######## design 1 ########
Figure 1. Nets reached from selected ports (design 1).
Scale bar: 50 microns.
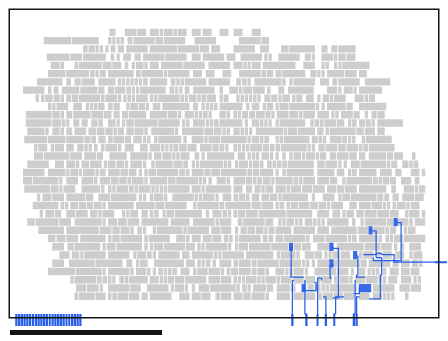
Figure 2. Metal layers overlaid (design 1).
Only two layers are drawn.
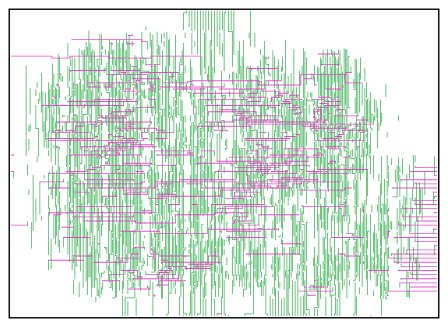
==> src/rtl/mmio_pkg.sv <==
// Shared definitions for the MMIO I/O controller: region base, register
// offsets inside the region and status bit positions.
package mmio_pkg;

  // Default base of the MMIO region; only bits [31:28] take part in decode.
  localparam logic [31:0] MMIO_BASE_DEF = 32'h8000_0000;

  // Register offsets from the region base (low 28 address bits).
  localparam logic [27:0] MMIO_STATUS  = 28'h000_0000;
  localparam logic [27:0] MMIO_RX      = 28'h000_0004;
  localparam logic [27:0] MMIO_TX      = 28'h000_0008;
  localparam logic [27:0] MMIO_CYCLE   = 28'h000_0010;
  localparam logic [27:0] MMIO_INSTRET = 28'h000_0014;
  localparam logic [27:0] MMIO_CNT_CLR = 28'h000_0018;

  // Bit positions inside the status word.
  localparam int STAT_TX_FREE     = 0;
  localparam int STAT_RX_NONEMPTY = 1;

  // Region hit: compare the top address nibble against the base nibble.
  function automatic logic mmio_hit(input logic [3:0] adr_hi, input logic [3:0] base_hi);
    return (adr_hi == base_hi);
  endfunction

endpackage

==> src/rtl/mmio_rx_fifo.sv <==
// RX byte buffer for the MMIO controller.
// With MMIO_RX_FIFO_EN defined it is a DEPTH-entry circular FIFO; otherwise
// it collapses to a single holding register and DEPTH only sizes o_count.
// A push is taken only when there is room (or, in the single-entry build,
// when the held byte leaves in the same cycle); a pop only when non-empty.
module mmio_rx_fifo #(
  parameter int DEPTH = 8,
  localparam int AW = $clog2(DEPTH)
) (
  input  logic          clk,
  input  logic          rst,
  input  logic          i_push,
  input  logic [7:0]    i_push_data,
  input  logic          i_pop,
  output logic [7:0]    o_head,
  output logic          o_full,
  output logic          o_empty,
  output logic [AW:0]   o_count
);

`ifdef MMIO_RX_FIFO_EN

  logic [7:0]    r_mem [DEPTH];
  logic [AW-1:0] r_wptr;
  logic [AW-1:0] r_rptr;
  logic [AW:0]   r_count;
  logic          w_full;
  logic          w_empty;
  logic          w_do_push;
  logic          w_do_pop;

  assign w_full    = (r_count == (AW+1)'(DEPTH));
  assign w_empty   = (r_count == {(AW+1){1'b0}});
  assign w_do_push = i_push && !w_full;
  assign w_do_pop  = i_pop && !w_empty;

  // Storage write; contents need no reset because occupancy gates every read.
  always_ff @(posedge clk) begin
    if (w_do_push) begin
      r_mem[r_wptr] <= i_push_data;
    end
  end

  // Pointers wrap naturally at DEPTH (power of two); count tracks occupancy.
  always_ff @(posedge clk) begin
    if (!rst) begin
      r_wptr  <= {AW{1'b0}};
      r_rptr  <= {AW{1'b0}};
      r_count <= {(AW+1){1'b0}};
    end else begin
      if (w_do_push) begin
        r_wptr <= r_wptr + AW'(1);
      end
      if (w_do_pop) begin
        r_rptr <= r_rptr + AW'(1);
      end
      case ({w_do_push, w_do_pop})
        2'b10:   r_count <= r_count + (AW+1)'(1);
        2'b01:   r_count <= r_count - (AW+1)'(1);
        default: r_count <= r_count;
      endcase
    end
  end

  assign o_head  = r_mem[r_rptr];
  assign o_full  = w_full;
  assign o_empty = w_empty;
  assign o_count = r_count;

`else

  logic       r_held;
  logic [7:0] r_data;
  logic       w_do_pop;
  logic       w_do_push;

  assign w_do_pop  = i_pop && r_held;
  assign w_do_push = i_push && (!r_held || w_do_pop);

  // Single holding register; a same-cycle pop and push reloads the new byte.
  always_ff @(posedge clk) begin
    if (!rst) begin
      r_held <= 1'b0;
      r_data <= 8'h00;
    end else if (w_do_push) begin
      r_held <= 1'b1;
      r_data <= i_push_data;
    end else if (w_do_pop) begin
      r_held <= 1'b0;
    end
  end

  assign o_head  = r_data;
  assign o_full  = r_held;
  assign o_empty = !r_held;
  assign o_count = {{AW{1'b0}}, r_held};

`endif

endmodule

==> src/rtl/mmio_io_ctrl.sv <==
// MMIO I/O controller on the core data-memory port.
// Decodes the M-stage access, drives a UART TX byte, buffers UART RX bytes,
// keeps cycle/instret counters and returns registered read data in W.
// Optional feature macro: MMIO_RX_FIFO_EN (multi-entry RX FIFO instead of a
// single holding register).
module mmio_io_ctrl
  import mmio_pkg::*;
#(
  parameter int          XLEN      = 32,
  parameter logic [31:0] MMIO_BASE = MMIO_BASE_DEF,
  parameter int          RX_DEPTH  = 8
) (
  input  logic            clk,
  input  logic            rst,
  input  logic [XLEN-1:0] mem_adrM,
  input  logic [XLEN-1:0] mem_wdataM,
  input  logic [3:0]      wea,
  input  logic            rd_enM,
  input  logic            instr_retire,
  output logic [XLEN-1:0] dout,
  output logic [7:0]      uart_tx_data,
  output logic            uart_tx_valid,
  input  logic            uart_tx_ready,
  input  logic [7:0]      uart_rx_data,
  input  logic            uart_rx_valid,
  output logic            uart_rx_ready
);

  localparam int RX_AW = $clog2(RX_DEPTH);

  logic [XLEN-1:0] r_dout;
  logic [7:0]      r_tx_data;
  logic            r_tx_valid;
  logic [31:0]     r_cycle;
  logic [31:0]     r_instret;

  logic [27:0]     w_off;
  logic            w_sel;
  logic            w_store;
  logic            w_load;
  logic            w_tx_wr;
  logic            w_cnt_clr;
  logic            w_rx_pop;
  logic            w_rx_push;
  logic [7:0]      w_rx_head;
  logic            w_rx_full;
  logic            w_rx_empty;
  logic [RX_AW:0]  w_rx_count;
  logic            w_rx_nonempty;
  logic [XLEN-1:0] w_rd_data;
  logic            w_unused;

  // Only the low store byte feeds the TX register.
  assign w_unused = ^mem_wdataM[XLEN-1:8];

  assign w_off     = mem_adrM[27:0];
  assign w_sel     = mmio_hit(mem_adrM[XLEN-1:XLEN-4], MMIO_BASE[31:28]);
  assign w_store   = w_sel && (wea != 4'b0000);
  assign w_load    = w_sel && rd_enM;
  assign w_tx_wr   = w_store && (w_off == MMIO_TX);
  assign w_cnt_clr = w_store && (w_off == MMIO_CNT_CLR);
  assign w_rx_pop  = w_load && (w_off == MMIO_RX) && !w_rx_empty;

  // Ready depends on registered occupancy only, never on this cycle's pop.
  assign uart_rx_ready = !w_rx_full;
  assign w_rx_push     = uart_rx_valid && !w_rx_full;
  assign w_rx_nonempty = (w_rx_count != {(RX_AW+1){1'b0}});

  mmio_rx_fifo #(
    .DEPTH (RX_DEPTH)
  ) u_rx_fifo (
    .clk         (clk),
    .rst         (rst),
    .i_push      (w_rx_push),
    .i_push_data (uart_rx_data),
    .i_pop       (w_rx_pop),
    .o_head      (w_rx_head),
    .o_full      (w_rx_full),
    .o_empty     (w_rx_empty),
    .o_count     (w_rx_count)
  );

  // Read mux: value that dout captures at the end of the M-stage cycle.
  always_comb begin
    w_rd_data = {XLEN{1'b0}};
    if (w_load) begin
      case (w_off)
        MMIO_STATUS: begin
          w_rd_data[STAT_TX_FREE]     = !r_tx_valid;
          w_rd_data[STAT_RX_NONEMPTY] = w_rx_nonempty;
        end
        MMIO_RX: begin
          if (!w_rx_empty) begin
            w_rd_data[7:0] = w_rx_head;
          end else begin
            w_rd_data = {XLEN{1'b0}};
          end
        end
        MMIO_CYCLE:   w_rd_data[31:0] = r_cycle;
        MMIO_INSTRET: w_rd_data[31:0] = r_instret;
        default:      w_rd_data = {XLEN{1'b0}};
      endcase
    end else begin
      w_rd_data = {XLEN{1'b0}};
    end
  end

  // Registered read data; zero whenever the cycle is not an MMIO load.
  always_ff @(posedge clk) begin
    if (!rst) begin
      r_dout <= {XLEN{1'b0}};
    end else begin
      r_dout <= w_rd_data;
    end
  end

  // TX holding register; stores while a byte is pending (including the
  // handshake cycle) are dropped so the byte stays stable while valid.
  always_ff @(posedge clk) begin
    if (!rst) begin
      r_tx_valid <= 1'b0;
      r_tx_data  <= 8'h00;
    end else if (w_tx_wr && !r_tx_valid) begin
      r_tx_valid <= 1'b1;
      r_tx_data  <= mem_wdataM[7:0];
    end else if (r_tx_valid && uart_tx_ready) begin
      r_tx_valid <= 1'b0;
    end
  end

  // Free-running cycle and retired-instruction counters; clear wins.
  always_ff @(posedge clk) begin
    if (!rst) begin
      r_cycle   <= 32'h0000_0000;
      r_instret <= 32'h0000_0000;
    end else if (w_cnt_clr) begin
      r_cycle   <= 32'h0000_0000;
      r_instret <= 32'h0000_0000;
    end else begin
      r_cycle <= r_cycle + 32'h0000_0001;
      if (instr_retire) begin
        r_instret <= r_instret + 32'h0000_0001;
      end
    end
  end

  assign dout          = r_dout;
  assign uart_tx_data  = r_tx_data;
  assign uart_tx_valid = r_tx_valid;

endmodule

==> config.mk <==
export PLATFORM = sky130hd
export DESIGN_NAME = mmio_io_ctrl
export DESIGN_NICKNAME = d
export VERILOG_FILES = /design/src/rtl/mmio_pkg.sv /design/src/rtl/mmio_rx_fifo.sv /design/src/rtl/mmio_io_ctrl.sv
export SDC_FILE = /design/constraint.sdc
export NUM_CORES = 1
export LEC_CHECK = 0
export ABC_AREA = 1
export CORE_ASPECT_RATIO = 0.7
export CORE_MARGIN = 4
export CORE_UTILIZATION = 46
export CTS_CLUSTER_SIZE = 40
export DETAILED_ROUTE_END_ITERATION = 10
export GPL_TIMING_DRIVEN = 0
export PLACE_DENSITY = 0.8
export SLEW_MARGIN = 20
export SYNTH_ARGS = -nofsm -noshare
export SYNTH_HDL_FRONTEND = slang
export SYNTH_HIERARCHICAL = 1
export SYNTH_SLANG_ARGS = --single-unit
==> constraint.sdc <==
create_clock -name clk -period 1.3 [get_ports clk]
set_input_delay 0.13 -clock clk [delete_from_list [all_inputs] [get_ports clk]]
set_output_delay 0.13 -clock clk [all_outputs]
set_load 0.005 [all_outputs]
==> impl_metrics.json <==
{
  "status": "finished, violations left",
  "violations": "setup timing",
  "p_int_mw": 6.66,
  "worst_slack_ns": -0.291,
  "postCtsSetupBuffers": 55,
  "antenna_found_initial": 0,
  "synth.distinct_cells": 36,
  "vdd_drop_max_v": 0.00127,
  "finalSetupViolCount": 61,
  "r2r_cells": 9,
  "clkPwrFrac_pct": 53.8,
  "design_area_sq_mm": 0.00959,
  "die_w_microns": 141,
  "cap_viol_max_count": 0,
  "hold_viol_final": 0,
  "numCtsBuffers": 17,
  "die_area_sq_mm": 0.0143,
  "clockBufferDepth": 2,
  "htree_levels": 4,
  "fin_crit_ns": 1.59,
  "dr.pass1.iters": 6,
  "power.switching_mw": 2.36
}
## Picture notes: Figure 1
[`mem_wdataM`] blue | bits: 32 | direction: input | edge: 31 bottom, 1 right | end cells: 8 | buffers: 8 | wire: 221 microns
I/O pins: 124
IO buf count: 98

## Picture notes: Figure 2
[met3] magenta | wire length: 2690 microns
[met2] green | wire length: 11700 microns
WL/cell: 20.0 microns
DR vias: 7150
GRT Util Overall: 27.0%

==> cells in the mapped netlist (2+ instances only) <==
master    instances  area share [%]
inv_2             4            0.26
nand3_1          38             3.3
buf_6             3            0.59
a21oi_1          59             5.2
xnor2_1          17             2.6
ha_1              2            0.44
buf_2            12             1.1
nor3b_1           5            0.66
buf_4            11             1.4
o21bai_1          2            0.26
dfxtp_1         114              40
nand4_1          16             1.8
nor2_4            3            0.59
xor2_1           15             2.3
nand2_1         231              15
nand3_2           3            0.53
or2_2             4            0.44
or2_0             9            0.99
nand3b_1          3            0.39
nor2_2            6            0.66
inv_1            96             6.3
o21ai_0           9            0.79
nor2_1          156              10
nor3_1           18             1.6
nand2_2           7            0.77
==> metal layers <==
metal  GRT usage [%]  vias up  part of all wire, %
li1                -     3091                    -
met1            34.0     3312                   36
met2            44.6      575                   47
met3            7.50      172                   11
met4            10.2        0                  5.6
met5               0        -                    0
==> worst max-delay path, stage by stage, from the launching register on <==
cell	delay (ns)
dfxtp_4	0.40
nand2_1	0.12
inv_2	0.11
nand3_2	0.14
nor2_4	0.20
nand2_4	0.09
nor2_4	0.16
nand2_2	0.07
xor2_1	0.12
nor2_1	0.05

######## design 2 ########
File: config.mk
export PLATFORM = sky130hd
export DESIGN_NAME = mux_tree_pipe
export DESIGN_NICKNAME = d
export VERILOG_FILES = /design/src/rtl/mux_tree_pipe.sv
export SDC_FILE = /design/constraint.sdc
export NUM_CORES = 1
export LEC_CHECK = 0
export CORE_UTILIZATION = 44
export CTS_CLUSTER_DIAMETER = 50
export DETAILED_ROUTE_END_ITERATION = 6
export PLACE_DENSITY = 0.79
export RECOVER_POWER = 50
export SLEW_MARGIN = 20
export SYNTH_ARGS = -nofsm -noshare
export SYNTH_HDL_FRONTEND = slang
export SYNTH_SLANG_ARGS = --single-unit
File: constraint.sdc
create_clock -name clk -period 1.2 [get_ports clk]
set_input_delay 0.36 -clock clk [delete_from_list [all_inputs] [get_ports clk]]
set_output_delay 0.36 -clock clk [all_outputs]
set_load 0.02 [all_outputs]
File: src/rtl/mux_tree_pipe.sv
// ============================================================================
// Module   : mux_tree_pipe
// Purpose  : Pipelined N:1 binary-tree multiplexer with one register stage per
//            select bit and a valid/ready handshake. A stall freezes the pipe.
// Revision : 1.0 - initial release
// ============================================================================
`default_nettype none

module mux_tree_pipe #(
    parameter int N_IN  = 8,
    parameter int DW    = 1,
    parameter int SEL_W = $clog2(N_IN)
) (
    input  logic                 clk,
    input  logic                 rst_n,
    input  logic [N_IN*DW-1:0]   in_data,
    input  logic [SEL_W-1:0]     in_sel,
    input  logic                 in_valid,
    output logic                 in_ready,
    output logic [DW-1:0]        out_data,
    output logic                 out_valid,
    input  logic                 out_ready
);

    logic              w_adv;
    logic [2*DW-1:0]   w_last_src_data;
    logic              w_last_src_sel;
    logic              w_last_src_valid;
    logic [DW-1:0]     r_out_data;
    logic              r_out_valid;

    // One global enable: the whole pipe moves or the whole pipe holds.
    assign w_adv     = !r_out_valid || out_ready;
    assign in_ready  = w_adv;
    assign out_valid = r_out_valid;
    assign out_data  = r_out_data;

    // Stages 1..L-1 carry the select bits not yet consumed; the last stage
    // needs none and is built separately below.
    for (genvar k = 1; k < SEL_W; k++) begin : g_stage
        localparam int c_src_words = N_IN >> (k - 1);
        localparam int c_dst_words = N_IN >> k;
        localparam int c_sel_w     = SEL_W - k;

        logic [c_src_words*DW-1:0] w_src_data;
        logic [c_sel_w:0]          w_src_sel;
        logic                      w_src_valid;
        logic [c_dst_words*DW-1:0] w_next_data;
        logic [c_dst_words*DW-1:0] r_data;
        logic [c_sel_w-1:0]        r_sel;
        logic                      r_valid;

        if (k == 1) begin : g_src_input
            assign w_src_data  = in_data;
            assign w_src_sel   = in_sel;
            assign w_src_valid = in_valid;
        end else begin : g_src_stage
            assign w_src_data  = g_stage[k-1].r_data;
            assign w_src_sel   = g_stage[k-1].r_sel;
            assign w_src_valid = g_stage[k-1].r_valid;
        end

        for (genvar j = 0; j < c_dst_words; j++) begin : g_word
            assign w_next_data[j*DW +: DW] = w_src_sel[0] ? w_src_data[(2*j+1)*DW +: DW]
                                                           : w_src_data[(2*j)*DW +: DW];
        end

        always_ff @(posedge clk or negedge rst_n) begin
            if (!rst_n) begin
                r_data  <= '0;
                r_sel   <= '0;
                r_valid <= 1'b0;
            end else if (w_adv) begin
                r_data  <= w_next_data;
                r_sel   <= w_src_sel[c_sel_w:1];
                r_valid <= w_src_valid;
            end
        end
    end

    if (SEL_W == 1) begin : g_last_src_input
        assign w_last_src_data  = in_data;
        assign w_last_src_sel   = in_sel[0];
        assign w_last_src_valid = in_valid;
    end else begin : g_last_src_stage
        assign w_last_src_data  = g_stage[SEL_W-1].r_data;
        assign w_last_src_sel   = g_stage[SEL_W-1].r_sel[0];
        assign w_last_src_valid = g_stage[SEL_W-1].r_valid;
    end

    always_ff @(posedge clk or negedge rst_n) begin
        if (!rst_n) begin
            r_out_data  <= '0;
            r_out_valid <= 1'b0;
        end else if (w_adv) begin
            r_out_data  <= w_last_src_sel ? w_last_src_data[DW +: DW] : w_last_src_data[0 +: DW];
            r_out_valid <= w_last_src_valid;
        end
    end

endmodule

`default_nettype wire

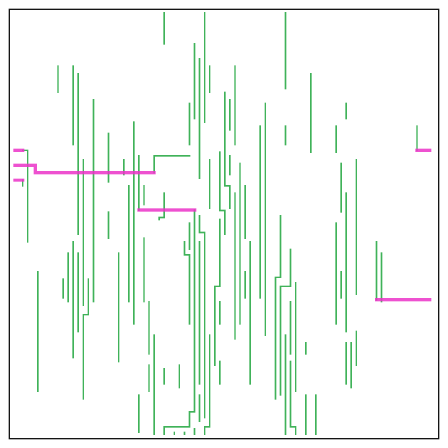
Figure 3: design 2, metal layers overlaid.
Only two layers are drawn.
[met2] green | wire length: 606 microns
[met3] magenta | wire length: 25.8 microns
WL/cell: 15.8 microns
drt total wl: 1120 microns

==> impl_metrics.json <==
{
  "status": "finished, violations left",
  "violations": "setup timing",
  "warning_count": 28,
  "io_pins": 18,
  "clockBufferDepth": 2,
  "rows": 12,
  "largest_reg_flops": 6,
  "n_antenna_cell": 0,
  "yosysTopAreaCell": "dfrtp_1",
  "synth.distinct_cells": 7,
  "end_kind": "output port",
  "drtAntennaViolNets": 0,
  "worst_slack_ns": -0.0501,
  "path_class": "register to output port",
  "top_register": "g_stage.r_data",
  "fmax_mhz": 800,
  "r2r_cells": 3,
  "finalSetupViolCount": 5,
  "cts_tree": "done",
  "routabilityCongestion": 0.702,
  "grt_max_degree": 14,
  "htree_levels": 1,
  "drive_gt1_share_pct": 40.4,
  "worstPathRequired_ns": 0.84,
  "clkTransAtPathRegs_ns": 0.07,
  "vias": 352,
  "ys.flops": 13,
  "power.density_mw_per_mm2": 1690,
  "drc": 0
}
worst max-delay path, stage by stage, from the launching register on:
cell	delay, ns
dfrtp_1	0.43
nand2b_4	0.09
buf_6	0.11
report_power, final:
part	switching (mW)	total (mW)	internal [mW]
sequential	0.0923	0.657	0.565
combinational	0.159	0.469	0.310
clock	0.127	0.255	0.128
through the flow:
stage          setup slack [ns]  utilization (%)  hold slack (ns)  instance area, sq um  instances
6_report                -0.0501             68.8            0.491                   816         71
5_1_grt                 -0.0889             68.8            0.517                   816         71
4_1_cts                 -0.0658             68.6            0.401                   813         71
2_1_floorplan           0.00542                -           0.0644                   601         35
3_5_place_dp             -0.678             66.8            0.483                   792         67
3_3_place_gp             -0.693             66.8            0.441                   792         67
cells by family after synthesis:
| kind of cell | Yosys count | synth area share [%] |
|---|---|---|
| flops | 13 | 54.2 |
| buf+inv | 1 | 1.87 |
| mux | 19 | 40.6 |
| simple gates | 2 | 3.33 |
cell type report:
| cell class | count | area (sq um) | share of cell area, % |
|---|---|---|---|
| sequential | 13 | 325 | 39.9 |
| multi-input combinational | 21 | 264 | 32.4 |
| timing repair buffer | 19 | 183 | 22.4 |
| clock buffer | 4 | 26.3 | 3.22 |
| tap | 14 | 17.5 | 2.15 |

######## design 3 ########
$ cat src/rtl/regfile_dump_pkg.sv
// Shared debug-side definitions for the register-file dumper.
// The defaults are also used by the register file and the debug unit.
package regfile_dump_pkg;

  localparam int DEF_NUM_REGS = 32;
  localparam int DEF_ADDR_W   = 5;
  localparam int DEF_DATA_W   = 32;

  function automatic int bytes_per_word(input int data_w);
    return data_w / 8;
  endfunction

  function automatic int byte_idx_width(input int data_w);
    return (data_w / 8 > 1) ? $clog2(data_w / 8) : 1;
  endfunction

  localparam int BYTES_PER_WORD = bytes_per_word(DEF_DATA_W);

  typedef enum logic [2:0] {
    ST_IDLE   = 3'd0,
    ST_LOAD   = 3'd1,
    ST_SEND   = 3'd2,
    ST_WAIT   = 3'd3,
    ST_FINISH = 3'd4
  } state_t;

endpackage

$ cat src/rtl/regfile_dump_if.sv
// Register-file read port plus UART TX start/done handshake.
// The dumper is the master; the register file and the UART sit on the slave side.
interface regfile_dump_if
  import regfile_dump_pkg::*;
#(
  parameter int ADDR_W = DEF_ADDR_W,
  parameter int DATA_W = DEF_DATA_W
) ();

  logic [ADDR_W-1:0] rd_addr;
  logic [DATA_W-1:0] rd_data;
  logic [7:0]        tx_data;
  logic              tx_start;
  logic              tx_busy;
  logic              tx_done;

  modport master (
    output rd_addr,
    output tx_data,
    output tx_start,
    input  rd_data,
    input  tx_busy,
    input  tx_done
  );

  modport slave (
    input  rd_addr,
    input  tx_data,
    input  tx_start,
    output rd_data,
    output tx_busy,
    output tx_done
  );

endinterface

$ cat src/rtl/regfile_dump_word_serializer.sv
// Holds one captured register word and presents it byte by byte.
// byte_idx restarts on every load; last flags the final byte of the word.
module regfile_dump_word_serializer
  import regfile_dump_pkg::*;
#(
  parameter int DATA_W    = DEF_DATA_W,
  parameter int MSB_FIRST = 1
) (
  input  logic              clk,
  input  logic              rst,
  input  logic              load,
  input  logic [DATA_W-1:0] word,
  input  logic              advance,
  output logic [7:0]        byte_sel,
  output logic              last
);

  localparam int BYTES  = bytes_per_word(DATA_W);
  localparam int BIDX_W = byte_idx_width(DATA_W);
  localparam logic [BIDX_W-1:0] LAST_IDX = BIDX_W'(BYTES - 1);

  logic [DATA_W-1:0] word_reg;
  logic [BIDX_W-1:0] byte_idx_reg;
  logic [7:0]        lane [BYTES];

  // Lane k is the k-th byte on the wire, so the selector is order-agnostic.
  generate
    for (genvar gi = 0; gi < BYTES; gi++) begin : g_lane
      if (MSB_FIRST != 0) begin : g_msb
        assign lane[gi] = word_reg[DATA_W-1-8*gi -: 8];
      end else begin : g_lsb
        assign lane[gi] = word_reg[8*gi +: 8];
      end
    end
  endgenerate

  always_comb begin
    byte_sel = lane[byte_idx_reg];
  end

  assign last = (byte_idx_reg == LAST_IDX);

  always_ff @(posedge clk) begin
    if (!rst) begin
      word_reg     <= '0;
      byte_idx_reg <= '0;
    end else if (load) begin
      word_reg     <= word;
      byte_idx_reg <= '0;
    end else if (advance) begin
      byte_idx_reg <= byte_idx_reg + BIDX_W'(1);
    end
  end

endmodule

$ cat src/rtl/regfile_dump.sv
// Walks every register-file address and streams each word to the UART,
// one byte per start/done handshake, while the pipeline is halted.
module regfile_dump
  import regfile_dump_pkg::*;
#(
  parameter int NUM_REGS  = DEF_NUM_REGS,
  parameter int ADDR_W    = DEF_ADDR_W,
  parameter int DATA_W    = DEF_DATA_W,
  parameter int MSB_FIRST = 1
) (
  input  logic           clk,
  input  logic           rst,
  input  logic           start,
  output logic           busy,
  output logic           done,
  regfile_dump_if.master bus
);

  localparam logic [ADDR_W-1:0] LAST_REG = ADDR_W'(NUM_REGS - 1);

  state_t            state_reg;
  logic [ADDR_W-1:0] reg_idx_reg;
  logic [7:0]        tx_data_reg;
  logic              tx_start_reg;
  logic              busy_reg;
  logic              done_reg;

  logic              load;
  logic              advance;
  logic              last_byte;
  logic [7:0]        cur_byte;

  assign load    = (state_reg == ST_LOAD);
  assign advance = (state_reg == ST_WAIT) && bus.tx_done && !last_byte;

  regfile_dump_word_serializer #(
    .DATA_W    (DATA_W),
    .MSB_FIRST (MSB_FIRST)
  ) u_serializer (
    .clk      (clk),
    .rst      (rst),
    .load     (load),
    .word     (bus.rd_data),
    .advance  (advance),
    .byte_sel (cur_byte),
    .last     (last_byte)
  );

  // The register index doubles as the read address, so rd_addr is registered.
  assign bus.rd_addr  = reg_idx_reg;
  assign bus.tx_data  = tx_data_reg;
  assign bus.tx_start = tx_start_reg;
  assign busy         = busy_reg;
  assign done         = done_reg;

  always_ff @(posedge clk) begin
    if (!rst) begin
      state_reg    <= ST_IDLE;
      reg_idx_reg  <= '0;
      tx_data_reg  <= '0;
      tx_start_reg <= 1'b0;
      busy_reg     <= 1'b0;
      done_reg     <= 1'b0;
    end else begin
      tx_start_reg <= 1'b0;
      done_reg     <= 1'b0;
      case (state_reg)
        ST_IDLE: begin
          if (start) begin
            reg_idx_reg <= '0;
            busy_reg    <= 1'b1;
            state_reg   <= ST_LOAD;
          end
        end
        ST_LOAD: begin
          state_reg <= ST_SEND;
        end
        ST_SEND: begin
          if (!bus.tx_busy) begin
            tx_data_reg  <= cur_byte;
            tx_start_reg <= 1'b1;
            state_reg    <= ST_WAIT;
          end
        end
        ST_WAIT: begin
          // Terminal compares come first, so neither counter ever wraps.
          if (bus.tx_done) begin
            if (!last_byte) begin
              state_reg <= ST_SEND;
            end else if (reg_idx_reg < LAST_REG) begin
              reg_idx_reg <= reg_idx_reg + ADDR_W'(1);
              state_reg   <= ST_LOAD;
            end else begin
              done_reg  <= 1'b1;
              state_reg <= ST_FINISH;
            end
          end
        end
        ST_FINISH: begin
          busy_reg  <= 1'b0;
          state_reg <= ST_IDLE;
        end
        default: begin
          busy_reg  <= 1'b0;
          state_reg <= ST_IDLE;
        end
      endcase
    end
  end

endmodule

$ cat src/flat_wrapper.sv
// flat-port wrapper written by rule: the top's interface ports become plain ports
module regfile_dump_flat import regfile_dump_pkg::*;
#(
  parameter int NUM_REGS  = DEF_NUM_REGS,
  parameter int ADDR_W    = DEF_ADDR_W,
  parameter int DATA_W    = DEF_DATA_W,
  parameter int MSB_FIRST = 1
)
  (clk, rst, start, busy, done, bus_rd_addr, bus_tx_data, bus_tx_start, bus_rd_data, bus_tx_busy, bus_tx_done);
  regfile_dump_if #(.ADDR_W(ADDR_W), .DATA_W(DATA_W)) bus_i ();
  input  logic clk;
  input  logic rst;
  input  logic start;
  output logic busy;
  output logic done;
  output wire logic [$bits(bus_i.rd_addr)-1:0] bus_rd_addr;
  output wire logic [$bits(bus_i.tx_data)-1:0] bus_tx_data;
  output wire logic [$bits(bus_i.tx_start)-1:0] bus_tx_start;
  input wire logic [$bits(bus_i.rd_data)-1:0] bus_rd_data;
  input wire logic [$bits(bus_i.tx_busy)-1:0] bus_tx_busy;
  input wire logic [$bits(bus_i.tx_done)-1:0] bus_tx_done;
  assign bus_rd_addr = bus_i.rd_addr;
  assign bus_tx_data = bus_i.tx_data;
  assign bus_tx_start = bus_i.tx_start;
  assign bus_i.rd_data = bus_rd_data;
  assign bus_i.tx_busy = bus_tx_busy;
  assign bus_i.tx_done = bus_tx_done;
  regfile_dump #(.NUM_REGS(NUM_REGS), .ADDR_W(ADDR_W), .DATA_W(DATA_W), .MSB_FIRST(MSB_FIRST)) u_core (.clk(clk), .rst(rst), .start(start), .busy(busy), .done(done), .bus(bus_i));
endmodule
$ cat config.mk
export PLATFORM = sky130hd
export DESIGN_NAME = regfile_dump_flat
export DESIGN_NICKNAME = d
export VERILOG_FILES = /design/src/rtl/regfile_dump_pkg.sv /design/src/rtl/regfile_dump_if.sv /design/src/rtl/regfile_dump_word_serializer.sv /design/src/rtl/regfile_dump.sv /design/src/flat_wrapper.sv
export SDC_FILE = /design/constraint.sdc
export NUM_CORES = 1
export LEC_CHECK = 0
export CORE_ASPECT_RATIO = 1.1
export CORE_MARGIN = 2
export CORE_UTILIZATION = 24
export CTS_BUF_LIST = sky130_fd_sc_hd__clkbuf_8
export DETAILED_ROUTE_END_ITERATION = 16
export SETUP_SLACK_MARGIN = 0.3
export SLEW_MARGIN = 25
export SYNTH_ARGS = -nofsm -noshare
export SYNTH_HDL_FRONTEND = slang
export SYNTH_SLANG_ARGS = --single-unit
export TNS_END_PERCENT = 50
$ cat constraint.sdc
create_clock -name clk -period 1.7 [get_ports clk]
set_input_delay 0.34 -clock clk [delete_from_list [all_inputs] [get_ports clk]]
set_output_delay 0.34 -clock clk [all_outputs]
set_load 0.02 [all_outputs]
==> impl_metrics.json <==
{
  "yosysWarnings": 0,
  "synth_nets": 301,
  "tightest_slew_ns": 0.308,
  "fin_setup_tns_ns": 0,
  "critical_path.top_delay_family": "AND-OR/OR-AND gates",
  "antenna_found_initial": 0,
  "dp_hpwl_microns": 3900,
  "crit_path_start": "u_core.state_reg[1]",
  "grt_pass1_vias": 1890,
  "clock-root-buffer": "clkbuf_8",
  "fp_util_pct": 24.9,
  "fin_crit_ns": 1.43,
  "setup.worst_path.start_class": "register",
  "dr.pass1.iters": 4,
  "cp.depth": 5,
  "r2r-end": "u_core.bus.rd_addr[1]",
  "yosysMostFrequentCell": "nand2_1",
  "r2r_cells": 5,
  "clk_latency_ns": 0.31,
  "routabilityCongestion": 0.769,
  "end_kind": "register",
  "ys_top_cells_by_count": "nand2_1 (91), dfxtp_1 (53), a21oi_1 (43)",
  "finalCritPeriodShare_pct": 83.9,
  "seq_area_frac_synth_pct": 47.7,
  "ys.flops": 53,
  "biggestCellCategory": "sequential cells",
  "grt_max_degree": 42,
  "htree_levels": 2,
  "status": "complete, no violations"
}
[where the power goes]
group / total [mW] / internal, mW / switching, mW
clock network: 0.724 / 0.293 / 0.431
registers: 1.38 / 1.33 / 0.0463
logic: 0.511 / 0.257 / 0.254
total: 2.61 / 1.88 / 0.731
[metal layers]
metal | wire (microns) | vias up | GRT usage (%) | part of all wire, %
li1 | - | 1001 | - | -
met1 | 2430 | 859 | 15.6 | 44
met2 | 2680 | 44 | 18.4 | 49
met3 | 236 | 12 | 2.52 | 4.3
met4 | 135 | 0 | 4.80 | 2.5
met5 | 0 | - | 0 | 0
[cell usage in the layout, fill, tap and decap left out, drive strengths merged, types with 2 or more instances in the layout]
master         count
a21oi             44
mux4               8
nor2               5
nor2b              2
nand2             91
a211o              2
o22ai              2
ha                 2
inv                5
clkinv             3
nand4              4
o21ai              3
nor3               4
buf               14
clkbuf             5
nand3              2
dlygate4sd2       17
dfxtp             53
clkdlybuf4s50     35
nand2b             2
[logic make-up (layout without fill, tap and decap cells)]
logic type	Yosys count	in the layout	share of synthesized area [%]
flops	53	53	47.7
fa+ha+maj	2	2	1.13
xor+xnor	1	1	0.394
buf+inv	23	79	5.40
simple gates	117	117	22.3
mux	8	8	8.10
compound gates	58	58	14.9
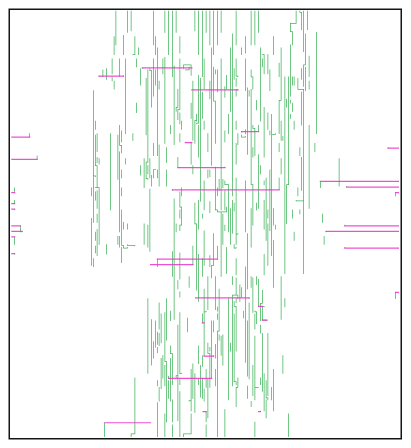
Figure 4: design 3, metal layers overlaid.
Only two layers are drawn.
[met2] green | wire length: 2680 microns
[met3] magenta | wire length: 237 microns
GRT Util Overall: 11.8%
DR vias: 1916

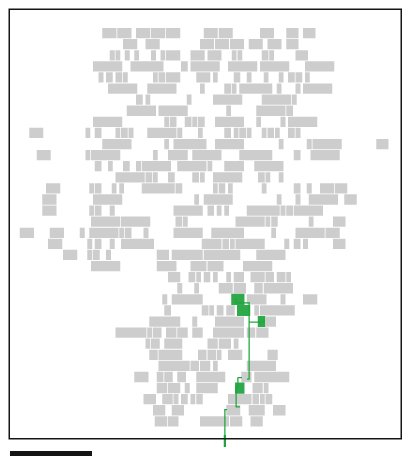
Figure 5: design 3, nets reached from selected ports.
Scale bar: 20 microns.
[`bus_tx_done`] green | bits: 1 | direction: input | edge: bottom | end cells: 4 | buffers: 2 | wire: 44.0 microns
I/O pins: 53
IO buf count: 52


######## design 4 ########
Figure 6. Nets reached from selected ports (design 4).
Scale bar: 20 microns.
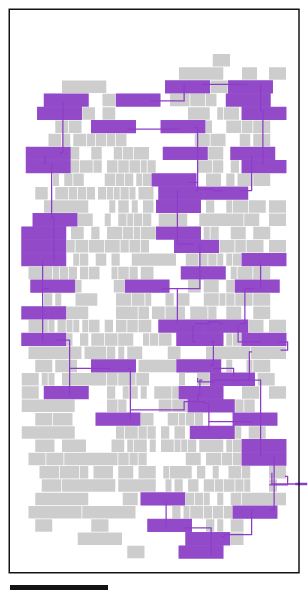
Figure 7. Sequential cells grouped by signal name (design 4).
Scale bar: 20 microns. Other sequential cells in the stronger grey, the rest of the logic in the fainter grey.
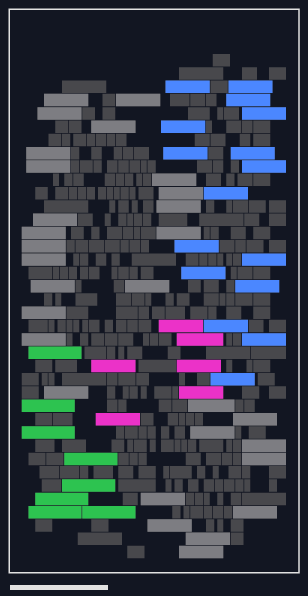
--- src/rtl/peak_uart_tx.sv ---
// 8N1 UART transmitter fed from the peak-accumulate stage's tx FIFO.
// Pulls one byte per frame through the TxEnable/DataValid handshake and sends it LSB first.
module peak_uart_tx #(
    parameter int CLKS_PER_BIT  = 868,
    parameter int STOP_BITS     = 1,
    parameter int VALID_TIMEOUT = 4
) (
    input  logic        SysClk,
    input  logic        Reset,
    input  logic        DataReady,
    input  logic        DataValid,
    input  logic [7:0]  DataIn,
    input  logic        UartCts,
    input  logic        ClearError,
    output logic        TxEnable,
    output logic        UartTxd,
    output logic        Busy,
    output logic        Error,
    output logic [15:0] BytesSent
);

    localparam logic [5:0] S_IDLE  = 6'b000001;
    localparam logic [5:0] S_REQ   = 6'b000010;
    localparam logic [5:0] S_WAIT  = 6'b000100;
    localparam logic [5:0] S_START = 6'b001000;
    localparam logic [5:0] S_DATA  = 6'b010000;
    localparam logic [5:0] S_STOP  = 6'b100000;

    localparam logic [15:0] BAUD_LAST = 16'(CLKS_PER_BIT - 1);
    localparam logic [2:0]  STOP_LAST = 3'(STOP_BITS - 1);
    localparam logic [7:0]  TMO_LAST  = 8'(VALID_TIMEOUT);

    logic [5:0]  r_state;
    logic [15:0] r_baud;
    logic [2:0]  r_bit;
    logic [7:0]  r_tmo;
    logic [7:0]  r_shift;
    logic        r_txd;
    logic        r_err;
    logic [15:0] r_bytes;

    logic        w_baud_end;
    logic [7:0]  w_tmo_next;
    logic        w_timeout;

    assign w_baud_end = (r_baud == BAUD_LAST);
    assign w_tmo_next = r_tmo + 8'd1;
    // Arriving data beats the timeout on the cycle the count is reached.
    assign w_timeout  = (r_state == S_WAIT) && !DataValid && (w_tmo_next == TMO_LAST);

    assign TxEnable  = r_state[1];
    assign Busy      = ~r_state[0];
    assign UartTxd   = r_txd;
    assign Error     = r_err;
    assign BytesSent = r_bytes;

    always_ff @(posedge SysClk or negedge Reset) begin
        if (!Reset) begin
            r_state <= S_IDLE;
            r_baud  <= 16'd0;
            r_bit   <= 3'd0;
            r_tmo   <= 8'd0;
            r_txd   <= 1'b1;
            r_bytes <= 16'd0;
        end else begin
            case (r_state)
                S_IDLE: begin
                    r_txd <= 1'b1;
                    if (DataReady && UartCts)
                        r_state <= S_REQ;
                end
                S_REQ: begin
                    r_tmo   <= 8'd0;
                    r_state <= S_WAIT;
                end
                S_WAIT: begin
                    if (DataValid) begin
                        r_baud  <= 16'd0;
                        r_txd   <= 1'b0;
                        r_state <= S_START;
                    end else begin
                        r_tmo <= w_tmo_next;
                        if (w_timeout)
                            r_state <= S_IDLE;
                    end
                end
                S_START: begin
                    if (w_baud_end) begin
                        r_baud  <= 16'd0;
                        r_bit   <= 3'd0;
                        r_txd   <= r_shift[0];
                        r_state <= S_DATA;
                    end else begin
                        r_baud <= r_baud + 16'd1;
                    end
                end
                S_DATA: begin
                    if (w_baud_end) begin
                        r_baud <= 16'd0;
                        if (r_bit == 3'd7) begin
                            r_bit   <= 3'd0;
                            r_txd   <= 1'b1;
                            r_state <= S_STOP;
                        end else begin
                            r_bit <= r_bit + 3'd1;
                            r_txd <= r_shift[1];
                        end
                    end else begin
                        r_baud <= r_baud + 16'd1;
                    end
                end
                S_STOP: begin
                    // r_bit is reused here to count stop bits.
                    if (w_baud_end) begin
                        r_baud <= 16'd0;
                        if (r_bit == STOP_LAST) begin
                            r_bit   <= 3'd0;
                            r_bytes <= r_bytes + 16'd1;
                            r_state <= S_IDLE;
                        end else begin
                            r_bit <= r_bit + 3'd1;
                        end
                    end else begin
                        r_baud <= r_baud + 16'd1;
                    end
                end
                default: begin
                    r_txd   <= 1'b1;
                    r_state <= S_IDLE;
                end
            endcase
        end
    end

    // Shift register is pure data and needs no reset.
    always_ff @(posedge SysClk) begin
        if (r_state == S_WAIT && DataValid)
            r_shift <= DataIn;
        else if (r_state == S_DATA && w_baud_end)
            r_shift <= {1'b0, r_shift[7:1]};
    end

    always_ff @(posedge SysClk or negedge Reset) begin
        if (!Reset)
            r_err <= 1'b0;
        else if (w_timeout)
            r_err <= 1'b1;
        else if (ClearError)
            r_err <= 1'b0;
    end

endmodule

--- config.mk ---
export PLATFORM = sky130hd
export DESIGN_NAME = peak_uart_tx
export DESIGN_NICKNAME = d
export VERILOG_FILES = /design/src/rtl/peak_uart_tx.sv
export SDC_FILE = /design/constraint.sdc
export NUM_CORES = 1
export LEC_CHECK = 0
export CORE_AREA = 2 2 57 113
export DETAILED_ROUTE_END_ITERATION = 10
export DIE_AREA = 0 0 59 115
export PLACE_DENSITY = 0.8
export SYNTH_ARGS = -nofsm -noshare
export SYNTH_HDL_FRONTEND = slang
export SYNTH_SLANG_ARGS = --single-unit
--- constraint.sdc ---
create_clock -name SysClk -period 2.4 [get_ports SysClk]
set_clock_uncertainty 0.15 [all_clocks]
set_input_delay 0.6 -clock SysClk [delete_from_list [all_inputs] [get_ports SysClk]]
set_output_delay 0.6 -clock SysClk [all_outputs]
set_load 0.005 [all_outputs]
==> impl_metrics.json <==
{
  "status": "complete, no violations",
  "final_cells": 429,
  "pg_clk_mw": 1.20,
  "reg2reg_slack_ns": 0.18,
  "finalSetupViolCount": 0,
  "yosysTopAreaCell": "dfrtp_1",
  "clockBufferDepth": 2,
  "drtAntennaViolNets": 0,
  "core_area_sq_mm": 0.00591,
  "grtUsageMet3_pct": 6.86,
  "synth-main-ff-cell": "dfrtp_1",
  "clkSinkCount": 59,
  "dp.cells": 412,
  "relSlewSlack_pct": 62.2,
  "grt_use_met2_pct": 33.0,
  "synth_nets": 337,
  "min_path_cells": 1,
  "power.switching_uw": 864,
  "wl_met1_microns": 2710,
  "wl_met3_microns": 348,
  "ys.flops": 59,
  "avgSynthCellArea_sq_um": 9.96,
  "seq_area_frac_synth_pct": 48.1,
  "p_total_mw": 3.05,
  "clkTransAtPathRegs_ns": 0.05,
  "syn_inst": 317,
  "top_usage_layer": "met2"
}
About Figure 6:
[`Reset`] purple | bits: 1 | direction: input | edge: right | end cells: 51 | buffers: 4 | wire: 376 microns
IO buf count: 33
I/O pins: 34

About Figure 7:
[`BytesSent`] blue | flops: 16
[`r_shift`] green | flops: 8 | where: lower left
[`r_state`] magenta | flops: 6
not coloured: 29
Register Area: 0.00152 sq mm
sequential cell area share: 39.1%
Finished Core Util: 65.7%
P_seq: 1.28 mW

worst register-to-register path, delay by kind of cell (launching register included):
kind / cells / cell delay, ns
AND/OR/NAND/NOR: 4 / 1.24
flip-flops: 1 / 0.41
AND-OR/OR-AND: 1 / 0.09
adder cells (fa/ha/maj): 1 / 0.25
what timing repair did:
item | in CTS | in global routing
endpoints found under the setup margin | 0 | 21
gates resized | 0 | 3
hold buffers | 1 | 0
hold endpoints to repair | 7 | 0
layout make-up:
type | count | area, sq um | area share, %
repair buffers | 45 | 430 | 11.1
clock inverters | 2 | 10.0 | 0.258
flip-flops and latches | 59 | 1520 | 39.1
inverters | 11 | 41.3 | 1.06
well taps | 63 | 78.8 | 2.03
multi-input cells | 235 | 1530 | 39.4
clock buffers | 14 | 274 | 7.06
flip-flops by register name (all words and copies together), names as in the netlist:
name       cells
BytesSent     16
Error          1
UartTxd        1
r_baud        16
r_bit          3
r_shift        8
r_state        6
r_tmo          8
cells by family (layout without fill, tap and decap cells):
logic type | after synthesis | in the layout
compound gates | 65 | 65
xor+xnor | 19 | 19
fa+ha+maj | 6 | 6
buf+inv | 23 | 72
flops | 59 | 59
mux | 9 | 9
simple gates | 136 | 136

######## design 5 ########
Figure 8. PDN straps and rails (design 5).
Pins as bars on the die edge. Tap cells in grey.
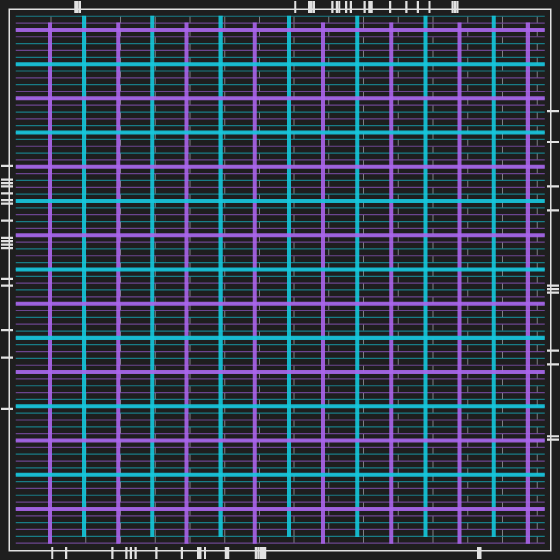
Figure 9. Routing congestion map (design 5).
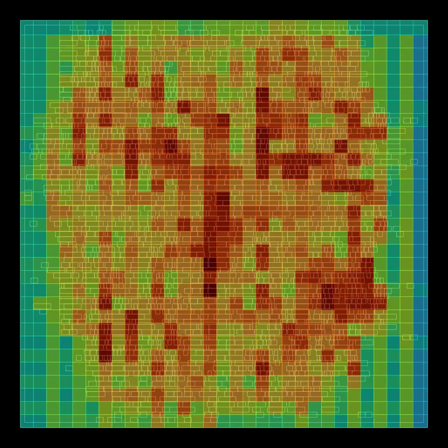
**config.mk**
```make
export PLATFORM = sky130hd
export DESIGN_NAME = multi_ch_clk_gen
export DESIGN_NICKNAME = d
export VERILOG_FILES = /design/src/rtl/multi_ch_clk_gen.sv
export SDC_FILE = /design/constraint.sdc
export NUM_CORES = 1
export LEC_CHECK = 0
export CORE_MARGIN = 2
export CORE_UTILIZATION = 56
export DETAILED_ROUTE_END_ITERATION = 7
export PLACE_DENSITY = 0.85
export SYNTH_ARGS = -nofsm -noshare
export SYNTH_HDL_FRONTEND = slang
export SYNTH_SLANG_ARGS = --single-unit
```
**constraint.sdc**
```tcl
create_clock -name clk -period 16.3 [get_ports clk]
set_clock_uncertainty 0.15 [all_clocks]
set_input_delay 4.075 -clock clk [delete_from_list [all_inputs] [get_ports clk]]
set_output_delay 4.075 -clock clk [all_outputs]
set_load 0.02 [all_outputs]
```
**src/rtl/multi_ch_clk_gen.sv**
```systemverilog
// N-channel programmable clock/PWM generator with per-channel period, high time and start phase.
// Config writes land in shadow registers and are applied only at IDLE exit or at a period boundary.
module multi_ch_clk_gen #(
    parameter int unsigned NUM_CH = 4,
    parameter int unsigned CNT_W  = 16,
    parameter int unsigned CH_W   = (NUM_CH > 1) ? $clog2(NUM_CH) : 1
) (
    input  logic              clk,
    input  logic              rst,
    input  logic [NUM_CH-1:0] en,
    input  logic              cfg_valid,
    output logic              cfg_ready,
    input  logic [CH_W-1:0]   cfg_ch,
    input  logic [CNT_W-1:0]  cfg_period,
    input  logic [CNT_W-1:0]  cfg_ton,
    input  logic [CNT_W-1:0]  cfg_phase,
    output logic [NUM_CH-1:0] clk_out,
    output logic [NUM_CH-1:0] period_tick,
    output logic [NUM_CH-1:0] busy
);

    typedef logic [CNT_W-1:0] cnt_t;
    typedef enum logic [1:0] {
        IDLE,
        PHASE,
        RUN
    } state_t;

    localparam cnt_t P_DEF = cnt_t'(2);
    localparam cnt_t T_DEF = cnt_t'(1);
    localparam cnt_t F_DEF = '0;

    logic [NUM_CH-1:0] pend_vec;

    // Out-of-range channel selects never stall, so such writes are accepted and dropped.
    always_comb begin
        cfg_ready = 1'b1;
        for (int unsigned i = 0; i < NUM_CH; i++) begin
            if ((cfg_ch == CH_W'(i)) && pend_vec[i]) begin
                cfg_ready = 1'b0;
            end
        end
    end

    for (genvar g = 0; g < NUM_CH; g++) begin : g_ch
        state_t state_q, state_d;
        cnt_t   cnt_q, cnt_d;
        cnt_t   p_act_q, p_act_d, t_act_q, t_act_d, f_act_q, f_act_d;
        cnt_t   p_sh_q, p_sh_d, t_sh_q, t_sh_d, f_sh_q, f_sh_d;
        logic   pend_q, pend_d;
        logic   clk_out_q, clk_out_d;
        logic   tick_q, tick_d;
        logic   busy_q, busy_d;
        logic   wr_sel;
        logic   at_end;
        cnt_t   p_eff;

        assign wr_sel = cfg_valid && cfg_ready && (cfg_ch == CH_W'(g));
        assign p_eff  = (p_act_q == '0) ? cnt_t'(1) : p_act_q;
        assign at_end = (cnt_q == p_eff - cnt_t'(1));

        always_comb begin
            state_d   = state_q;
            cnt_d     = cnt_q;
            p_act_d   = p_act_q;
            t_act_d   = t_act_q;
            f_act_d   = f_act_q;
            p_sh_d    = p_sh_q;
            t_sh_d    = t_sh_q;
            f_sh_d    = f_sh_q;
            pend_d    = pend_q;
            clk_out_d = (state_q == RUN) && (cnt_q < t_act_q);
            tick_d    = (state_q == RUN) && at_end;

            if (!en[g]) begin
                state_d = IDLE;
                cnt_d   = '0;
            end else begin
                unique case (state_q)
                    IDLE: begin
                        p_act_d = p_sh_q;
                        t_act_d = t_sh_q;
                        f_act_d = f_sh_q;
                        pend_d  = 1'b0;
                        cnt_d   = '0;
                        state_d = (f_sh_q != '0) ? PHASE : RUN;
                    end
                    PHASE: begin
                        if (cnt_q == f_act_q - cnt_t'(1)) begin
                            cnt_d   = '0;
                            state_d = RUN;
                        end else begin
                            cnt_d = cnt_q + cnt_t'(1);
                        end
                    end
                    RUN: begin
                        if (at_end) begin
                            cnt_d = '0;
                            if (pend_q) begin
                                p_act_d = p_sh_q;
                                t_act_d = t_sh_q;
                                pend_d  = 1'b0;
                            end
                        end else begin
                            cnt_d = cnt_q + cnt_t'(1);
                        end
                    end
                    default: begin
                        state_d = IDLE;
                        cnt_d   = '0;
                    end
                endcase
            end

            // A write in the IDLE-exit cycle lands after the copy above, so it stays pending.
            if (wr_sel) begin
                p_sh_d = cfg_period;
                t_sh_d = cfg_ton;
                f_sh_d = cfg_phase;
                pend_d = 1'b1;
            end

            busy_d = (state_d != IDLE);
        end

        always_ff @(posedge clk or posedge rst) begin
            if (rst) begin
                state_q   <= IDLE;
                cnt_q     <= '0;
                p_act_q   <= P_DEF;
                t_act_q   <= T_DEF;
                f_act_q   <= F_DEF;
                p_sh_q    <= P_DEF;
                t_sh_q    <= T_DEF;
                f_sh_q    <= F_DEF;
                pend_q    <= 1'b0;
                clk_out_q <= 1'b0;
                tick_q    <= 1'b0;
                busy_q    <= 1'b0;
            end else begin
                state_q   <= state_d;
                cnt_q     <= cnt_d;
                p_act_q   <= p_act_d;
                t_act_q   <= t_act_d;
                f_act_q   <= f_act_d;
                p_sh_q    <= p_sh_d;
                t_sh_q    <= t_sh_d;
                f_sh_q    <= f_sh_d;
                pend_q    <= pend_d;
                clk_out_q <= clk_out_d;
                tick_q    <= tick_d;
                busy_q    <= busy_d;
            end
        end

        assign pend_vec[g]    = pend_q;
        assign clk_out[g]     = clk_out_q;
        assign period_tick[g] = tick_q;
        assign busy[g]        = busy_q;
    end

endmodule

```
==> impl_metrics.json <==
{
  "status": "complete, no violations",
  "n_antenna_cell": 5,
  "setup.worst_path.start_class": "primary input",
  "lay_top_count": "dfrtp_1",
  "clkPwrFrac_pct": 26.9,
  "muxShareOfSynthArea_pct": 17.8,
  "die_area_sq_mm": 0.0461,
  "dr.pass1.iters": 7,
  "grt_use_met2_pct": 43.2,
  "final.fill_count": 3237,
  "comb_cell_power_mw": 1.15,
  "routed_wl_microns": 63300,
  "final-comb-area_sq_mm": 0.0122,
  "vias": 17600,
  "syn_area_sq_mm": 0.0248,
  "min_to": "g_ch[3].p_act_q[0]",
  "synth.distinct_cells": 78,
  "io_pins": 70,
  "ctsHoldBuffers": 0,
  "critPathArrivalTime_ns": 6.56,
  "final_cell_mix": "dfrtp_1 (456), mux2_2 (380), xnor2_1 (113), inv_1 (107), xor2_1 (95)",
  "power.density_mw_per_mm2": 153,
  "n_clock_buffer": 72,
  "pg_clk_mw": 1.13,
  "place.port_buffers": 69,
  "syn2layout_area_growth_pct": 10.9,
  "biggestCellCategory": "multi-input combinational cells",
  "fin_setup_tns_ns": 0,
  "power_leader": "sequential cells",
  "top_layer": "met5"
}
## Picture notes: Figure 8
[VSS] purple
[VDD] cyan
met1 rails: 78
signal pins: 70
rows: 77
met4 straps: 15
VDD IR max: 0.0000794 V
Die Wd: 215 microns
die height: 215 microns
core area: 0.0440 sq mm

## Picture notes: Figure 9
Finished Core Util: 62.6%
GRT Util Overall: 27.6%

==> Yosys cell counts, drive strengths merged, types with 4 or more instances <==
cell type / number
nand4: 22
dfrtp: 456
a2111oi: 9
a21o: 27
nor2b: 17
o211ai: 7
nor3b: 15
and4b: 5
o31ai: 15
a211oi: 6
o31a: 6
or2: 9
or4: 20
or3b: 5
a41oi: 4
nand4b: 4
o21a: 6
and4: 4
mux2: 385
dfstp: 16
o22ai: 6
ha: 92
a22oi: 5
and3: 34
nand3: 57
and2: 5
clkbuf: 73
nor4b: 7
inv: 108
xor2: 95
a31oi: 26
buf: 41
mux2i: 9
or3: 13
nor2: 93
a311oi: 5
nand2: 57
a21oi: 53
nand2b: 12
o21ai: 36
nor4: 55
xnor2: 113
nor3: 98
==> state kept, by name (all words and copies together), names as in the netlist <==
signal	cells
g_ch.cnt_q	64
g_ch.f_sh_q	64
g_ch.tick_q	4
g_ch.busy_q	4
g_ch.p_act_q	64
g_ch.clk_out_q	4
g_ch.pend_q	4
g_ch.t_act_q	64
g_ch.state_q	8
g_ch.t_sh_q	64
g_ch.f_act_q	64
g_ch.p_sh_q	64

######## design 6 ########
Figure 10. Metal layers overlaid (design 6).
Only two layers are drawn.
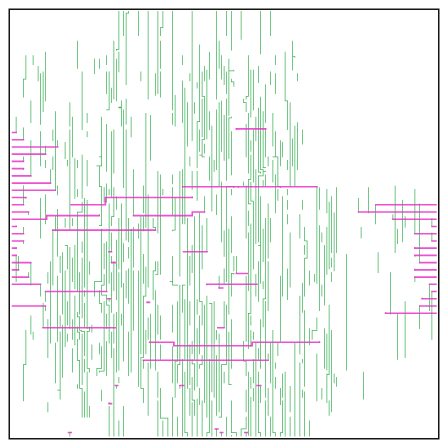
Figure 11. Sequential cells grouped by signal name (design 6).
Scale bar: 20 microns. Other sequential cells in the stronger grey, the rest of the logic in the fainter grey.
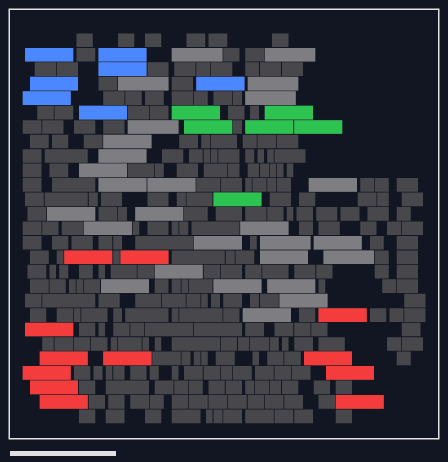
Figure 12. Routing congestion map (design 6).
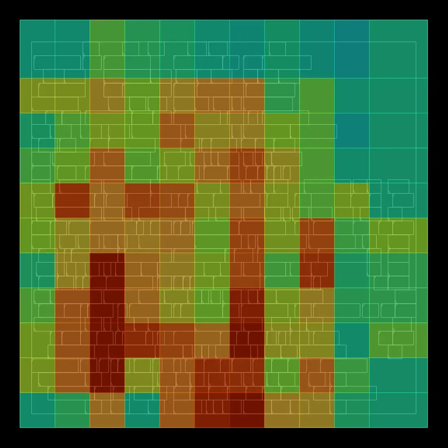
===== config.mk =====
export PLATFORM = sky130hd
export DESIGN_NAME = text_render_ctrl
export DESIGN_NICKNAME = d
export VERILOG_FILES = /design/src/rtl/text_render_ctrl.sv
export SDC_FILE = /design/constraint.sdc
export NUM_CORES = 1
export LEC_CHECK = 0
export ABC_CLOCK_PERIOD_IN_PS = 1610
export CAP_MARGIN = 20
export CORE_MARGIN = 2
export CORE_UTILIZATION = 46
export DETAILED_ROUTE_END_ITERATION = 6
export GPL_TIMING_DRIVEN = 0
export HOLD_SLACK_MARGIN = 0.12
export PLACE_DENSITY = 0.92
export SETUP_SLACK_MARGIN = 0.05
export SLEW_MARGIN = 30
export SYNTH_ARGS = -nofsm -noshare
export SYNTH_HDL_FRONTEND = slang
export SYNTH_SLANG_ARGS = --single-unit

===== constraint.sdc =====
create_clock -name clk -period 1.61 [get_ports clk]
set_input_delay 0.161 -clock clk [delete_from_list [all_inputs] [get_ports clk]]
set_output_delay 0.161 -clock clk [all_outputs]
set_load 0.05 [all_outputs]

===== src/rtl/text_render_ctrl.sv =====
// text_render_ctrl: three-stage text-mode pixel pipeline for an 80x30
// character display (640x480, 8x16 glyphs).
//
// Stage 1 turns the pixel coordinate into a text-buffer cell address and
// evaluates the cursor position. Stage 2 captures the character code and
// attribute returned by the text RAM and presents code/row to the glyph
// ROM. Stage 3 picks the glyph bit, applies reverse video and the blinking
// underline cursor, and registers the final colour. The syncs travel with
// the pixel, so rgb, hsync_out and vsync_out stay aligned.
//
// Ports:
//   clk, reset          system clock, async active-high reset
//   pixel_tick          pixel enable; every pipeline register loads on it
//   pixel_x, pixel_y    pixel coordinate from the timing generator
//   video_on            visible-area flag
//   hsync_in, vsync_in  active-low syncs from the timing generator
//   cursor_en           cursor display enable
//   cursor_col/_row     cursor cell position
//   tb_addr, tb_data    text RAM read port (data valid 1 clk after addr)
//   char_code           glyph ROM character code
//   glyph_row           glyph ROM row within the 8x16 cell
//   char_line           glyph ROM data, bit 7 is the leftmost pixel
//   rgb                 12-bit pixel colour
//   hsync_out/vsync_out syncs delayed to match rgb

module text_render_ctrl #(
    parameter int          COLS         = 80,
    parameter int          ROWS         = 30,
    parameter int          BLINK_FRAMES = 30,
    parameter logic [11:0] FG_RGB       = 12'hFFF,
    parameter logic [11:0] BG_RGB       = 12'h000
) (
    input  logic        clk,
    input  logic        reset,
    input  logic        pixel_tick,
    input  logic [9:0]  pixel_x,
    input  logic [9:0]  pixel_y,
    input  logic        video_on,
    input  logic        hsync_in,
    input  logic        vsync_in,
    input  logic        cursor_en,
    input  logic [6:0]  cursor_col,
    input  logic [4:0]  cursor_row,
    output logic [11:0] tb_addr,
    input  logic [7:0]  tb_data,
    output logic [6:0]  char_code,
    output logic [3:0]  glyph_row,
    input  logic [7:0]  char_line,
    output logic [11:0] rgb,
    output logic        hsync_out,
    output logic        vsync_out
);

    // One extra bit of headroom so BLINK_FRAMES=1 still gets a valid width.
    localparam int FW = $clog2(BLINK_FRAMES) + 1;

    localparam logic [FW-1:0] LAST_FRAME = FW'(BLINK_FRAMES - 1);
    localparam logic [11:0]   COLS_W     = 12'(COLS);
    localparam logic [6:0]    COLS_7     = 7'(COLS);
    localparam logic [4:0]    ROWS_5     = 5'(ROWS);

    // ------------------------------------------------------------
    // Cell coordinate of the incoming pixel
    // ------------------------------------------------------------
    logic [6:0]  cell_col;
    logic [4:0]  cell_row;
    logic [3:0]  line_in_cell;
    logic [11:0] addr_next;
    logic        col_ok;
    logic        row_ok;
    logic        cursor_next;

    // pixel_y[9] is beyond the 480-line screen and never addresses text.
    logic        unused_y9;

    assign cell_col     = pixel_x[9:3];
    assign cell_row     = pixel_y[8:4];
    assign line_in_cell = pixel_y[3:0];
    assign unused_y9    = pixel_y[9];

    assign addr_next = {7'd0, cell_row} * COLS_W
                     + {5'd0, cell_col};

    // An out-of-range cursor position must never match, even though
    // pixel_x can reach cell columns past the visible area.
    assign col_ok = (cursor_col < COLS_7);
    assign row_ok = (cursor_row < ROWS_5);

    // Underline cursor: bottom two scan lines of the cursor cell.
    assign cursor_next = cursor_en
                       & col_ok
                       & row_ok
                       & (cell_col == cursor_col)
                       & (cell_row == cursor_row)
                       & (line_in_cell >= 4'd14);

    // ------------------------------------------------------------
    // Stage 1: address generation and side-band delay
    // ------------------------------------------------------------
    logic [2:0] s1_x;
    logic [3:0] s1_y;
    logic       s1_von;
    logic       s1_hs;
    logic       s1_vs;
    logic       s1_cur;

    always_ff @(posedge clk or posedge reset) begin
        if (reset) begin
            tb_addr <= 12'd0;
            s1_x    <= 3'd0;
            s1_y    <= 4'd0;
            s1_von  <= 1'b0;
            s1_hs   <= 1'b1;
            s1_vs   <= 1'b1;
            s1_cur  <= 1'b0;
        end else if (pixel_tick) begin
            tb_addr <= video_on ? addr_next : 12'd0;
            s1_x    <= pixel_x[2:0];
            s1_y    <= line_in_cell;
            s1_von  <= video_on;
            s1_hs   <= hsync_in;
            s1_vs   <= vsync_in;
            s1_cur  <= cursor_next;
        end
    end

    // ------------------------------------------------------------
    // Stage 2: character fetch, glyph ROM addressing
    // ------------------------------------------------------------
    logic       s2_rev;
    logic [2:0] s2_x;
    logic       s2_von;
    logic       s2_hs;
    logic       s2_vs;
    logic       s2_cur;

    always_ff @(posedge clk or posedge reset) begin
        if (reset) begin
            char_code <= 7'd0;
            glyph_row <= 4'd0;
            s2_rev    <= 1'b0;
            s2_x      <= 3'd0;
            s2_von    <= 1'b0;
            s2_hs     <= 1'b1;
            s2_vs     <= 1'b1;
            s2_cur    <= 1'b0;
        end else if (pixel_tick) begin
            char_code <= tb_data[6:0];
            glyph_row <= s1_y;
            s2_rev    <= tb_data[7];
            s2_x      <= s1_x;
            s2_von    <= s1_von;
            s2_hs     <= s1_hs;
            s2_vs     <= s1_vs;
            s2_cur    <= s1_cur;
        end
    end

    // ------------------------------------------------------------
    // Cursor blink: counts falling edges of the stage-1 vsync copy
    // ------------------------------------------------------------
    logic [FW-1:0] frame_cnt;
    logic          blink_phase;
    logic          vs_fall;

    assign vs_fall = s1_vs & ~vsync_in;

    always_ff @(posedge clk or posedge reset) begin
        if (reset) begin
            frame_cnt   <= '0;
            blink_phase <= 1'b1;
        end else if (pixel_tick && vs_fall) begin
            if (frame_cnt == LAST_FRAME) begin
                frame_cnt   <= '0;
                blink_phase <= ~blink_phase;
            end else begin
                frame_cnt <= frame_cnt + 1'b1;
            end
        end
    end

    // ------------------------------------------------------------
    // Stage 3: pixel select and colour
    // ------------------------------------------------------------
    logic glyph_bit;
    logic pix_on;

    // x=0 is the leftmost pixel, which the ROM places in bit 7.
    assign glyph_bit = char_line[3'd7 - s2_x];
    assign pix_on    = glyph_bit
                     ^ s2_rev
                     ^ (s2_cur & blink_phase);

    always_ff @(posedge clk or posedge reset) begin
        if (reset) begin
            rgb       <= 12'h000;
            hsync_out <= 1'b1;
            vsync_out <= 1'b1;
        end else if (pixel_tick) begin
            if (s2_von) begin
                rgb <= pix_on ? FG_RGB : BG_RGB;
            end else begin
                rgb <= 12'h000;
            end
            hsync_out <= s2_hs;
            vsync_out <= s2_vs;
        end
    end

endmodule


==> impl_metrics.json <==
{
  "finalSetupViolCount": 3,
  "synth-edff-count": 0,
  "drv_slew": 0,
  "yosysWarnings": 0,
  "worst_slack_ns": -0.157,
  "comb_share_pct": 33.9,
  "power.density_mw_per_mm2": 1050,
  "final-comb-area_sq_mm": 0.00135,
  "status": "finished, violations left",
  "place_area_sq_mm": 0.00373,
  "crit_path_start": "pixel_y[5]",
  "logic_gates": 140,
  "dr.pass1.iters": 4,
  "hold_viol_final": 0,
  "violations": "setup timing",
  "reg2reg_slack_ns": 0.09,
  "n_all_inverters": 15,
  "wl_met1_microns": 2680,
  "power_leader": "sequential cells",
  "min_to": "tb_addr[11]"
}
Notes on Figure 10 above:
[met3] magenta | wire length: 358 microns
[met2] green | wire length: 3480 microns
DR vias: 2098
drt total wl: 6750 microns
GRT Util Overall: 22.3%
WL/cell: 16.9 microns

Notes on Figure 11 above:
[`tb_addr`] red | flops: 12
[`frame_cnt`] green | flops: 6 | where: top centre
[`char_code`] blue | flops: 7 | where: upper left
not coloured: 27
sequential cell area share: 33.0%
Register Area: 0.00131 sq mm

Notes on Figure 12 above:
Finished Core Util: 71.2%
met1 Resource Use GR: 27.7%

-- metal layers --
metal | global-route usage (%) | vias up
met2 | 37.3 | 72
li1 | - | 986
met5 | 0 | -
met4 | 10.5 | 0
met3 | 4.49 | 21
met1 | 27.7 | 1019
-- state kept, by name (all words and copies together), names as in the netlist --
signal,count
s1_cur,1
s2_cur,1
s1_y,4
s1_von,1
frame_cnt,6
rgb,1
char_code,7
s2_vs,1
s1_hs,1
glyph_row,4
blink_phase,1
s2_rev,1
s1_vs,1
hsync_out,1
s1_x,3
tb_addr,12
s2_x,3
s2_hs,1
s2_von,1
vsync_out,1
-- placed cells by master (no fill, tap or decap), types with 8 or more instances in the layout --
cell type        netlist  final
a21o_1                 8      8
clkdlybuf4s15_2        0     11
inv_1                 15     12
xnor2_1               12     12
dfrtp_1               45     44
mux2_2                30     30
buf_4                 11     18
dlygate4sd2_1          0     24
nand2_1               15     15
clkdlybuf4s50_1        0     47
-- cells by family (layout without fill, tap and decap cells) --
logic type	after synthesis	after routing	synth area share, %
compound gates	37	37	10.1
xor+xnor	18	18	6.37
fa+ha+maj	13	13	6.60
buf+inv	32	136	6.18
flops	52	52	48.7
mux	33	33	14.9
simple gates	39	39	7.16

######## design 7 ########
**config.mk**
```make
export PLATFORM = sky130hd
export DESIGN_NAME = shift_pipe_flat
export DESIGN_NICKNAME = d
export VERILOG_FILES = /design/src/rtl/shift_pipe_if.sv /design/src/rtl/shift_pipe.sv /design/src/flat_wrapper.sv
export SDC_FILE = /design/constraint.sdc
export NUM_CORES = 1
export LEC_CHECK = 0
export ABC_CLOCK_PERIOD_IN_PS = 10770
export CORE_AREA = 4 4 173 175
export CTS_BUF_LIST = sky130_fd_sc_hd__clkbuf_2
export CTS_CLUSTER_DIAMETER = 40
export DETAILED_ROUTE_END_ITERATION = 16
export DIE_AREA = 0 0 177 179
export PLACE_DENSITY = 0.77
export SLEW_MARGIN = 30
export SYNTH_ARGS = -nofsm -noshare
export SYNTH_HDL_FRONTEND = slang
export SYNTH_SLANG_ARGS = --single-unit
```
**constraint.sdc**
```tcl
create_clock -name clk -period 10.77 [get_ports clk]
set_clock_uncertainty 0.1 [all_clocks]
set_input_delay 2.6925 -clock clk [delete_from_list [all_inputs] [get_ports clk]]
set_output_delay 2.6925 -clock clk [all_outputs]
set_load 0.05 [all_outputs]
```
**src/rtl/shift_pipe_if.sv**
```systemverilog
// Operand/result handshake bundle for the pipelined barrel shifter.
// The producer side uses master; the shifter itself uses slave.
interface shift_pipe_if #(
    parameter int WIDTH = 64,
    parameter int SHW   = $clog2(WIDTH)
);
    logic             in_valid;
    logic             in_ready;
    logic [WIDTH-1:0] in_data;
    logic [SHW-1:0]   in_shamt;
    logic [2:0]       in_op;
    logic             out_valid;
    logic             out_ready;
    logic [WIDTH-1:0] out_data;
    logic             out_zero;
    logic             out_err;

    modport master (
        output in_valid, in_data, in_shamt, in_op, out_ready,
        input  in_ready, out_valid, out_data, out_zero, out_err
    );

    modport slave (
        input  in_valid, in_data, in_shamt, in_op, out_ready,
        output in_ready, out_valid, out_data, out_zero, out_err
    );
endinterface

```
**src/rtl/shift_pipe.sv**
```systemverilog
// Pipelined logarithmic shifter: SHW conditional power-of-two stages, with a
// register bank after every REG_EVERY stages and a global stall from the output.
module shift_pipe #(
    parameter int WIDTH     = 64,
    parameter int SHW       = $clog2(WIDTH),
    parameter int REG_EVERY = 2
) (
    input logic         clk,
    input logic         rst,
    shift_pipe_if.slave bus
);
    localparam int NREG = (SHW + REG_EVERY - 1) / REG_EVERY;

    logic stall;

    assign stall        = bus.out_valid && !bus.out_ready;
    assign bus.in_ready = !stall;

    // Applies log-shifter stages lo..hi-1; the original sign bit is carried so
    // SRA fill stays correct even after earlier stages moved the MSB.
    function automatic logic [WIDTH-1:0] shift_stages(
        input logic [WIDTH-1:0] x,
        input logic [SHW-1:0]   shamt,
        input logic [2:0]       op,
        input logic             sign,
        input int               lo,
        input int               hi
    );
        logic [WIDTH-1:0] r;
        logic [WIDTH-1:0] fill;
        r = x;
        for (int k = 0; k < SHW; k++) begin
            fill = ~({WIDTH{1'b1}} >> (2**k));
            if (k >= lo && k < hi && shamt[k]) begin
                case (op)
                    3'b000:  r = r << (2**k);
                    3'b001:  r = r >> (2**k);
                    3'b010:  r = (r >> (2**k)) | (sign ? fill : '0);
                    3'b011:  r = (r << (2**k)) | (r >> (WIDTH - 2**k));
                    3'b100:  r = (r >> (2**k)) | (r << (WIDTH - 2**k));
                    default: r = r;
                endcase
            end
        end
        return r;
    endfunction

    for (genvar b = 0; b < NREG; b++) begin : bank
        localparam int LO = b * REG_EVERY;
        localparam int HI = ((b + 1) * REG_EVERY > SHW) ? SHW : (b + 1) * REG_EVERY;

        logic             v_i;
        logic [WIDTH-1:0] d_i;
        logic [SHW-1:0]   sh_i;
        logic [2:0]       op_i;
        logic             sg_i;
        logic [WIDTH-1:0] d_next;
        logic             v_q;
        logic [WIDTH-1:0] d_q;

        if (b == 0) begin : src
            assign v_i  = bus.in_valid;
            assign d_i  = bus.in_data;
            assign sh_i = bus.in_shamt;
            assign op_i = bus.in_op;
            assign sg_i = bus.in_data[WIDTH-1];
        end else begin : src
            assign v_i  = bank[b-1].v_q;
            assign d_i  = bank[b-1].d_q;
            assign sh_i = bank[b-1].mid.sh_q;
            assign op_i = bank[b-1].mid.op_q;
            assign sg_i = bank[b-1].mid.sg_q;
        end

        assign d_next = shift_stages(d_i, sh_i, op_i, sg_i, LO, HI);

        always_ff @(posedge clk or posedge rst) begin
            if (rst) begin
                v_q <= 1'b0;
                d_q <= '0;
            end else if (!stall) begin
                v_q <= v_i;
                d_q <= d_next;
            end
        end

        // Intermediate banks still need the control fields; the last bank only
        // keeps the flags the consumer sees, since no shift bits remain.
        if (b < NREG - 1) begin : mid
            logic [SHW-1:0] sh_q;
            logic [2:0]     op_q;
            logic           sg_q;

            always_ff @(posedge clk or posedge rst) begin
                if (rst) begin
                    sh_q <= '0;
                    op_q <= '0;
                    sg_q <= 1'b0;
                end else if (!stall) begin
                    sh_q <= sh_i;
                    op_q <= op_i;
                    sg_q <= sg_i;
                end
            end
        end else begin : fin
            logic zero_q;
            logic err_q;

            always_ff @(posedge clk or posedge rst) begin
                if (rst) begin
                    zero_q <= 1'b0;
                    err_q  <= 1'b0;
                end else if (!stall) begin
                    zero_q <= (d_next == '0);
                    err_q  <= (op_i > 3'd4);
                end
            end
        end
    end

    assign bus.out_valid = bank[NREG-1].v_q;
    assign bus.out_data  = bank[NREG-1].d_q;
    assign bus.out_zero  = bank[NREG-1].fin.zero_q;
    assign bus.out_err   = bank[NREG-1].fin.err_q;
endmodule

```
**src/flat_wrapper.sv**
```systemverilog
// flat-port wrapper written by rule: the top's interface ports become plain ports
module shift_pipe_flat 
#(
    parameter int WIDTH     = 64,
    parameter int SHW       = $clog2(WIDTH),
    parameter int REG_EVERY = 2
)
  (clk, rst, bus_in_valid, bus_in_data, bus_in_shamt, bus_in_op, bus_out_ready, bus_in_ready, bus_out_valid, bus_out_data, bus_out_zero, bus_out_err);
  shift_pipe_if #(.WIDTH(WIDTH), .SHW(SHW)) bus_i ();
  input logic clk;
  input logic rst;
  input wire logic [$bits(bus_i.in_valid)-1:0] bus_in_valid;
  input wire logic [$bits(bus_i.in_data)-1:0] bus_in_data;
  input wire logic [$bits(bus_i.in_shamt)-1:0] bus_in_shamt;
  input wire logic [$bits(bus_i.in_op)-1:0] bus_in_op;
  input wire logic [$bits(bus_i.out_ready)-1:0] bus_out_ready;
  output wire logic [$bits(bus_i.in_ready)-1:0] bus_in_ready;
  output wire logic [$bits(bus_i.out_valid)-1:0] bus_out_valid;
  output wire logic [$bits(bus_i.out_data)-1:0] bus_out_data;
  output wire logic [$bits(bus_i.out_zero)-1:0] bus_out_zero;
  output wire logic [$bits(bus_i.out_err)-1:0] bus_out_err;
  assign bus_i.in_valid = bus_in_valid;
  assign bus_i.in_data = bus_in_data;
  assign bus_i.in_shamt = bus_in_shamt;
  assign bus_i.in_op = bus_in_op;
  assign bus_i.out_ready = bus_out_ready;
  assign bus_in_ready = bus_i.in_ready;
  assign bus_out_valid = bus_i.out_valid;
  assign bus_out_data = bus_i.out_data;
  assign bus_out_zero = bus_i.out_zero;
  assign bus_out_err = bus_i.out_err;
  shift_pipe #(.WIDTH(WIDTH), .SHW(SHW), .REG_EVERY(REG_EVERY)) u_core (.clk(clk), .rst(rst), .bus(bus_i));
endmodule
```
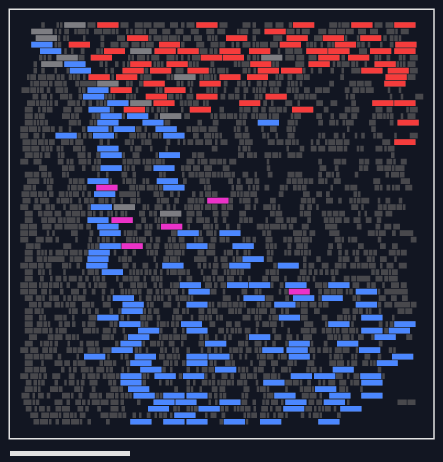
Figure 13: design 7, sequential cells grouped by signal name.
Scale bar: 50 microns. Other sequential cells in the stronger grey, the rest of the logic in the fainter grey.
[`u_core.bank.d_q`] blue | flops: 128 | where: spread over the die
[`u_core.bank.mid.op_q`] magenta | flops: 6
[`u_core.bus.out_data`] red | flops: 64 | where: a horizontal strip, top
not coloured: 13
sequential cell area share: 30.1%
Finished Core Util: 61.6%
P_seq: 1.58 mW
Register Area: 0.00528 sq mm

==> impl_metrics.json <==
{
  "status": "complete, no violations",
  "setup.worst_path.start_class": "primary input",
  "power.switching_mw": 3.26,
  "clock_area_share_pct": 2.60,
  "rsz0062_at_grt": "false",
  "syn_inst": 2067,
  "compound_area_share_pct": 40.4,
  "worst_slack_ns": 2.96,
  "lay_top_count": "nand2_1",
  "drive_gt1_share_pct": 7.47,
  "clkTransAtPathRegs_ns": 0.08,
  "seq_area_frac_synth_pct": 33.7,
  "avgSynthCellArea_sq_um": 7.59,
  "antenna_found_initial": 1,
  "tightest_slew_ns": 1.02,
  "async_flop_share_pct": 100,
  "vdd_drop_max_v": 0.000132,
  "final_cell_mix": "nand2_1 (395), o21ai_0 (350), dfrtp_1 (211), clkdlybuf4s50_1 (144), a22oi_1 (132)",
  "hold_viol_final": 0,
  "cap_viol_max_count": 0,
  "core_area_sq_mm": 0.0285
}
-- power groups by stage --
stage	Clock, mW	Sequential (mW)	Combinational (mW)
after floorplan	0	1.81	1.99
after global placement	0	1.57	3.43
after detailed placement	0	1.57	3.48
after CTS	0.540	1.56	3.48
after global routing	0.579	1.61	3.81
final	0.530	1.58	3.60
-- worst max-delay path: stages --
cell and delay [ns]:
clkdlybuf4s50_1 0.50, nor2b_4 0.06, inv_2 0.04, buf_4 0.75, clkdlybuf4s50_1 0.96
-- registers in the layout, indices dropped and copies added, names as in the netlist --
signal                cells
u_core.bus.out_valid      1
u_core.bank.mid.op_q      6
u_core.bank.mid.sg_q      2
u_core.bank.d_q         128
u_core.bus.out_zero       1
u_core.bus.out_data      64
u_core.bus.out_err        1
u_core.bank.v_q           2
u_core.bank.mid.sh_q      6
-- per-stage QoR --
step	instance area [sq um]	utilization, %	total power, mW
2_1_floorplan	15700	-	3.80
6_report	17500	61.6	5.71
5_1_grt	17500	61.6	6.00
4_1_cts	17500	61.6	5.58
3_5_place_dp	17100	60.0	5.05
3_3_place_gp	17000	59.9	5.00

######## design 8 ########
$ cat config.mk
export PLATFORM = sky130hd
export DESIGN_NAME = uart_tx_arbiter
export DESIGN_NICKNAME = d
export VERILOG_FILES = /design/src/rtl/uart_tx_arbiter.sv
export SDC_FILE = /design/constraint.sdc
export NUM_CORES = 1
export LEC_CHECK = 0
export CELL_PAD_IN_SITES_DETAIL_PLACEMENT = 1
export CELL_PAD_IN_SITES_GLOBAL_PLACEMENT = 1
export CORE_AREA = 2 2 61 63
export CTS_BUF_LIST = sky130_fd_sc_hd__clkbuf_2 sky130_fd_sc_hd__clkbuf_4 sky130_fd_sc_hd__clkbuf_8
export CTS_CLUSTER_SIZE = 12
export DETAILED_ROUTE_END_ITERATION = 10
export DIE_AREA = 0 0 63 65
export DONT_BUFFER_PORTS = 1
export GPL_TIMING_DRIVEN = 0
export PLACE_DENSITY_LB_ADDON = 0.1
export RECOVER_POWER = 50
export REMOVE_ABC_BUFFERS = 1
export SETUP_SLACK_MARGIN = 0.2
export SLEW_MARGIN = 25
export SYNTH_ARGS = -nofsm -noshare
export SYNTH_HDL_FRONTEND = slang
export SYNTH_SLANG_ARGS = --single-unit
$ cat constraint.sdc
create_clock -name clock_i -period 1.9 [get_ports clock_i]
set_input_delay 0.285 -clock clock_i [delete_from_list [all_inputs] [get_ports clock_i]]
set_output_delay 0.285 -clock clock_i [all_outputs]
set_load 0.05 [all_outputs]
$ cat src/rtl/uart_tx_arbiter.sv
// Round-robin arbiter sharing one UART transmitter among NUM_REQ byte producers.
// Optional packet locking is enabled by defining UART_TX_ARBITER_LOCK_EN.
module uart_tx_arbiter #(
    parameter int unsigned NUM_REQ      = 4,
    parameter int unsigned BUSY_TIMEOUT = 15
) (
    input  logic                   clock_i,
    input  logic                   reset_i,
    input  logic [NUM_REQ-1:0]     req_valid_i,
    input  logic [NUM_REQ*8-1:0]   req_data_i,
`ifdef UART_TX_ARBITER_LOCK_EN
    input  logic [NUM_REQ-1:0]     req_lock_i,
`endif
    output logic [NUM_REQ-1:0]     req_ready_o,
    output logic [NUM_REQ-1:0]     grant_o,
    output logic [7:0]             uart_data_o,
    output logic                   uart_write_o,
    input  logic                   uart_busy_i,
    output logic                   timeout_o
);

    localparam int unsigned IdxW = $clog2(NUM_REQ);
    localparam int unsigned CntW = $clog2(BUSY_TIMEOUT + 1);

    typedef enum logic [1:0] {StIdle, StWrite, StWaitBusy, StWaitDone} state_e;

    state_e            state_q;
    logic [IdxW-1:0]   ptr_q;
    logic [CntW-1:0]   cnt_q;
    logic [NUM_REQ-1:0] grant_q;
    logic [7:0]        data_q;
    logic              write_q;
    logic              timeout_q;
`ifdef UART_TX_ARBITER_LOCK_EN
    logic              lock_q;
`endif

    logic [NUM_REQ-1:0] eligible;
    logic [NUM_REQ-1:0] win_onehot;
    logic               win_found;
    logic [IdxW-1:0]    win_idx;
    logic [7:0]         win_data;
    logic               accept;

    always_comb begin
        int unsigned cand;
        cand      = 0;
        eligible  = req_valid_i;
`ifdef UART_TX_ARBITER_LOCK_EN
        // While locked only the owner may win, even if it currently has nothing to send.
        if (lock_q && req_lock_i[ptr_q]) begin
            eligible = req_valid_i & (NUM_REQ'(1) << ptr_q);
        end
`endif
        win_found = 1'b0;
        win_idx   = '0;
        for (int unsigned i = 1; i <= NUM_REQ; i++) begin
            cand = (32'(ptr_q) + i) % NUM_REQ;
            if (!win_found && eligible[cand[IdxW-1:0]]) begin
                win_found = 1'b1;
                win_idx   = cand[IdxW-1:0];
            end
        end
        win_data = 8'h00;
        for (int unsigned i = 0; i < NUM_REQ; i++) begin
            if (IdxW'(i) == win_idx) begin
                win_data = req_data_i[8*i +: 8];
            end
        end
    end

    assign accept      = reset_i && (state_q == StIdle) && !uart_busy_i && win_found;
    assign win_onehot  = NUM_REQ'(1) << win_idx;
    assign req_ready_o = accept ? win_onehot : '0;

    always_ff @(posedge clock_i or negedge reset_i) begin
        if (!reset_i) begin
            state_q   <= StIdle;
            ptr_q     <= IdxW'(NUM_REQ - 1);
            cnt_q     <= '0;
            grant_q   <= '0;
            data_q    <= 8'h00;
            write_q   <= 1'b0;
            timeout_q <= 1'b0;
`ifdef UART_TX_ARBITER_LOCK_EN
            lock_q    <= 1'b0;
`endif
        end else begin
            write_q   <= 1'b0;
            timeout_q <= 1'b0;
            case (state_q)
                StIdle: begin
`ifdef UART_TX_ARBITER_LOCK_EN
                    if (lock_q && !req_lock_i[ptr_q]) begin
                        lock_q <= 1'b0;
                    end
`endif
                    if (accept) begin
                        data_q  <= win_data;
                        grant_q <= win_onehot;
                        ptr_q   <= win_idx;
                        write_q <= 1'b1;
                        state_q <= StWrite;
                    end
                end
                StWrite: begin
                    cnt_q   <= '0;
                    state_q <= StWaitBusy;
                end
                StWaitBusy: begin
                    if (uart_busy_i) begin
                        state_q <= StWaitDone;
                    end else if (cnt_q == CntW'(BUSY_TIMEOUT - 1)) begin
                        // Byte is dropped; the transmitter never acknowledged it.
                        timeout_q <= 1'b1;
                        grant_q   <= '0;
                        state_q   <= StIdle;
`ifdef UART_TX_ARBITER_LOCK_EN
                        lock_q    <= 1'b0;
`endif
                    end else begin
                        cnt_q <= cnt_q + 1'b1;
                    end
                end
                StWaitDone: begin
                    if (!uart_busy_i) begin
                        grant_q <= '0;
                        state_q <= StIdle;
`ifdef UART_TX_ARBITER_LOCK_EN
                        lock_q  <= req_lock_i[ptr_q];
`endif
                    end
                end
                default: state_q <= StIdle;
            endcase
        end
    end

    assign grant_o      = grant_q;
    assign uart_data_o  = data_q;
    assign uart_write_o = write_q;
    assign timeout_o    = timeout_q;

endmodule

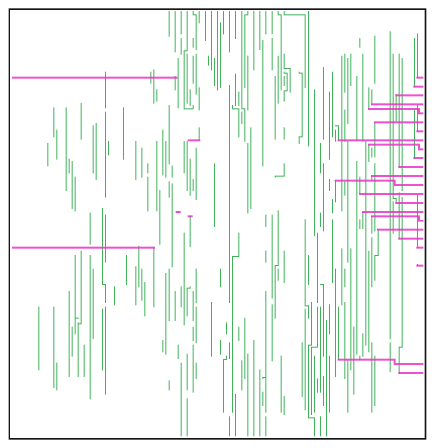
Figure 14: design 8, metal layers overlaid.
Only two layers are drawn.
[met3] magenta | wire length: 185 microns
[met2] green | wire length: 1870 microns
GRT Util Overall: 18.5%
WL/cell: 18.4 microns
drt total wl: 3600 microns
DR vias: 1090

==> impl_metrics.json <==
{
  "finalSetupViolCount": 5,
  "violations": "setup timing",
  "drtAntennaViolNets": 0,
  "lay_top_count": "dfrtp_1",
  "syn_inst": 135,
  "htree_levels": 1,
  "ctsResizeCount": 27,
  "power_leader": "combinational cells",
  "endpoint": "req_ready_o[2]",
  "worst_slack_ns": -0.314,
  "fp_util_pct": 38.2,
  "power_frac_comb_pct": 45.0,
  "status": "finished, violations left",
  "min_to": "timeout_o",
  "warning_count": 32,
  "syn_area_sq_mm": 0.00134,
  "drc": 0,
  "p_int_mw": 1.45,
  "async_flop_share_pct": 100,
  "top_area_share_pct": 37.5
}
state kept, by name, summed over array words and instances, names as in the netlist:
signal and count:
uart_data_o 8, cnt_q 4, uart_write_o 1, grant_o 4
ptr_q 2, timeout_o 1, state_q 2
critical path, cell delays in order, from the launching register on:
cell and delay (ns):
dfstp_2 0.65, nand2_2 0.09, a31oi_4 0.23, nand3_4 0.15, nor3_4 0.50
final cells by class:
type | instances | area (sq um)
Fill cell | 394 | 1780
Multi-Input combinational cell | 105 | 936
Sequential cell | 22 | 554
Timing Repair Buffer | 11 | 88.8
Tap cell | 48 | 60.1
Clock inverter | 1 | 30.0
Inverter | 6 | 25.0
Clock buffer | 3 | 22.5
stage by stage:
stage,std cells,utilization [%],cell area [sq um],total power [mW],hold slack [ns]
3_3_place_gp,179,38.9,1360,2.03,-0.00957
6_report,196,49.1,1720,2.84,0.164
4_1_cts,194,47.4,1660,2.78,0.158
2_1_floorplan,131,-,1300,1.87,-0.0106
5_1_grt,196,49.1,1720,3.03,0.145
3_5_place_dp,179,39.2,1370,2.10,-0.00954

######## design 9 ########
Figure 15. The metal 1 layer (design 9).
Scale bar: 20 microns. Supply wires on this layer in grey.
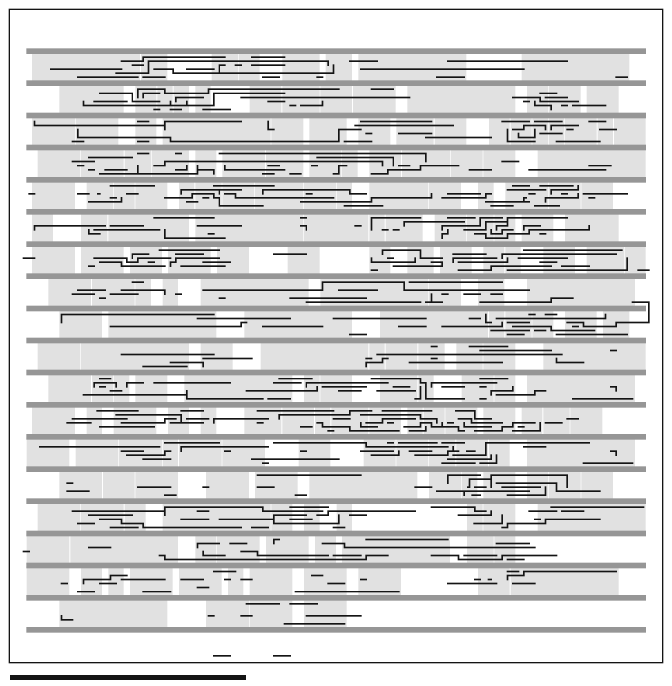
$ cat src/rtl/uart_tx_arbiter.sv
// Packet-granular round-robin arbiter that shares one UART transmitter between
// CPU MMIO stores (requester 0) and the debug/trace engine (requester 1).
module uart_tx_arbiter #(
  parameter int IdleTimeout  = 1024,
  parameter int TimeoutWidth = $clog2(IdleTimeout) + 1
) (
  input  logic       clk,
  input  logic       rst,
  input  logic [7:0] req0_data,
  input  logic       req0_valid,
  input  logic       req0_last,
  output logic       req0_ready,
  input  logic [7:0] req1_data,
  input  logic       req1_valid,
  input  logic       req1_last,
  output logic       req1_ready,
  output logic [7:0] tx_data,
  output logic       tx_valid,
  input  logic       tx_ready,
  output logic [1:0] grant,
  output logic       busy,
  output logic       timeout_event
);

  typedef enum logic {IDLE, LOCKED} state_t;

  localparam logic [TimeoutWidth-1:0] StallLimit = TimeoutWidth'(IdleTimeout);

  state_t                  state;
  state_t                  state_next;
  logic [1:0]              grant_next;
  logic                    prio;
  logic                    prio_next;
  logic [TimeoutWidth-1:0] stall_cnt;
  logic [TimeoutWidth-1:0] stall_next;
  logic [7:0]              tx_data_next;
  logic                    tx_valid_next;
  logic                    free;
  logic                    accept;
  logic                    owner_valid;
  logic                    owner_last;
  logic [7:0]              owner_data;
  logic                    timeout_hit;

  // The output register may take a new byte whenever the transmitter is not
  // still holding off the current one; Ready never looks at the requester's Valid.
  assign free        = !tx_valid || tx_ready;
  assign req0_ready  = grant[0] && free;
  assign req1_ready  = grant[1] && free;
  assign accept      = (req0_ready && req0_valid) || (req1_ready && req1_valid);

  assign owner_valid = grant[1] ? req1_valid : (grant[0] && req0_valid);
  assign owner_last  = grant[1] ? req1_last  : req0_last;
  assign owner_data  = grant[1] ? req1_data  : req0_data;

  // An accept on the expiry cycle keeps the lock, so it suppresses the timeout.
  assign timeout_hit   = (state == LOCKED) && (IdleTimeout != 0) &&
                         (stall_cnt == StallLimit) && !accept;
  assign timeout_event = timeout_hit;
  assign busy          = (state == LOCKED) || tx_valid;

  always_comb begin
    state_next    = state;
    grant_next    = grant;
    prio_next     = prio;
    stall_next    = stall_cnt;
    tx_data_next  = tx_data;
    tx_valid_next = tx_valid;

    if (accept) begin
      tx_data_next  = owner_data;
      tx_valid_next = 1'b1;
    end else if (tx_valid && tx_ready) begin
      tx_valid_next = 1'b0;
    end

    case (state)
      IDLE: begin
        stall_next = '0;
        if (req0_valid || req1_valid) begin
          state_next = LOCKED;
          if (req0_valid && req1_valid) begin
            grant_next = prio ? 2'b10 : 2'b01;
          end else begin
            grant_next = req1_valid ? 2'b10 : 2'b01;
          end
        end
      end
      LOCKED: begin
        if (accept) begin
          stall_next = '0;
          if (owner_last) begin
            state_next = IDLE;
            grant_next = 2'b00;
            prio_next  = grant[0];
          end
        end else if (timeout_hit) begin
          state_next = IDLE;
          grant_next = 2'b00;
          prio_next  = grant[0];
        end else if (!owner_valid && (stall_cnt != StallLimit)) begin
          stall_next = stall_cnt + TimeoutWidth'(1);
        end
      end
      default: begin
        state_next = IDLE;
        grant_next = 2'b00;
      end
    endcase
  end

  always_ff @(posedge clk or posedge rst) begin
    if (rst) begin
      state     <= IDLE;
      grant     <= 2'b00;
      prio      <= 1'b0;
      stall_cnt <= '0;
      tx_data   <= 8'h00;
      tx_valid  <= 1'b0;
    end else begin
      state     <= state_next;
      grant     <= grant_next;
      prio      <= prio_next;
      stall_cnt <= stall_next;
      tx_data   <= tx_data_next;
      tx_valid  <= tx_valid_next;
    end
  end

endmodule
$ cat config.mk
export PLATFORM = sky130hd
export DESIGN_NAME = uart_tx_arbiter
export DESIGN_NICKNAME = d
export VERILOG_FILES = /design/src/rtl/uart_tx_arbiter.sv
export SDC_FILE = /design/constraint.sdc
export NUM_CORES = 1
export LEC_CHECK = 0
export CAP_MARGIN = 30
export CORE_UTILIZATION = 46
export CTS_CLUSTER_DIAMETER = 60
export DETAILED_ROUTE_END_ITERATION = 7
export PLACE_DENSITY = 0.78
export SLEW_MARGIN = 20
export SYNTH_ARGS = -nofsm -noshare
export SYNTH_HDL_FRONTEND = slang
export SYNTH_SLANG_ARGS = --single-unit
$ cat constraint.sdc
create_clock -name clk -period 2 [get_ports clk]
set_input_delay 0.6 -clock clk [delete_from_list [all_inputs] [get_ports clk]]
set_output_delay 0.6 -clock clk [all_outputs]
set_load 0.005 [all_outputs]
==> impl_metrics.json <==
{
  "synth-main-ff-cell": "dfrtp_1",
  "n_all_inverters": 6,
  "ctsHoldBuffers": 0,
  "finalSetupViolCount": 1,
  "path_class": "register to output port",
  "use_met1_pct": 29.0,
  "synth.distinct_cells": 38,
  "crit_path_start": "stall_cnt[0]",
  "yosysCellCount": 138,
  "fa_ha_area_share_pct": 1.92,
  "die_w_microns": 55.2,
  "dr.pass1.iters": 4,
  "fin_skew_ns": 0.00109,
  "worst_slack_ns": -0.142,
  "numCtsBuffers": 3,
  "p_seq_uw": 718,
  "violations": "setup timing",
  "power_leader": "combinational cells",
  "drv_slew": 0,
  "status": "finished, violations left"
}
Notes on Figure 15 above:
nets with wire on the layer: 211
share of all routed wire: 44%
main direction: horizontal
wire length on this layer: 1540 microns
DR vias: 1288
drt total wl: 3520 microns

[flip-flops by register name, summed over array words and instances (netlist names)]
signal / cells
prio: 1
state: 1
tx_valid: 1
tx_data: 8
grant: 2
stall_cnt: 11
[stage by stage]
stage	instance area (sq um)	utilization (%)	total power [mW]	std cells
4_1_cts	2000	77.8	2.15	238
3_5_place_dp	1900	74.2	1.83	229
6_report	2020	78.7	2.20	239
3_3_place_gp	1900	74.2	1.79	229
5_1_grt	2020	78.7	2.37	239
2_1_floorplan	1300	-	1.25	138
[cell families (layout without fill, tap and decap cells)]
| logic type | after synthesis | in the layout |
|---|---|---|
| mux | 11 | 11 |
| compound gates | 31 | 31 |
| buf+inv | 12 | 83 |
| simple gates | 56 | 56 |
| xor+xnor | 2 | 2 |
| fa+ha+maj | 2 | 2 |
| flops | 24 | 24 |
[critical path: stages, from the launching register on]
cell     delay, ns
dfrtp_1       0.41
inv_2         0.07
ha_4          0.12
nor4b_4       0.19
nand4_1       0.17
nor2_1        0.14
buf_2         0.12
[timing repair]
item / in CTS / in global routing
gates resized: 26 / 4
setup endpoints to repair: 6 / 2
setup buffers: 6 / 2
pin swaps: 5 / 4

######## design 10 ########
`src/rtl/tt_um_lfsr_sachin.sv`:
```
// tt_um_lfsr_sachin: TinyTapeout tile with a 16-bit Galois LFSR and an optional 8-bit low-byte mode
// Ports:
//   clk     - rising-edge clock
//   rst_n   - synchronous reset, active HIGH despite the name; loads 0xACE1
//   ena     - tile select, unused
//   ui_in   - [0] run, [1] step, [2] load_lo, [3] load_hi, [4] out_sel, [5] mode8
//   uio_in  - seed byte for loads
//   uo_out  - selected LFSR byte (high when out_sel, else low)
//   uio_out - tied to 0
//   uio_oe  - tied to 0 (bidirectional pins are inputs)
module tt_um_lfsr_sachin (
    input  logic       clk,
    input  logic       rst_n,
    input  logic       ena,
    input  logic [7:0] ui_in,
    input  logic [7:0] uio_in,
    output logic [7:0] uo_out,
    output logic [7:0] uio_out,
    output logic [7:0] uio_oe
);
    logic [15:0] s_q, s_d, nxt16;
    logic [7:0]  nxt8;
    logic        step_q, adv, load;
    logic        unused_ok;
    assign unused_ok = &{1'b0, ena, ui_in[7:6]};
    // a step counts only on a 0->1 transition seen across consecutive edges
    assign adv  = ui_in[0] | (ui_in[1] & ~step_q);
    assign load = ui_in[2] | ui_in[3];
    always_comb begin
        // all-zero state would lock the LFSR, so it reseeds to 1
        nxt16 = (s_q == 16'h0) ? 16'h0001 : ((s_q >> 1) ^ (s_q[0] ? 16'hB400 : 16'h0000));
        nxt8  = (s_q[7:0] == 8'h0) ? 8'h01 : ((s_q[7:0] >> 1) ^ (s_q[0] ? 8'hB8 : 8'h00));
        s_d   = load ? {ui_in[3] ? uio_in : s_q[15:8], ui_in[2] ? uio_in : s_q[7:0]}
              : adv  ? (ui_in[5] ? {s_q[15:8], nxt8} : nxt16)
              : s_q;
    end
    always_ff @(posedge clk) begin
        if (rst_n) begin
            s_q    <= 16'hACE1;
            step_q <= 1'b0;
        end else begin
            s_q    <= s_d;
            step_q <= ui_in[1];
        end
    end
    assign uo_out  = ui_in[4] ? s_q[15:8] : s_q[7:0];
    assign uio_out = 8'h00;
    assign uio_oe  = 8'h00;
endmodule

```
`config.mk`:
```
export PLATFORM = sky130hd
export DESIGN_NAME = tt_um_lfsr_sachin
export DESIGN_NICKNAME = d
export VERILOG_FILES = /design/src/rtl/tt_um_lfsr_sachin.sv
export SDC_FILE = /design/constraint.sdc
export NUM_CORES = 1
export LEC_CHECK = 0
export ABC_CLOCK_PERIOD_IN_PS = 1700
export CORE_MARGIN = 5
export CORE_UTILIZATION = 44
export CTS_CLUSTER_DIAMETER = 30
export CTS_CLUSTER_SIZE = 28
export DETAILED_ROUTE_END_ITERATION = 6
export PLACE_DENSITY = 0.79
export SLEW_MARGIN = 10
export SYNTH_ARGS = -nofsm -noshare
export SYNTH_HDL_FRONTEND = slang
export SYNTH_SLANG_ARGS = --single-unit
```
`constraint.sdc`:
```
create_clock -name clk -period 1.7 [get_ports clk]
set_input_delay 0.425 -clock clk [delete_from_list [all_inputs] [get_ports clk]]
set_output_delay 0.425 -clock clk [all_outputs]
set_load 0.01 [all_outputs]
```
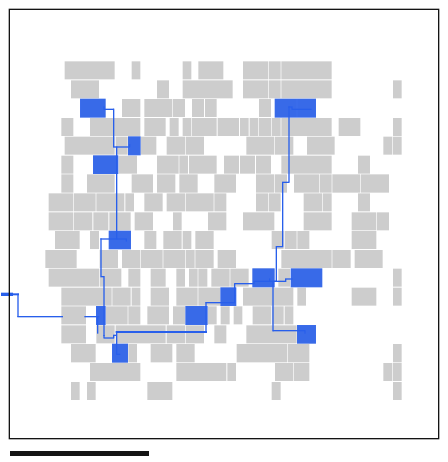
Figure 16: design 10, nets reached from selected ports.
Scale bar: 20 microns.
[`rst_n`] blue | bits: 1 | direction: input | edge: left | end cells: 13 | buffers: 2 | wire: 139 microns
IO buf count: 23
I/O pins: 43

==> Yosys cell counts, types with 2 or more instances <==
library cell / count
a211oi_1: 3
a31o_2: 2
o21a_1: 2
nor4_1: 3
o21ai_0: 9
xor2_1: 3
clkbuf_1: 3
dfxtp_1: 17
a311o_1: 2
mux2_2: 7
a311oi_1: 3
nand2_1: 13
inv_1: 3
a21o_1: 3
nor2_1: 5
xnor2_1: 3
a22oi_1: 2
buf_2: 2
nor3_1: 11
a21oi_1: 3
a211o_1: 2
buf_4: 17
==> per-layer routing <==
metal  global-route usage [%]  up-vias  wire, microns
met5                        0        -              0
met4                     10.6        0             89
met3                     2.69       10            336
met2                     33.2       73           1710
met1                     24.0      572           1380
li1                         -      568              -
==> worst paths after layout <==
kind	from	end	slack (ns)	cells past startpoint
worst max-delay path	ui_in[4]	uo_out[6]	0.03	4
worst min-delay path	s_q[12]	s_q[12]	0.52	2
worst max register to register	s_q[0]	s_q[4]	0.39	5
worst min register to register	s_q[12]	s_q[12]	0.52	2
==> cells by family after synthesis <==
kind of cell	Yosys count	synth area share, %
xor+xnor	6	4.46
flops	17	28.9
compound gates	40	24.5
buf+inv	27	14.9
mux	8	7.54
simple gates	43	19.4
other cells	1	0.318
==> impl_metrics.json <==
{
  "status": "complete, no violations",
  "lay_top_count": "buf_4",
  "p_int_uw": 690,
  "hold_path_class": "register to register",
  "final_nets": 202,
  "path_max_fanout": 5,
  "final_cells": 212,
  "power_frac_comb_pct": 32.5,
  "tapCellCount": 30,
  "antenna_found_initial": 0,
  "seq_area_frac_synth_pct": 28.9,
  "logic_gates": 113,
  "n_all_inverters": 4,
  "fin_skew_ns": 0.000799,
  "yosysWarnings": 0,
  "ys_area_sq_mm": 0.00118
}

######## design 11 ########
Figure 17. Metal layers overlaid (design 11).
Only two layers are drawn.
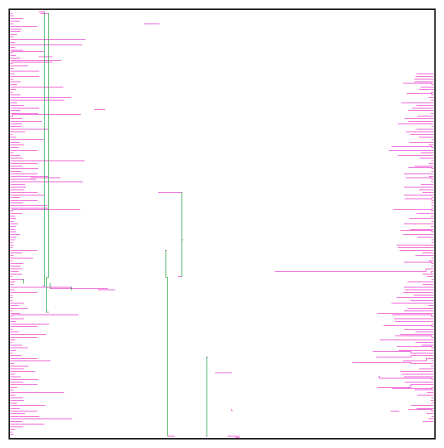
Figure 18. Routing congestion map (design 11).
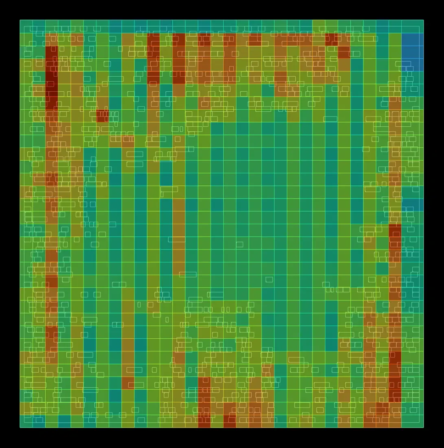
$ cat src/rtl/ahb_matrix_param.sv
// ahb_matrix_param: shared-bus AHB-Lite fabric for NUM_M masters / NUM_S slaves.
// Address phase is muxed from the owning master (hmaster); the data phase is
// tracked by registered dmaster/dslave/dactive. Unmapped regions go to an
// internal default slave that answers with a two-cycle ERROR.
// Build option: define AHB_MATRIX_RR_ARB_EN for round-robin arbitration;
// otherwise fixed priority (lowest index wins).
module ahb_matrix_param #(
    parameter int NUM_M = 4,
    parameter int NUM_S = 4,
    parameter int AW    = 32,
    parameter int DW    = 32
) (
    input  logic                HCLK,
    input  logic                HRESET,
    input  logic [NUM_M-1:0]    m_HBUSREQ,
    input  logic [NUM_M*AW-1:0] m_HADDR,
    input  logic [2*NUM_M-1:0]  m_HTRANS,
    input  logic [NUM_M-1:0]    m_HWRITE,
    input  logic [3*NUM_M-1:0]  m_HSIZE,
    input  logic [3*NUM_M-1:0]  m_HBURST,
    input  logic [NUM_M*DW-1:0] m_HWDATA,
    output logic [NUM_M-1:0]    m_HGRANT,
    output logic [DW-1:0]       m_HRDATA,
    output logic                m_HREADY,
    output logic [1:0]          m_HRESP,
    output logic [2:0]          hmaster,
    output logic [NUM_S-1:0]    s_HSEL,
    output logic [AW-1:0]       s_HADDR,
    output logic [1:0]          s_HTRANS,
    output logic                s_HWRITE,
    output logic [2:0]          s_HSIZE,
    output logic [2:0]          s_HBURST,
    output logic [DW-1:0]       s_HWDATA,
    output logic                s_HREADYin,
    input  logic [NUM_S*DW-1:0] s_HRDATA,
    input  logic [NUM_S-1:0]    s_HREADY,
    input  logic [2*NUM_S-1:0]  s_HRESP
);

    localparam logic [1:0] TR_IDLE   = 2'b00;
    localparam logic [1:0] TR_BUSY   = 2'b01;
    localparam logic [1:0] TR_NONSEQ = 2'b10;
    localparam logic [1:0] TR_SEQ    = 2'b11;
    localparam logic [1:0] RSP_OKAY  = 2'b00;
    localparam logic [1:0] RSP_ERROR = 2'b01;
    localparam logic [2:0] BU_SINGLE = 3'b000;
    // Slave index NUM_S stands for the internal default slave.
    localparam logic [3:0] DEF_SLV   = 4'(NUM_S);

    typedef struct packed {
        logic          busreq;
        logic [AW-1:0] addr;
        logic [1:0]    trans;
        logic          write;
        logic [2:0]    size;
        logic [2:0]    burst;
    } mreq_t;

    typedef struct packed {
        logic [DW-1:0] rdata;
        logic          ready;
        logic [1:0]    resp;
    } srsp_t;

    typedef enum logic [1:0] {DS_IDLE, DS_ERR1, DS_ERR2} dstate_t;

    mreq_t [NUM_M-1:0] mreq;
    srsp_t [NUM_S-1:0] srsp;
    mreq_t             own;
    logic [3:0]        region;
    logic [3:0]        aslave;
    logic              locked;
    logic [2:0]        grant_idx;
    logic [2:0]        dmaster;
    logic [3:0]        dslave;
    logic              dactive;
    dstate_t           ds_state, ds_next;
    logic              def_ready;
    logic [1:0]        def_resp;

    // Unpack the flat buses into per-lane request/response structs.
    for (genvar g = 0; g < NUM_M; g++) begin : g_mreq
        assign mreq[g] = {m_HBUSREQ[g], m_HADDR[g*AW +: AW], m_HTRANS[g*2 +: 2],
                          m_HWRITE[g], m_HSIZE[g*3 +: 3], m_HBURST[g*3 +: 3]};
    end
    for (genvar g = 0; g < NUM_S; g++) begin : g_srsp
        assign srsp[g] = {s_HRDATA[g*DW +: DW], s_HREADY[g], s_HRESP[g*2 +: 2]};
    end

    // Address-phase mux: everything comes from the current owner.
    always_comb begin
        own = '0;
        for (int i = 0; i < NUM_M; i++)
            if (hmaster == 3'(i)) own = mreq[i];
    end

    assign s_HADDR  = own.addr;
    assign s_HTRANS = own.trans;
    assign s_HWRITE = own.write;
    assign s_HSIZE  = own.size;
    assign s_HBURST = own.burst;

    // Top nibble picks the region; regions past NUM_S fall to the default slave.
    assign region = own.addr[AW-1:AW-4];
    assign aslave = (region < DEF_SLV) ? region : DEF_SLV;

    // One-hot select; stays all-zero when the default slave is targeted.
    always_comb begin
        s_HSEL = '0;
        for (int i = 0; i < NUM_S; i++) s_HSEL[i] = (aslave == 4'(i));
    end

    // Write data belongs to the data-phase owner.
    always_comb begin
        s_HWDATA = '0;
        for (int i = 0; i < NUM_M; i++)
            if (dmaster == 3'(i)) s_HWDATA = m_HWDATA[i*DW +: DW];
    end

    // Owner keeps the bus through bursts and while it is mid-transfer.
    assign locked = own.busreq &&
                    (own.trans == TR_SEQ || own.trans == TR_BUSY ||
                     (own.trans == TR_NONSEQ && own.burst != BU_SINGLE));

`ifdef AHB_MATRIX_RR_ARB_EN
    logic [2:0] last;

    // Remember the most recent handover target so the search rotates.
    always_ff @(posedge HCLK) begin
        if (HRESET)                             last <= 3'd0;
        else if (m_HREADY && grant_idx != hmaster) last <= grant_idx;
    end
`endif

    // Arbiter: hold during wait states or lock, else pick a requester (default master 0).
    always_comb begin
        logic found;
        found     = 1'b0;
        grant_idx = 3'd0;
        if (!m_HREADY || locked) begin
            grant_idx = hmaster;
        end else begin
`ifdef AHB_MATRIX_RR_ARB_EN
            for (int k = 1; k <= NUM_M; k++)
                for (int i = 0; i < NUM_M; i++)
                    if (!found && m_HBUSREQ[i] && i == (int'(last) + k) % NUM_M) begin
                        grant_idx = 3'(i);
                        found     = 1'b1;
                    end
`else
            for (int i = 0; i < NUM_M; i++)
                if (!found && m_HBUSREQ[i]) begin
                    grant_idx = 3'(i);
                    found     = 1'b1;
                end
`endif
        end
    end

    // Grant output is the one-hot of the next owner.
    always_comb begin
        m_HGRANT = '0;
        for (int i = 0; i < NUM_M; i++) m_HGRANT[i] = (grant_idx == 3'(i));
    end

    // Address and data phase ownership advance together on HREADY.
    always_ff @(posedge HCLK) begin
        if (HRESET) begin
            hmaster <= 3'd0;
            dmaster <= 3'd0;
            dslave  <= DEF_SLV;
            dactive <= 1'b0;
        end else if (m_HREADY) begin
            hmaster <= grant_idx;
            dmaster <= hmaster;
            dslave  <= aslave;
            dactive <= own.trans[1];
        end
    end

    // Default slave state register.
    always_ff @(posedge HCLK) begin
        if (HRESET) ds_state <= DS_IDLE;
        else        ds_state <= ds_next;
    end

    // Default slave next state: an accepted active transfer to it starts ERROR.
    always_comb begin
        ds_next = DS_IDLE;
        case (ds_state)
            DS_ERR1: ds_next = DS_ERR2;
            default: ds_next = (m_HREADY && aslave == DEF_SLV && own.trans[1])
                               ? DS_ERR1 : DS_IDLE;
        endcase
    end

    // Outputs decode from state only, keeping HREADY out of a combinational loop.
    assign def_ready = (ds_state != DS_ERR1);
    assign def_resp  = (ds_state == DS_IDLE) ? RSP_OKAY : RSP_ERROR;

    // Response mux from the data-phase slave; idle data phase is zero-wait OKAY.
    always_comb begin
        m_HREADY = 1'b1;
        m_HRESP  = RSP_OKAY;
        m_HRDATA = '0;
        if (dactive) begin
            if (dslave == DEF_SLV) begin
                m_HREADY = def_ready;
                m_HRESP  = def_resp;
            end else begin
                for (int i = 0; i < NUM_S; i++)
                    if (dslave == 4'(i)) begin
                        m_HREADY = srsp[i].ready;
                        m_HRESP  = srsp[i].resp;
                        m_HRDATA = srsp[i].rdata;
                    end
            end
        end
    end

    assign s_HREADYin = m_HREADY;

    // Idle-state tie-off: TR_IDLE is kept for readability of the encoding set.
    logic unused_ok;
    assign unused_ok = ^TR_IDLE;

endmodule

$ cat config.mk
export PLATFORM = sky130hd
export DESIGN_NAME = ahb_matrix_param
export DESIGN_NICKNAME = d
export VERILOG_FILES = /design/src/rtl/ahb_matrix_param.sv
export SDC_FILE = /design/constraint.sdc
export NUM_CORES = 1
export LEC_CHECK = 0
export CORE_AREA = 2 2 217 219
export DETAILED_ROUTE_END_ITERATION = 10
export DIE_AREA = 0 0 219 221
export PLACE_DENSITY_LB_ADDON = 0.12
export SYNTH_ARGS = -nofsm -noshare
export SYNTH_HDL_FRONTEND = slang
export SYNTH_SLANG_ARGS = --single-unit
$ cat constraint.sdc
create_clock -name HCLK -period 3.5 [get_ports HCLK]
set_input_delay 0.7 -clock HCLK [delete_from_list [all_inputs] [get_ports HCLK]]
set_output_delay 0.7 -clock HCLK [all_outputs]
set_load 0.01 [all_outputs]
==> impl_metrics.json <==
{
  "drive_gt1_share_pct": 17.3,
  "ys.flops": 13,
  "power_frac_comb_pct": 77.9,
  "end_kind": "output port",
  "grt_pass1_wl_microns": 43700,
  "rsz0062_at_grt": "false",
  "r2r-end": "dslave[1]",
  "power.density_mw_per_mm2": 169,
  "synth_nets": 823,
  "dr.pass1.iters": 4,
  "synth-main-ff-cell": "dfxtp_1",
  "status": "complete, no violations",
  "antenna_found_initial": 2,
  "tightest_slew_ns": 0.708,
  "drc": 0,
  "finalSetupViolCount": 0,
  "place_area_sq_mm": 0.0106
}
About Figure 17:
[met3] magenta | wire length: 3060 microns
[met4] green | wire length: 484 microns
GRT Util Overall: 12.1%
drt total wl: 30900 microns
WL/cell: 20.0 microns
DR vias: 5693

About Figure 18:
global route hottest layer: met2
met3 GRT Util: 3.55%

-- registers in the layout, summed over array words and instances (netlist names) --
signal    flops
ds_state      2
dslave        4
dactive       1
dmaster       3
hmaster       3
-- cell families (layout without fill, tap and decap cells) --
kind of cell | count (synthesis) | count (layout) | share of synthesized area [%]
flops | 13 | 13 | 6.30
simple gates | 155 | 155 | 22.4
compound gates | 53 | 53 | 9.81
other cells | 1 | 1 | 0.0907
mux | 107 | 107 | 54.9
buf+inv | 56 | 610 | 6.51
-- critical path, stage by stage --
cell and delay, ns:
clkdlybuf4s50_1 0.41, mux4_2 0.54, nor2_4 0.15, buf_4 0.12, nand2_1 0.06, nor2_1 0.12, clkdlybuf4s50_1 0.55
-- cell type report --
class	count	area share [%]
Clock buffer	4	0.739
Inverter	9	0.317
Multi-Input combinational cell	316	34.0
Sequential cell	13	2.56
Tap cell	607	7.12
Timing Repair Buffer	597	55.3
-- metal layers --
metal	global-route usage (%)	routed length, microns	up-vias
met3	3.55	3060	15
li1	-	-	2663
met4	2.35	483	4
met5	0	27	-
met1	12.2	10700	2686
met2	24.1	16600	325
-- repair_timing --
action / CTS / global route
gates cloned: 0 / 0
resized: 17 / 9
setup endpoints to repair: 10 / 5

######## design 12 ########
Figure 19. Nets reached from selected ports (design 12).
Scale bar: 50 microns.
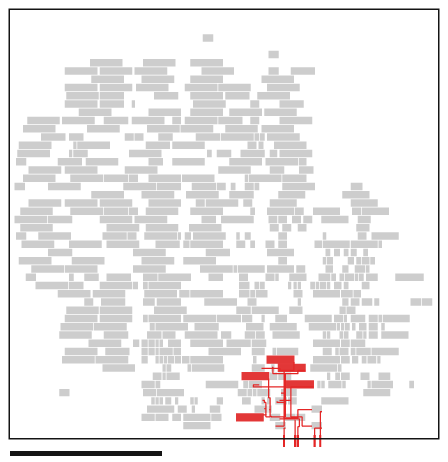
[src/rtl/uart_tx_fifo.sv]
// -----------------------------------------------------------------------------
// uart_tx_fifo: buffered UART transmitter.
// A small synchronous FIFO sits in front of an 8N1 serializer. Upstream pushes
// bytes with valid/ready and only stalls when the FIFO is full.
//
// Optional feature (macro UART_TX_PARITY_EN): adds an even-parity bit after the
// data bits, which gives 8E1 framing. When the macro is undefined the framing is
// 8N1 and no parity logic is built.
//
// Parameters:
//   CLK_PER_BIT  clock cycles per UART bit (>= 2)
//   DEPTH        FIFO entries (power of 2, >= 2)
// Ports:
//   clk     in   system clock, all logic on posedge
//   rst_n   in   asynchronous active-low reset
//   tdata   in   byte to transmit
//   tvalid  in   tdata valid
//   tready  out  FIFO can accept; a push happens when tvalid && tready
//   txd     out  serial line, idle high, registered
//   busy    out  FIFO non-empty or a frame is in progress
//   count   out  FIFO occupancy, 0..DEPTH
// -----------------------------------------------------------------------------
module uart_tx_fifo #(
    parameter int unsigned CLK_PER_BIT = 868,
    parameter int unsigned DEPTH       = 16
) (
    input  logic                     clk,
    input  logic                     rst_n,
    input  logic [7:0]               tdata,
    input  logic                     tvalid,
    output logic                     tready,
    output logic                     txd,
    output logic                     busy,
    output logic [$clog2(DEPTH):0]   count
);

    localparam int unsigned AW = $clog2(DEPTH);
    localparam int unsigned CW = AW + 1;
    localparam int unsigned TW = $clog2(CLK_PER_BIT);

    typedef enum logic [2:0] {
        StIdle   = 3'd0,
        StStart  = 3'd1,
        StData   = 3'd2,
`ifdef UART_TX_PARITY_EN
        StParity = 3'd3,
`endif
        StStop   = 3'd4
    } state_e;

    // FIFO storage and bookkeeping
    logic [7:0]    mem_q [DEPTH];
    logic [AW-1:0] wr_ptr_q, rd_ptr_q;
    logic [CW-1:0] count_q, count_d;
    logic          push, pop;
    logic [7:0]    head;

    // Serializer state
    state_e        state_q, state_d;
    logic [TW-1:0] timer_q, timer_d;
    logic [2:0]    bit_q, bit_d;
    logic [7:0]    shift_q, shift_d;
    logic          txd_q, txd_d;
    logic          tick;
`ifdef UART_TX_PARITY_EN
    logic          parity_q, parity_d;
`endif

    assign tready = (count_q != CW'(DEPTH));
    assign push   = tvalid && tready;
    assign head   = mem_q[rd_ptr_q];
    assign tick   = (timer_q == TW'(CLK_PER_BIT - 1));

    assign count_d = count_q + CW'(push) - CW'(pop);

    // Storage is not reset: the pointers and count already define what is valid.
    always_ff @(posedge clk) begin
        if (push) begin
            mem_q[wr_ptr_q] <= tdata;
        end
    end

    always_ff @(posedge clk or negedge rst_n) begin
        if (!rst_n) begin
            wr_ptr_q <= '0;
            rd_ptr_q <= '0;
            count_q  <= '0;
        end else begin
            if (push) begin
                wr_ptr_q <= wr_ptr_q + AW'(1);
            end
            if (pop) begin
                rd_ptr_q <= rd_ptr_q + AW'(1);
            end
            count_q <= count_d;
        end
    end

    // Next-state logic. txd_d is the line level for the state being entered,
    // so the registered txd changes on the same edge as the state.
    always_comb begin
        state_d  = state_q;
        timer_d  = timer_q;
        bit_d    = bit_q;
        shift_d  = shift_q;
        txd_d    = txd_q;
        pop      = 1'b0;
`ifdef UART_TX_PARITY_EN
        parity_d = parity_q;
`endif

        unique case (state_q)
            StIdle: begin
                txd_d   = 1'b1;
                timer_d = '0;
                if (count_q != '0) begin
                    pop      = 1'b1;
                    shift_d  = head;
`ifdef UART_TX_PARITY_EN
                    parity_d = ^head;
`endif
                    state_d  = StStart;
                    txd_d    = 1'b0;
                end
            end

            StStart: begin
                if (tick) begin
                    timer_d = '0;
                    bit_d   = '0;
                    state_d = StData;
                    txd_d   = shift_q[0];
                end else begin
                    timer_d = timer_q + TW'(1);
                end
            end

            StData: begin
                if (tick) begin
                    timer_d = '0;
                    if (bit_q == 3'd7) begin
`ifdef UART_TX_PARITY_EN
                        state_d = StParity;
                        txd_d   = parity_q;
`else
                        state_d = StStop;
                        txd_d   = 1'b1;
`endif
                    end else begin
                        bit_d   = bit_q + 3'd1;
                        shift_d = shift_q >> 1;
                        txd_d   = shift_q[1];
                    end
                end else begin
                    timer_d = timer_q + TW'(1);
                end
            end

`ifdef UART_TX_PARITY_EN
            StParity: begin
                if (tick) begin
                    timer_d = '0;
                    state_d = StStop;
                    txd_d   = 1'b1;
                end else begin
                    timer_d = timer_q + TW'(1);
                end
            end
`endif

            StStop: begin
                if (tick) begin
                    timer_d = '0;
                    if (count_q != '0) begin
                        // Back-to-back: next start bit follows the stop bit directly.
                        pop      = 1'b1;
                        shift_d  = head;
`ifdef UART_TX_PARITY_EN
                        parity_d = ^head;
`endif
                        state_d  = StStart;
                        txd_d    = 1'b0;
                    end else begin
                        state_d = StIdle;
                        txd_d   = 1'b1;
                    end
                end else begin
                    timer_d = timer_q + TW'(1);
                end
            end

            default: begin
                state_d = StIdle;
                timer_d = '0;
                txd_d   = 1'b1;
            end
        endcase
    end

    always_ff @(posedge clk or negedge rst_n) begin
        if (!rst_n) begin
            state_q  <= StIdle;
            timer_q  <= '0;
            bit_q    <= '0;
            shift_q  <= '0;
            txd_q    <= 1'b1;
`ifdef UART_TX_PARITY_EN
            parity_q <= 1'b0;
`endif
        end else begin
            state_q  <= state_d;
            timer_q  <= timer_d;
            bit_q    <= bit_d;
            shift_q  <= shift_d;
            txd_q    <= txd_d;
`ifdef UART_TX_PARITY_EN
            parity_q <= parity_d;
`endif
        end
    end

    assign txd   = txd_q;
    assign count = count_q;
    assign busy  = (state_q != StIdle) || (count_q != '0);

endmodule

[config.mk]
export PLATFORM = sky130hd
export DESIGN_NAME = uart_tx_fifo
export DESIGN_NICKNAME = d
export VERILOG_FILES = /design/src/rtl/uart_tx_fifo.sv
export SDC_FILE = /design/constraint.sdc
export NUM_CORES = 1
export LEC_CHECK = 0
export ABC_CLOCK_PERIOD_IN_PS = 3750
export CAP_MARGIN = 25
export CORE_UTILIZATION = 36
export CTS_BUF_LIST = sky130_fd_sc_hd__clkbuf_8
export CTS_CLUSTER_SIZE = 30
export DETAILED_ROUTE_END_ITERATION = 10
export GPL_ROUTABILITY_DRIVEN = 0
export GPL_TIMING_DRIVEN = 0
export SLEW_MARGIN = 20
export SYNTH_ARGS = -nofsm -noshare
export SYNTH_HDL_FRONTEND = slang
export SYNTH_SLANG_ARGS = --single-unit
[constraint.sdc]
create_clock -name clk -period 3.75 [get_ports clk]
set_input_delay 0.9375 -clock clk [delete_from_list [all_inputs] [get_ports clk]]
set_output_delay 0.9375 -clock clk [all_outputs]
set_load 0.02 [all_outputs]
==> impl_metrics.json <==
{
  "drtAntennaViolNets": 0,
  "grt_use_met2_pct": 23.6,
  "crit_buf_inv": 3,
  "clk_latency_ns": 0.44,
  "core_area_sq_mm": 0.0188,
  "synth-main-ff-cell": "edfxtp_1",
  "final.fill_count": 1670,
  "dp_hpwl_microns": 9160,
  "status": "complete, no violations",
  "final_cells": 724,
  "wl_met1_microns": 5800,
  "final_cell_mix": "edfxtp_1 (128), dfrtp_1 (37), mux4_2 (32), nor2_1 (23), inv_1 (18)",
  "cap_viol_max_count": 0,
  "power.switching_mw": 1.13,
  "ys_top_cells_by_count": "edfxtp_1 (128), dfrtp_1 (37), mux4_2 (32)",
  "grtUsageMet3_pct": 3.74,
  "routedWlPerCell_microns": 17.8,
  "fin_skew_ns": 0.0125,
  "clkSinkCount": 166,
  "worst_slack_ns": 0.362,
  "clkTransAtPathRegs_ns": 0.09,
  "worstPathRequired_ns": 4.12,
  "routed_via_density": 5.05,
  "p_int_mw": 3.05,
  "grt_pass1_wl_microns": 20800,
  "critPathSlowestCell": "dfrtp_1",
  "hold_path_class": "primary input to async pin",
  "ys_area_sq_mm": 0.00697
}
Notes on Figure 19 above:
[`count`] red | bits: 5 | direction: output | edge: bottom | end cells: 5 | buffers: 5 | wire: 187 microns
IO buf count: 18
I/O pins: 19

-- sequential cells by signal (all words and copies together) (netlist names) --
name and flops:
rd_ptr_q 4, shift_q 8, txd 1, wr_ptr_q 4, timer_q 10, bit_q 3
count 5, state_q 3, mem_q 128
-- cell type report --
class	count	share of cell area [%]
tap	260	4.09
multi-input combinational	205	25.7
sequential	166	60.3
timing repair buffer	23	2.71
buffer	20	1.20
clock buffer	17	2.94
clock inverter	15	2.17
inverter	18	0.850
-- path summary, 6_finish.rpt --
path                       slack, ns         end  startpoint  cells past startpoint
setup reg to reg                0.36    count[4]    count[3]                     14
hold / removal                  0.37  timer_q[8]       rst_n                      1
setup / recovery                0.36    count[4]    count[3]                     14
min in group clk                0.48  timer_q[0]  timer_q[0]                      1
max in group asynchronous       2.94  shift_q[7]       rst_n                      2
hold reg to reg                 0.48  timer_q[0]  timer_q[0]                      1
-- kinds of logic (layout without fill, tap and decap cells) --
kind of cell	Yosys count	in the layout	synth area share [%]
AOI/OAI and AO/OA	52	52	5.81
xor gates and xnor gates	18	18	2.26
and+or+nand+nor	79	79	6.35
DFF	166	166	68.8
adders and majority gates	15	15	2.80
muxes	41	41	11.7
buffers and inverters	38	93	2.33

######## design 13 ########
Figure 20. Nets reached from selected ports (design 13).
Scale bar: 20 microns.
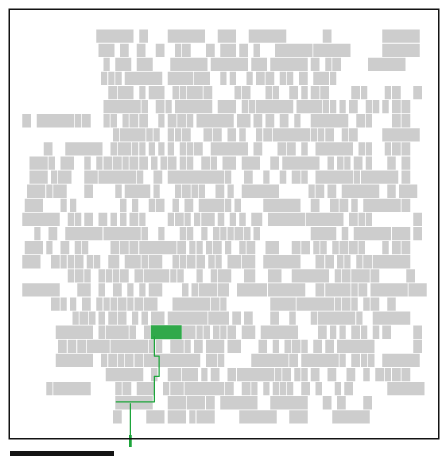
**config.mk**
```make
export PLATFORM = sky130hd
export DESIGN_NAME = code_word_decoder
export DESIGN_NICKNAME = d
export VERILOG_FILES = /design/src/rtl/code_word_decoder.sv
export SDC_FILE = /design/constraint.sdc
export NUM_CORES = 1
export LEC_CHECK = 0
export ABC_AREA = 1
export CAP_MARGIN = 25
export CORE_MARGIN = 2
export CORE_UTILIZATION = 50
export CTS_CLUSTER_SIZE = 30
export DETAILED_ROUTE_END_ITERATION = 10
export PLACE_DENSITY = 0.77
export RECOVER_POWER = 50
export SETUP_SLACK_MARGIN = 0.15
export SLEW_MARGIN = 20
export SYNTH_ARGS = -nofsm -noshare
export SYNTH_HDL_FRONTEND = slang
export SYNTH_SLANG_ARGS = --single-unit
```
**constraint.sdc**
```tcl
create_clock -name i_clk -period 1.85 [get_ports i_clk]
set_input_delay 0.185 -clock i_clk [delete_from_list [all_inputs] [get_ports i_clk]]
set_output_delay 0.185 -clock i_clk [all_outputs]
set_load 0.1 [all_outputs]
```
**src/rtl/code_word_decoder.sv**
```systemverilog
// rtl/code_word_decoder.sv - rebuilds 32-bit words from 12-bit match codes and split literals
module code_word_decoder #(
  parameter int WIDTH = 32,
  parameter int IN_W  = 16,
  parameter int RUN_W = 8
) (
  input  logic             i_clk,
  input  logic             i_reset,
  input  logic             i_valid,
  input  logic [IN_W-1:0]  i_data,
  output logic             o_ready,
  output logic             o_valid,
  output logic [WIDTH-1:0] o_word,
  input  logic             i_ready,
  output logic             o_busy,
  output logic             o_error
);

  typedef enum logic [1:0] {S_CODE, S_LIT_HI, S_LIT_LO, S_RUN} state_t;

  state_t           state;
  logic [RUN_W-1:0] run_cnt;
  logic [IN_W-1:0]  lit_hi;
  logic             slot_free;
  logic             accept;
  logic [11:0]      code;

  assign slot_free = ~o_valid | i_ready;
  assign accept    = i_valid & o_ready;
  assign code      = i_data[11:0];
  assign o_busy    = (state != S_CODE) | o_valid;

  // The high literal half never emits, so it is taken even while the slot is full.
  always_comb begin
    o_ready = 1'b0;
    case (state)
      S_CODE:   o_ready = slot_free;
      S_LIT_HI: o_ready = 1'b1;
      S_LIT_LO: o_ready = slot_free;
      S_RUN:    o_ready = 1'b0;
      default:  o_ready = 1'b0;
    endcase
  end

  always_ff @(posedge i_clk) begin
    if (i_reset) begin
      state   <= S_CODE;
      o_valid <= 1'b0;
      o_word  <= '0;
      o_error <= 1'b0;
      run_cnt <= '0;
      lit_hi  <= '0;
    end else begin
      if (i_ready) o_valid <= 1'b0;
      case (state)
        S_CODE: begin
          if (accept) begin
            if (code == 12'h000) begin
              o_valid <= 1'b1;
              o_word  <= '0;
            end else begin
              case (code[11:8])
                4'hD: begin
                  o_valid <= 1'b1;
                  o_word  <= WIDTH'(code[7:0]);
                end
                4'hE: begin
                  o_valid <= 1'b1;
                  o_word  <= '0;
                  run_cnt <= RUN_W'(code[7:0]);
                  if (code[7:0] != 8'h00) state <= S_RUN;
                end
                4'hF:    state   <= S_LIT_HI;
                default: o_error <= 1'b1;
              endcase
            end
          end
        end
        S_LIT_HI: begin
          if (accept) begin
            lit_hi <= i_data;
            state  <= S_LIT_LO;
          end
        end
        S_LIT_LO: begin
          if (accept) begin
            o_valid <= 1'b1;
            o_word  <= {lit_hi, i_data};
            state   <= S_CODE;
          end
        end
        S_RUN: begin
          if (slot_free) begin
            o_valid <= 1'b1;
            o_word  <= '0;
            run_cnt <= run_cnt - RUN_W'(1);
            if (run_cnt == RUN_W'(1)) state <= S_CODE;
          end
        end
        default: state <= S_CODE;
      endcase
    end
  end

endmodule

```
==> impl_metrics.json <==
{
  "antenna_found_initial": 0,
  "syn_inst": 469,
  "cp.depth": 5,
  "worstPathRequired_ns": 2.06,
  "critPathSlowestCell": "dfxtp_2",
  "status": "complete, no violations",
  "grt_pass1_vias": 2924,
  "final_core_util_pct": 65.6,
  "muxShareOfSynthArea_pct": 0,
  "seq_area_frac_synth_pct": 38.9,
  "synth.distinct_cells": 25,
  "die_area_sq_mm": 0.00682,
  "grt_use_met2_pct": 40.5,
  "clock-root-buffer": "clkbuf_8",
  "r2r-end": "lit_hi[14]",
  "timing.rr.start": "state[0]",
  "drt-initial-drc-count": 127,
  "design_area_sq_mm": 0.00391,
  "critPathArrivalTime_ns": 1.78,
  "synth-main-ff-cell": "dfxtp_1",
  "synth_nets": 491,
  "avgSynthCellArea_sq_um": 6.58,
  "ctsHoldBuffers": 0,
  "overflow": 0,
  "ys.flops": 60,
  "htree_levels": 3,
  "use_met1_pct": 28.2,
  "top_area_share_pct": 38.9
}
Notes on Figure 20 above:
[`o_ready`] green | bits: 1 | direction: output | edge: bottom | end cells: 1 | buffers: 1 | wire: 28.1 microns
IO buf count: 55
I/O pins: 56

-- report_power, final --
group | internal [mW] | switching, mW | leakage, nW
Combinational | 0.529 | 1.59 | 1.18
Sequential | 1.46 | 0.105 | 0.491
Clock | 0.753 | 0.553 | 0.109
Total | 2.74 | 2.25 | 1.77
-- flip-flops by register name, summed over array words and instances, names as in the netlist --
register	count
o_valid	1
o_word	32
state	2
lit_hi	16
run_cnt	8
o_error	1
-- stage by stage --
stage,instances,setup slack [ns],hold slack [ns]
6_report,613,0.281,0.443
5_1_grt,613,0.135,0.462
4_1_cts,613,0.247,0.448
3_5_place_dp,597,0.0319,0.437
3_3_place_gp,597,0.0981,0.432
2_1_floorplan,469,0.195,0.247
-- area by class of cell --
type,count,share of cell area (%)
clock buffer,9,3.17
sequential,60,30.8
tap,75,2.40
multi-input combinational,334,40.0
timing repair buffer,81,16.8
clock inverter,7,2.34
inverter,47,4.51
-- tightest hold or removal path: stages, from the launching register on --
cell and delay (ns):
dfxtp_1 0.31, inv_1 0.04, a21oi_1 0.05
-- timing repair --
item,CTS,global route
setup endpoints to repair,0,11
buffers inserted,0,0
resized,0,1


==> screenshots <==
Nets reached from selected ports.
panel A
Scale bar: 20 microns.
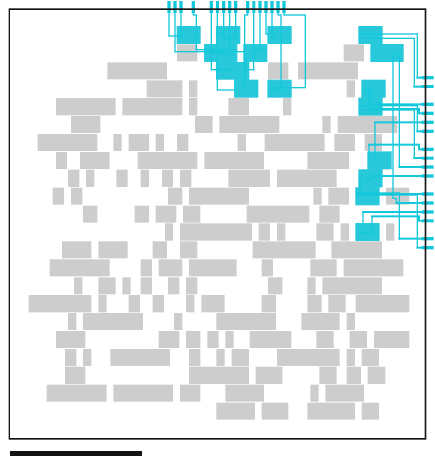
panel B
Scale bar: 50 microns.
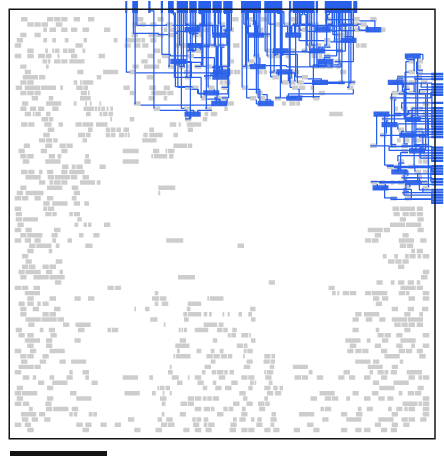
panel C
Scale bar: 20 microns.
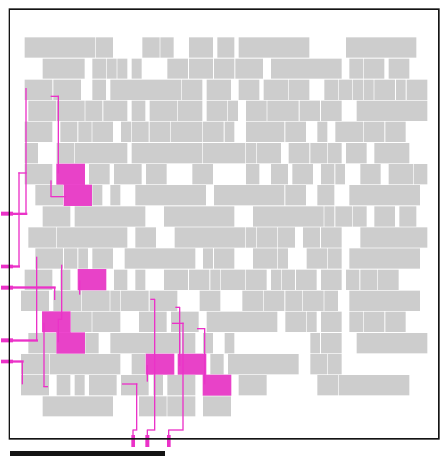
panel D
Scale bar: 20 microns.
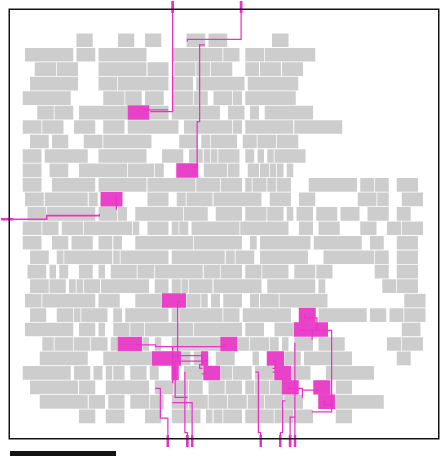
panel E
Scale bar: 10 microns.
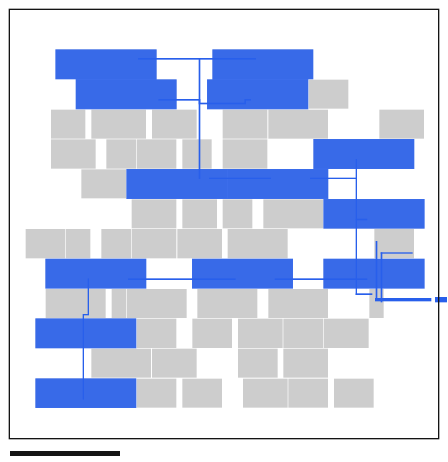
panel F
Scale bar: 50 microns.
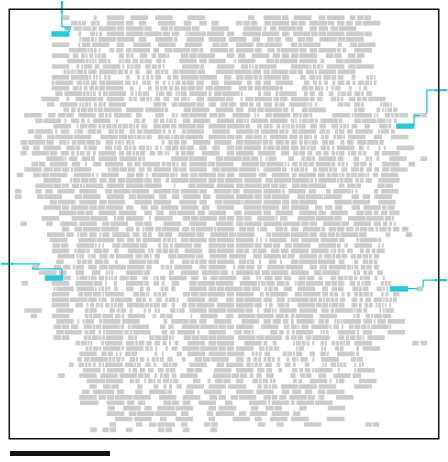
| from | picture |
|---|---|
| design 11 | panel B |
| design 5 | panel F |
| design 8 | panel A |
| design 9 | panel C |
| design 2 | panel E |
| design 6 | panel D |


==> notes/layouts.md <==
Pictures saved along the way, in no particular order.

Routing congestion map.
Plate I
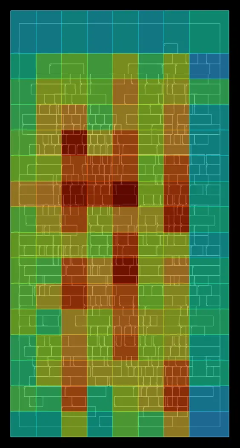
Plate II
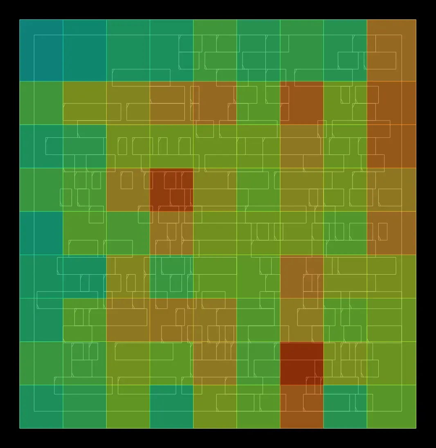
Plate III
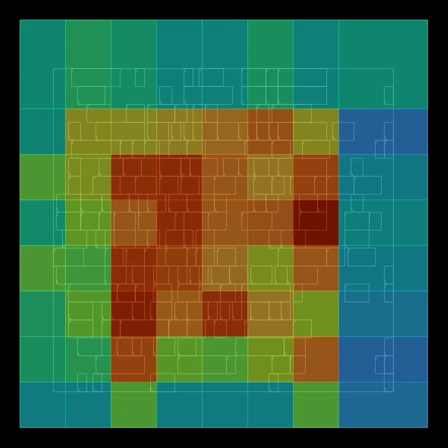
Plate IV
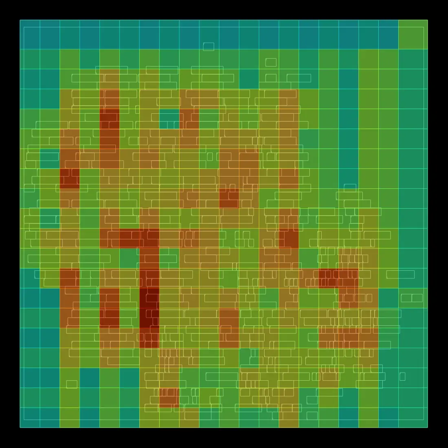
Plate V
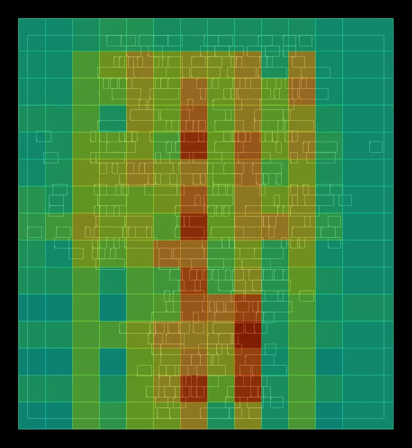
Plate VI
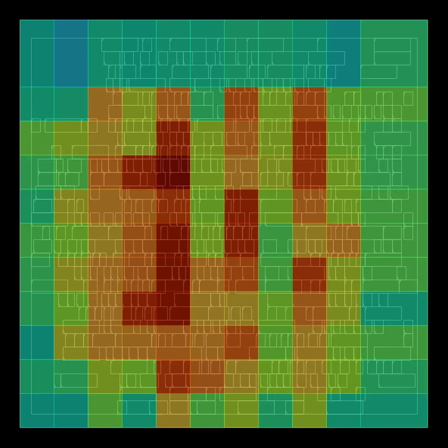
- lowest utilization: Plate V
- lowest track usage: Plate V
| from | picture |
|---|---|
| design 10 | Plate III |
| design 3 | Plate V |
| design 12 | Plate IV |
| design 8 | Plate II |
| design 4 | Plate I |
| design 13 | Plate VI |

No activity file was given, so power comes from the tool's default toggle rates.
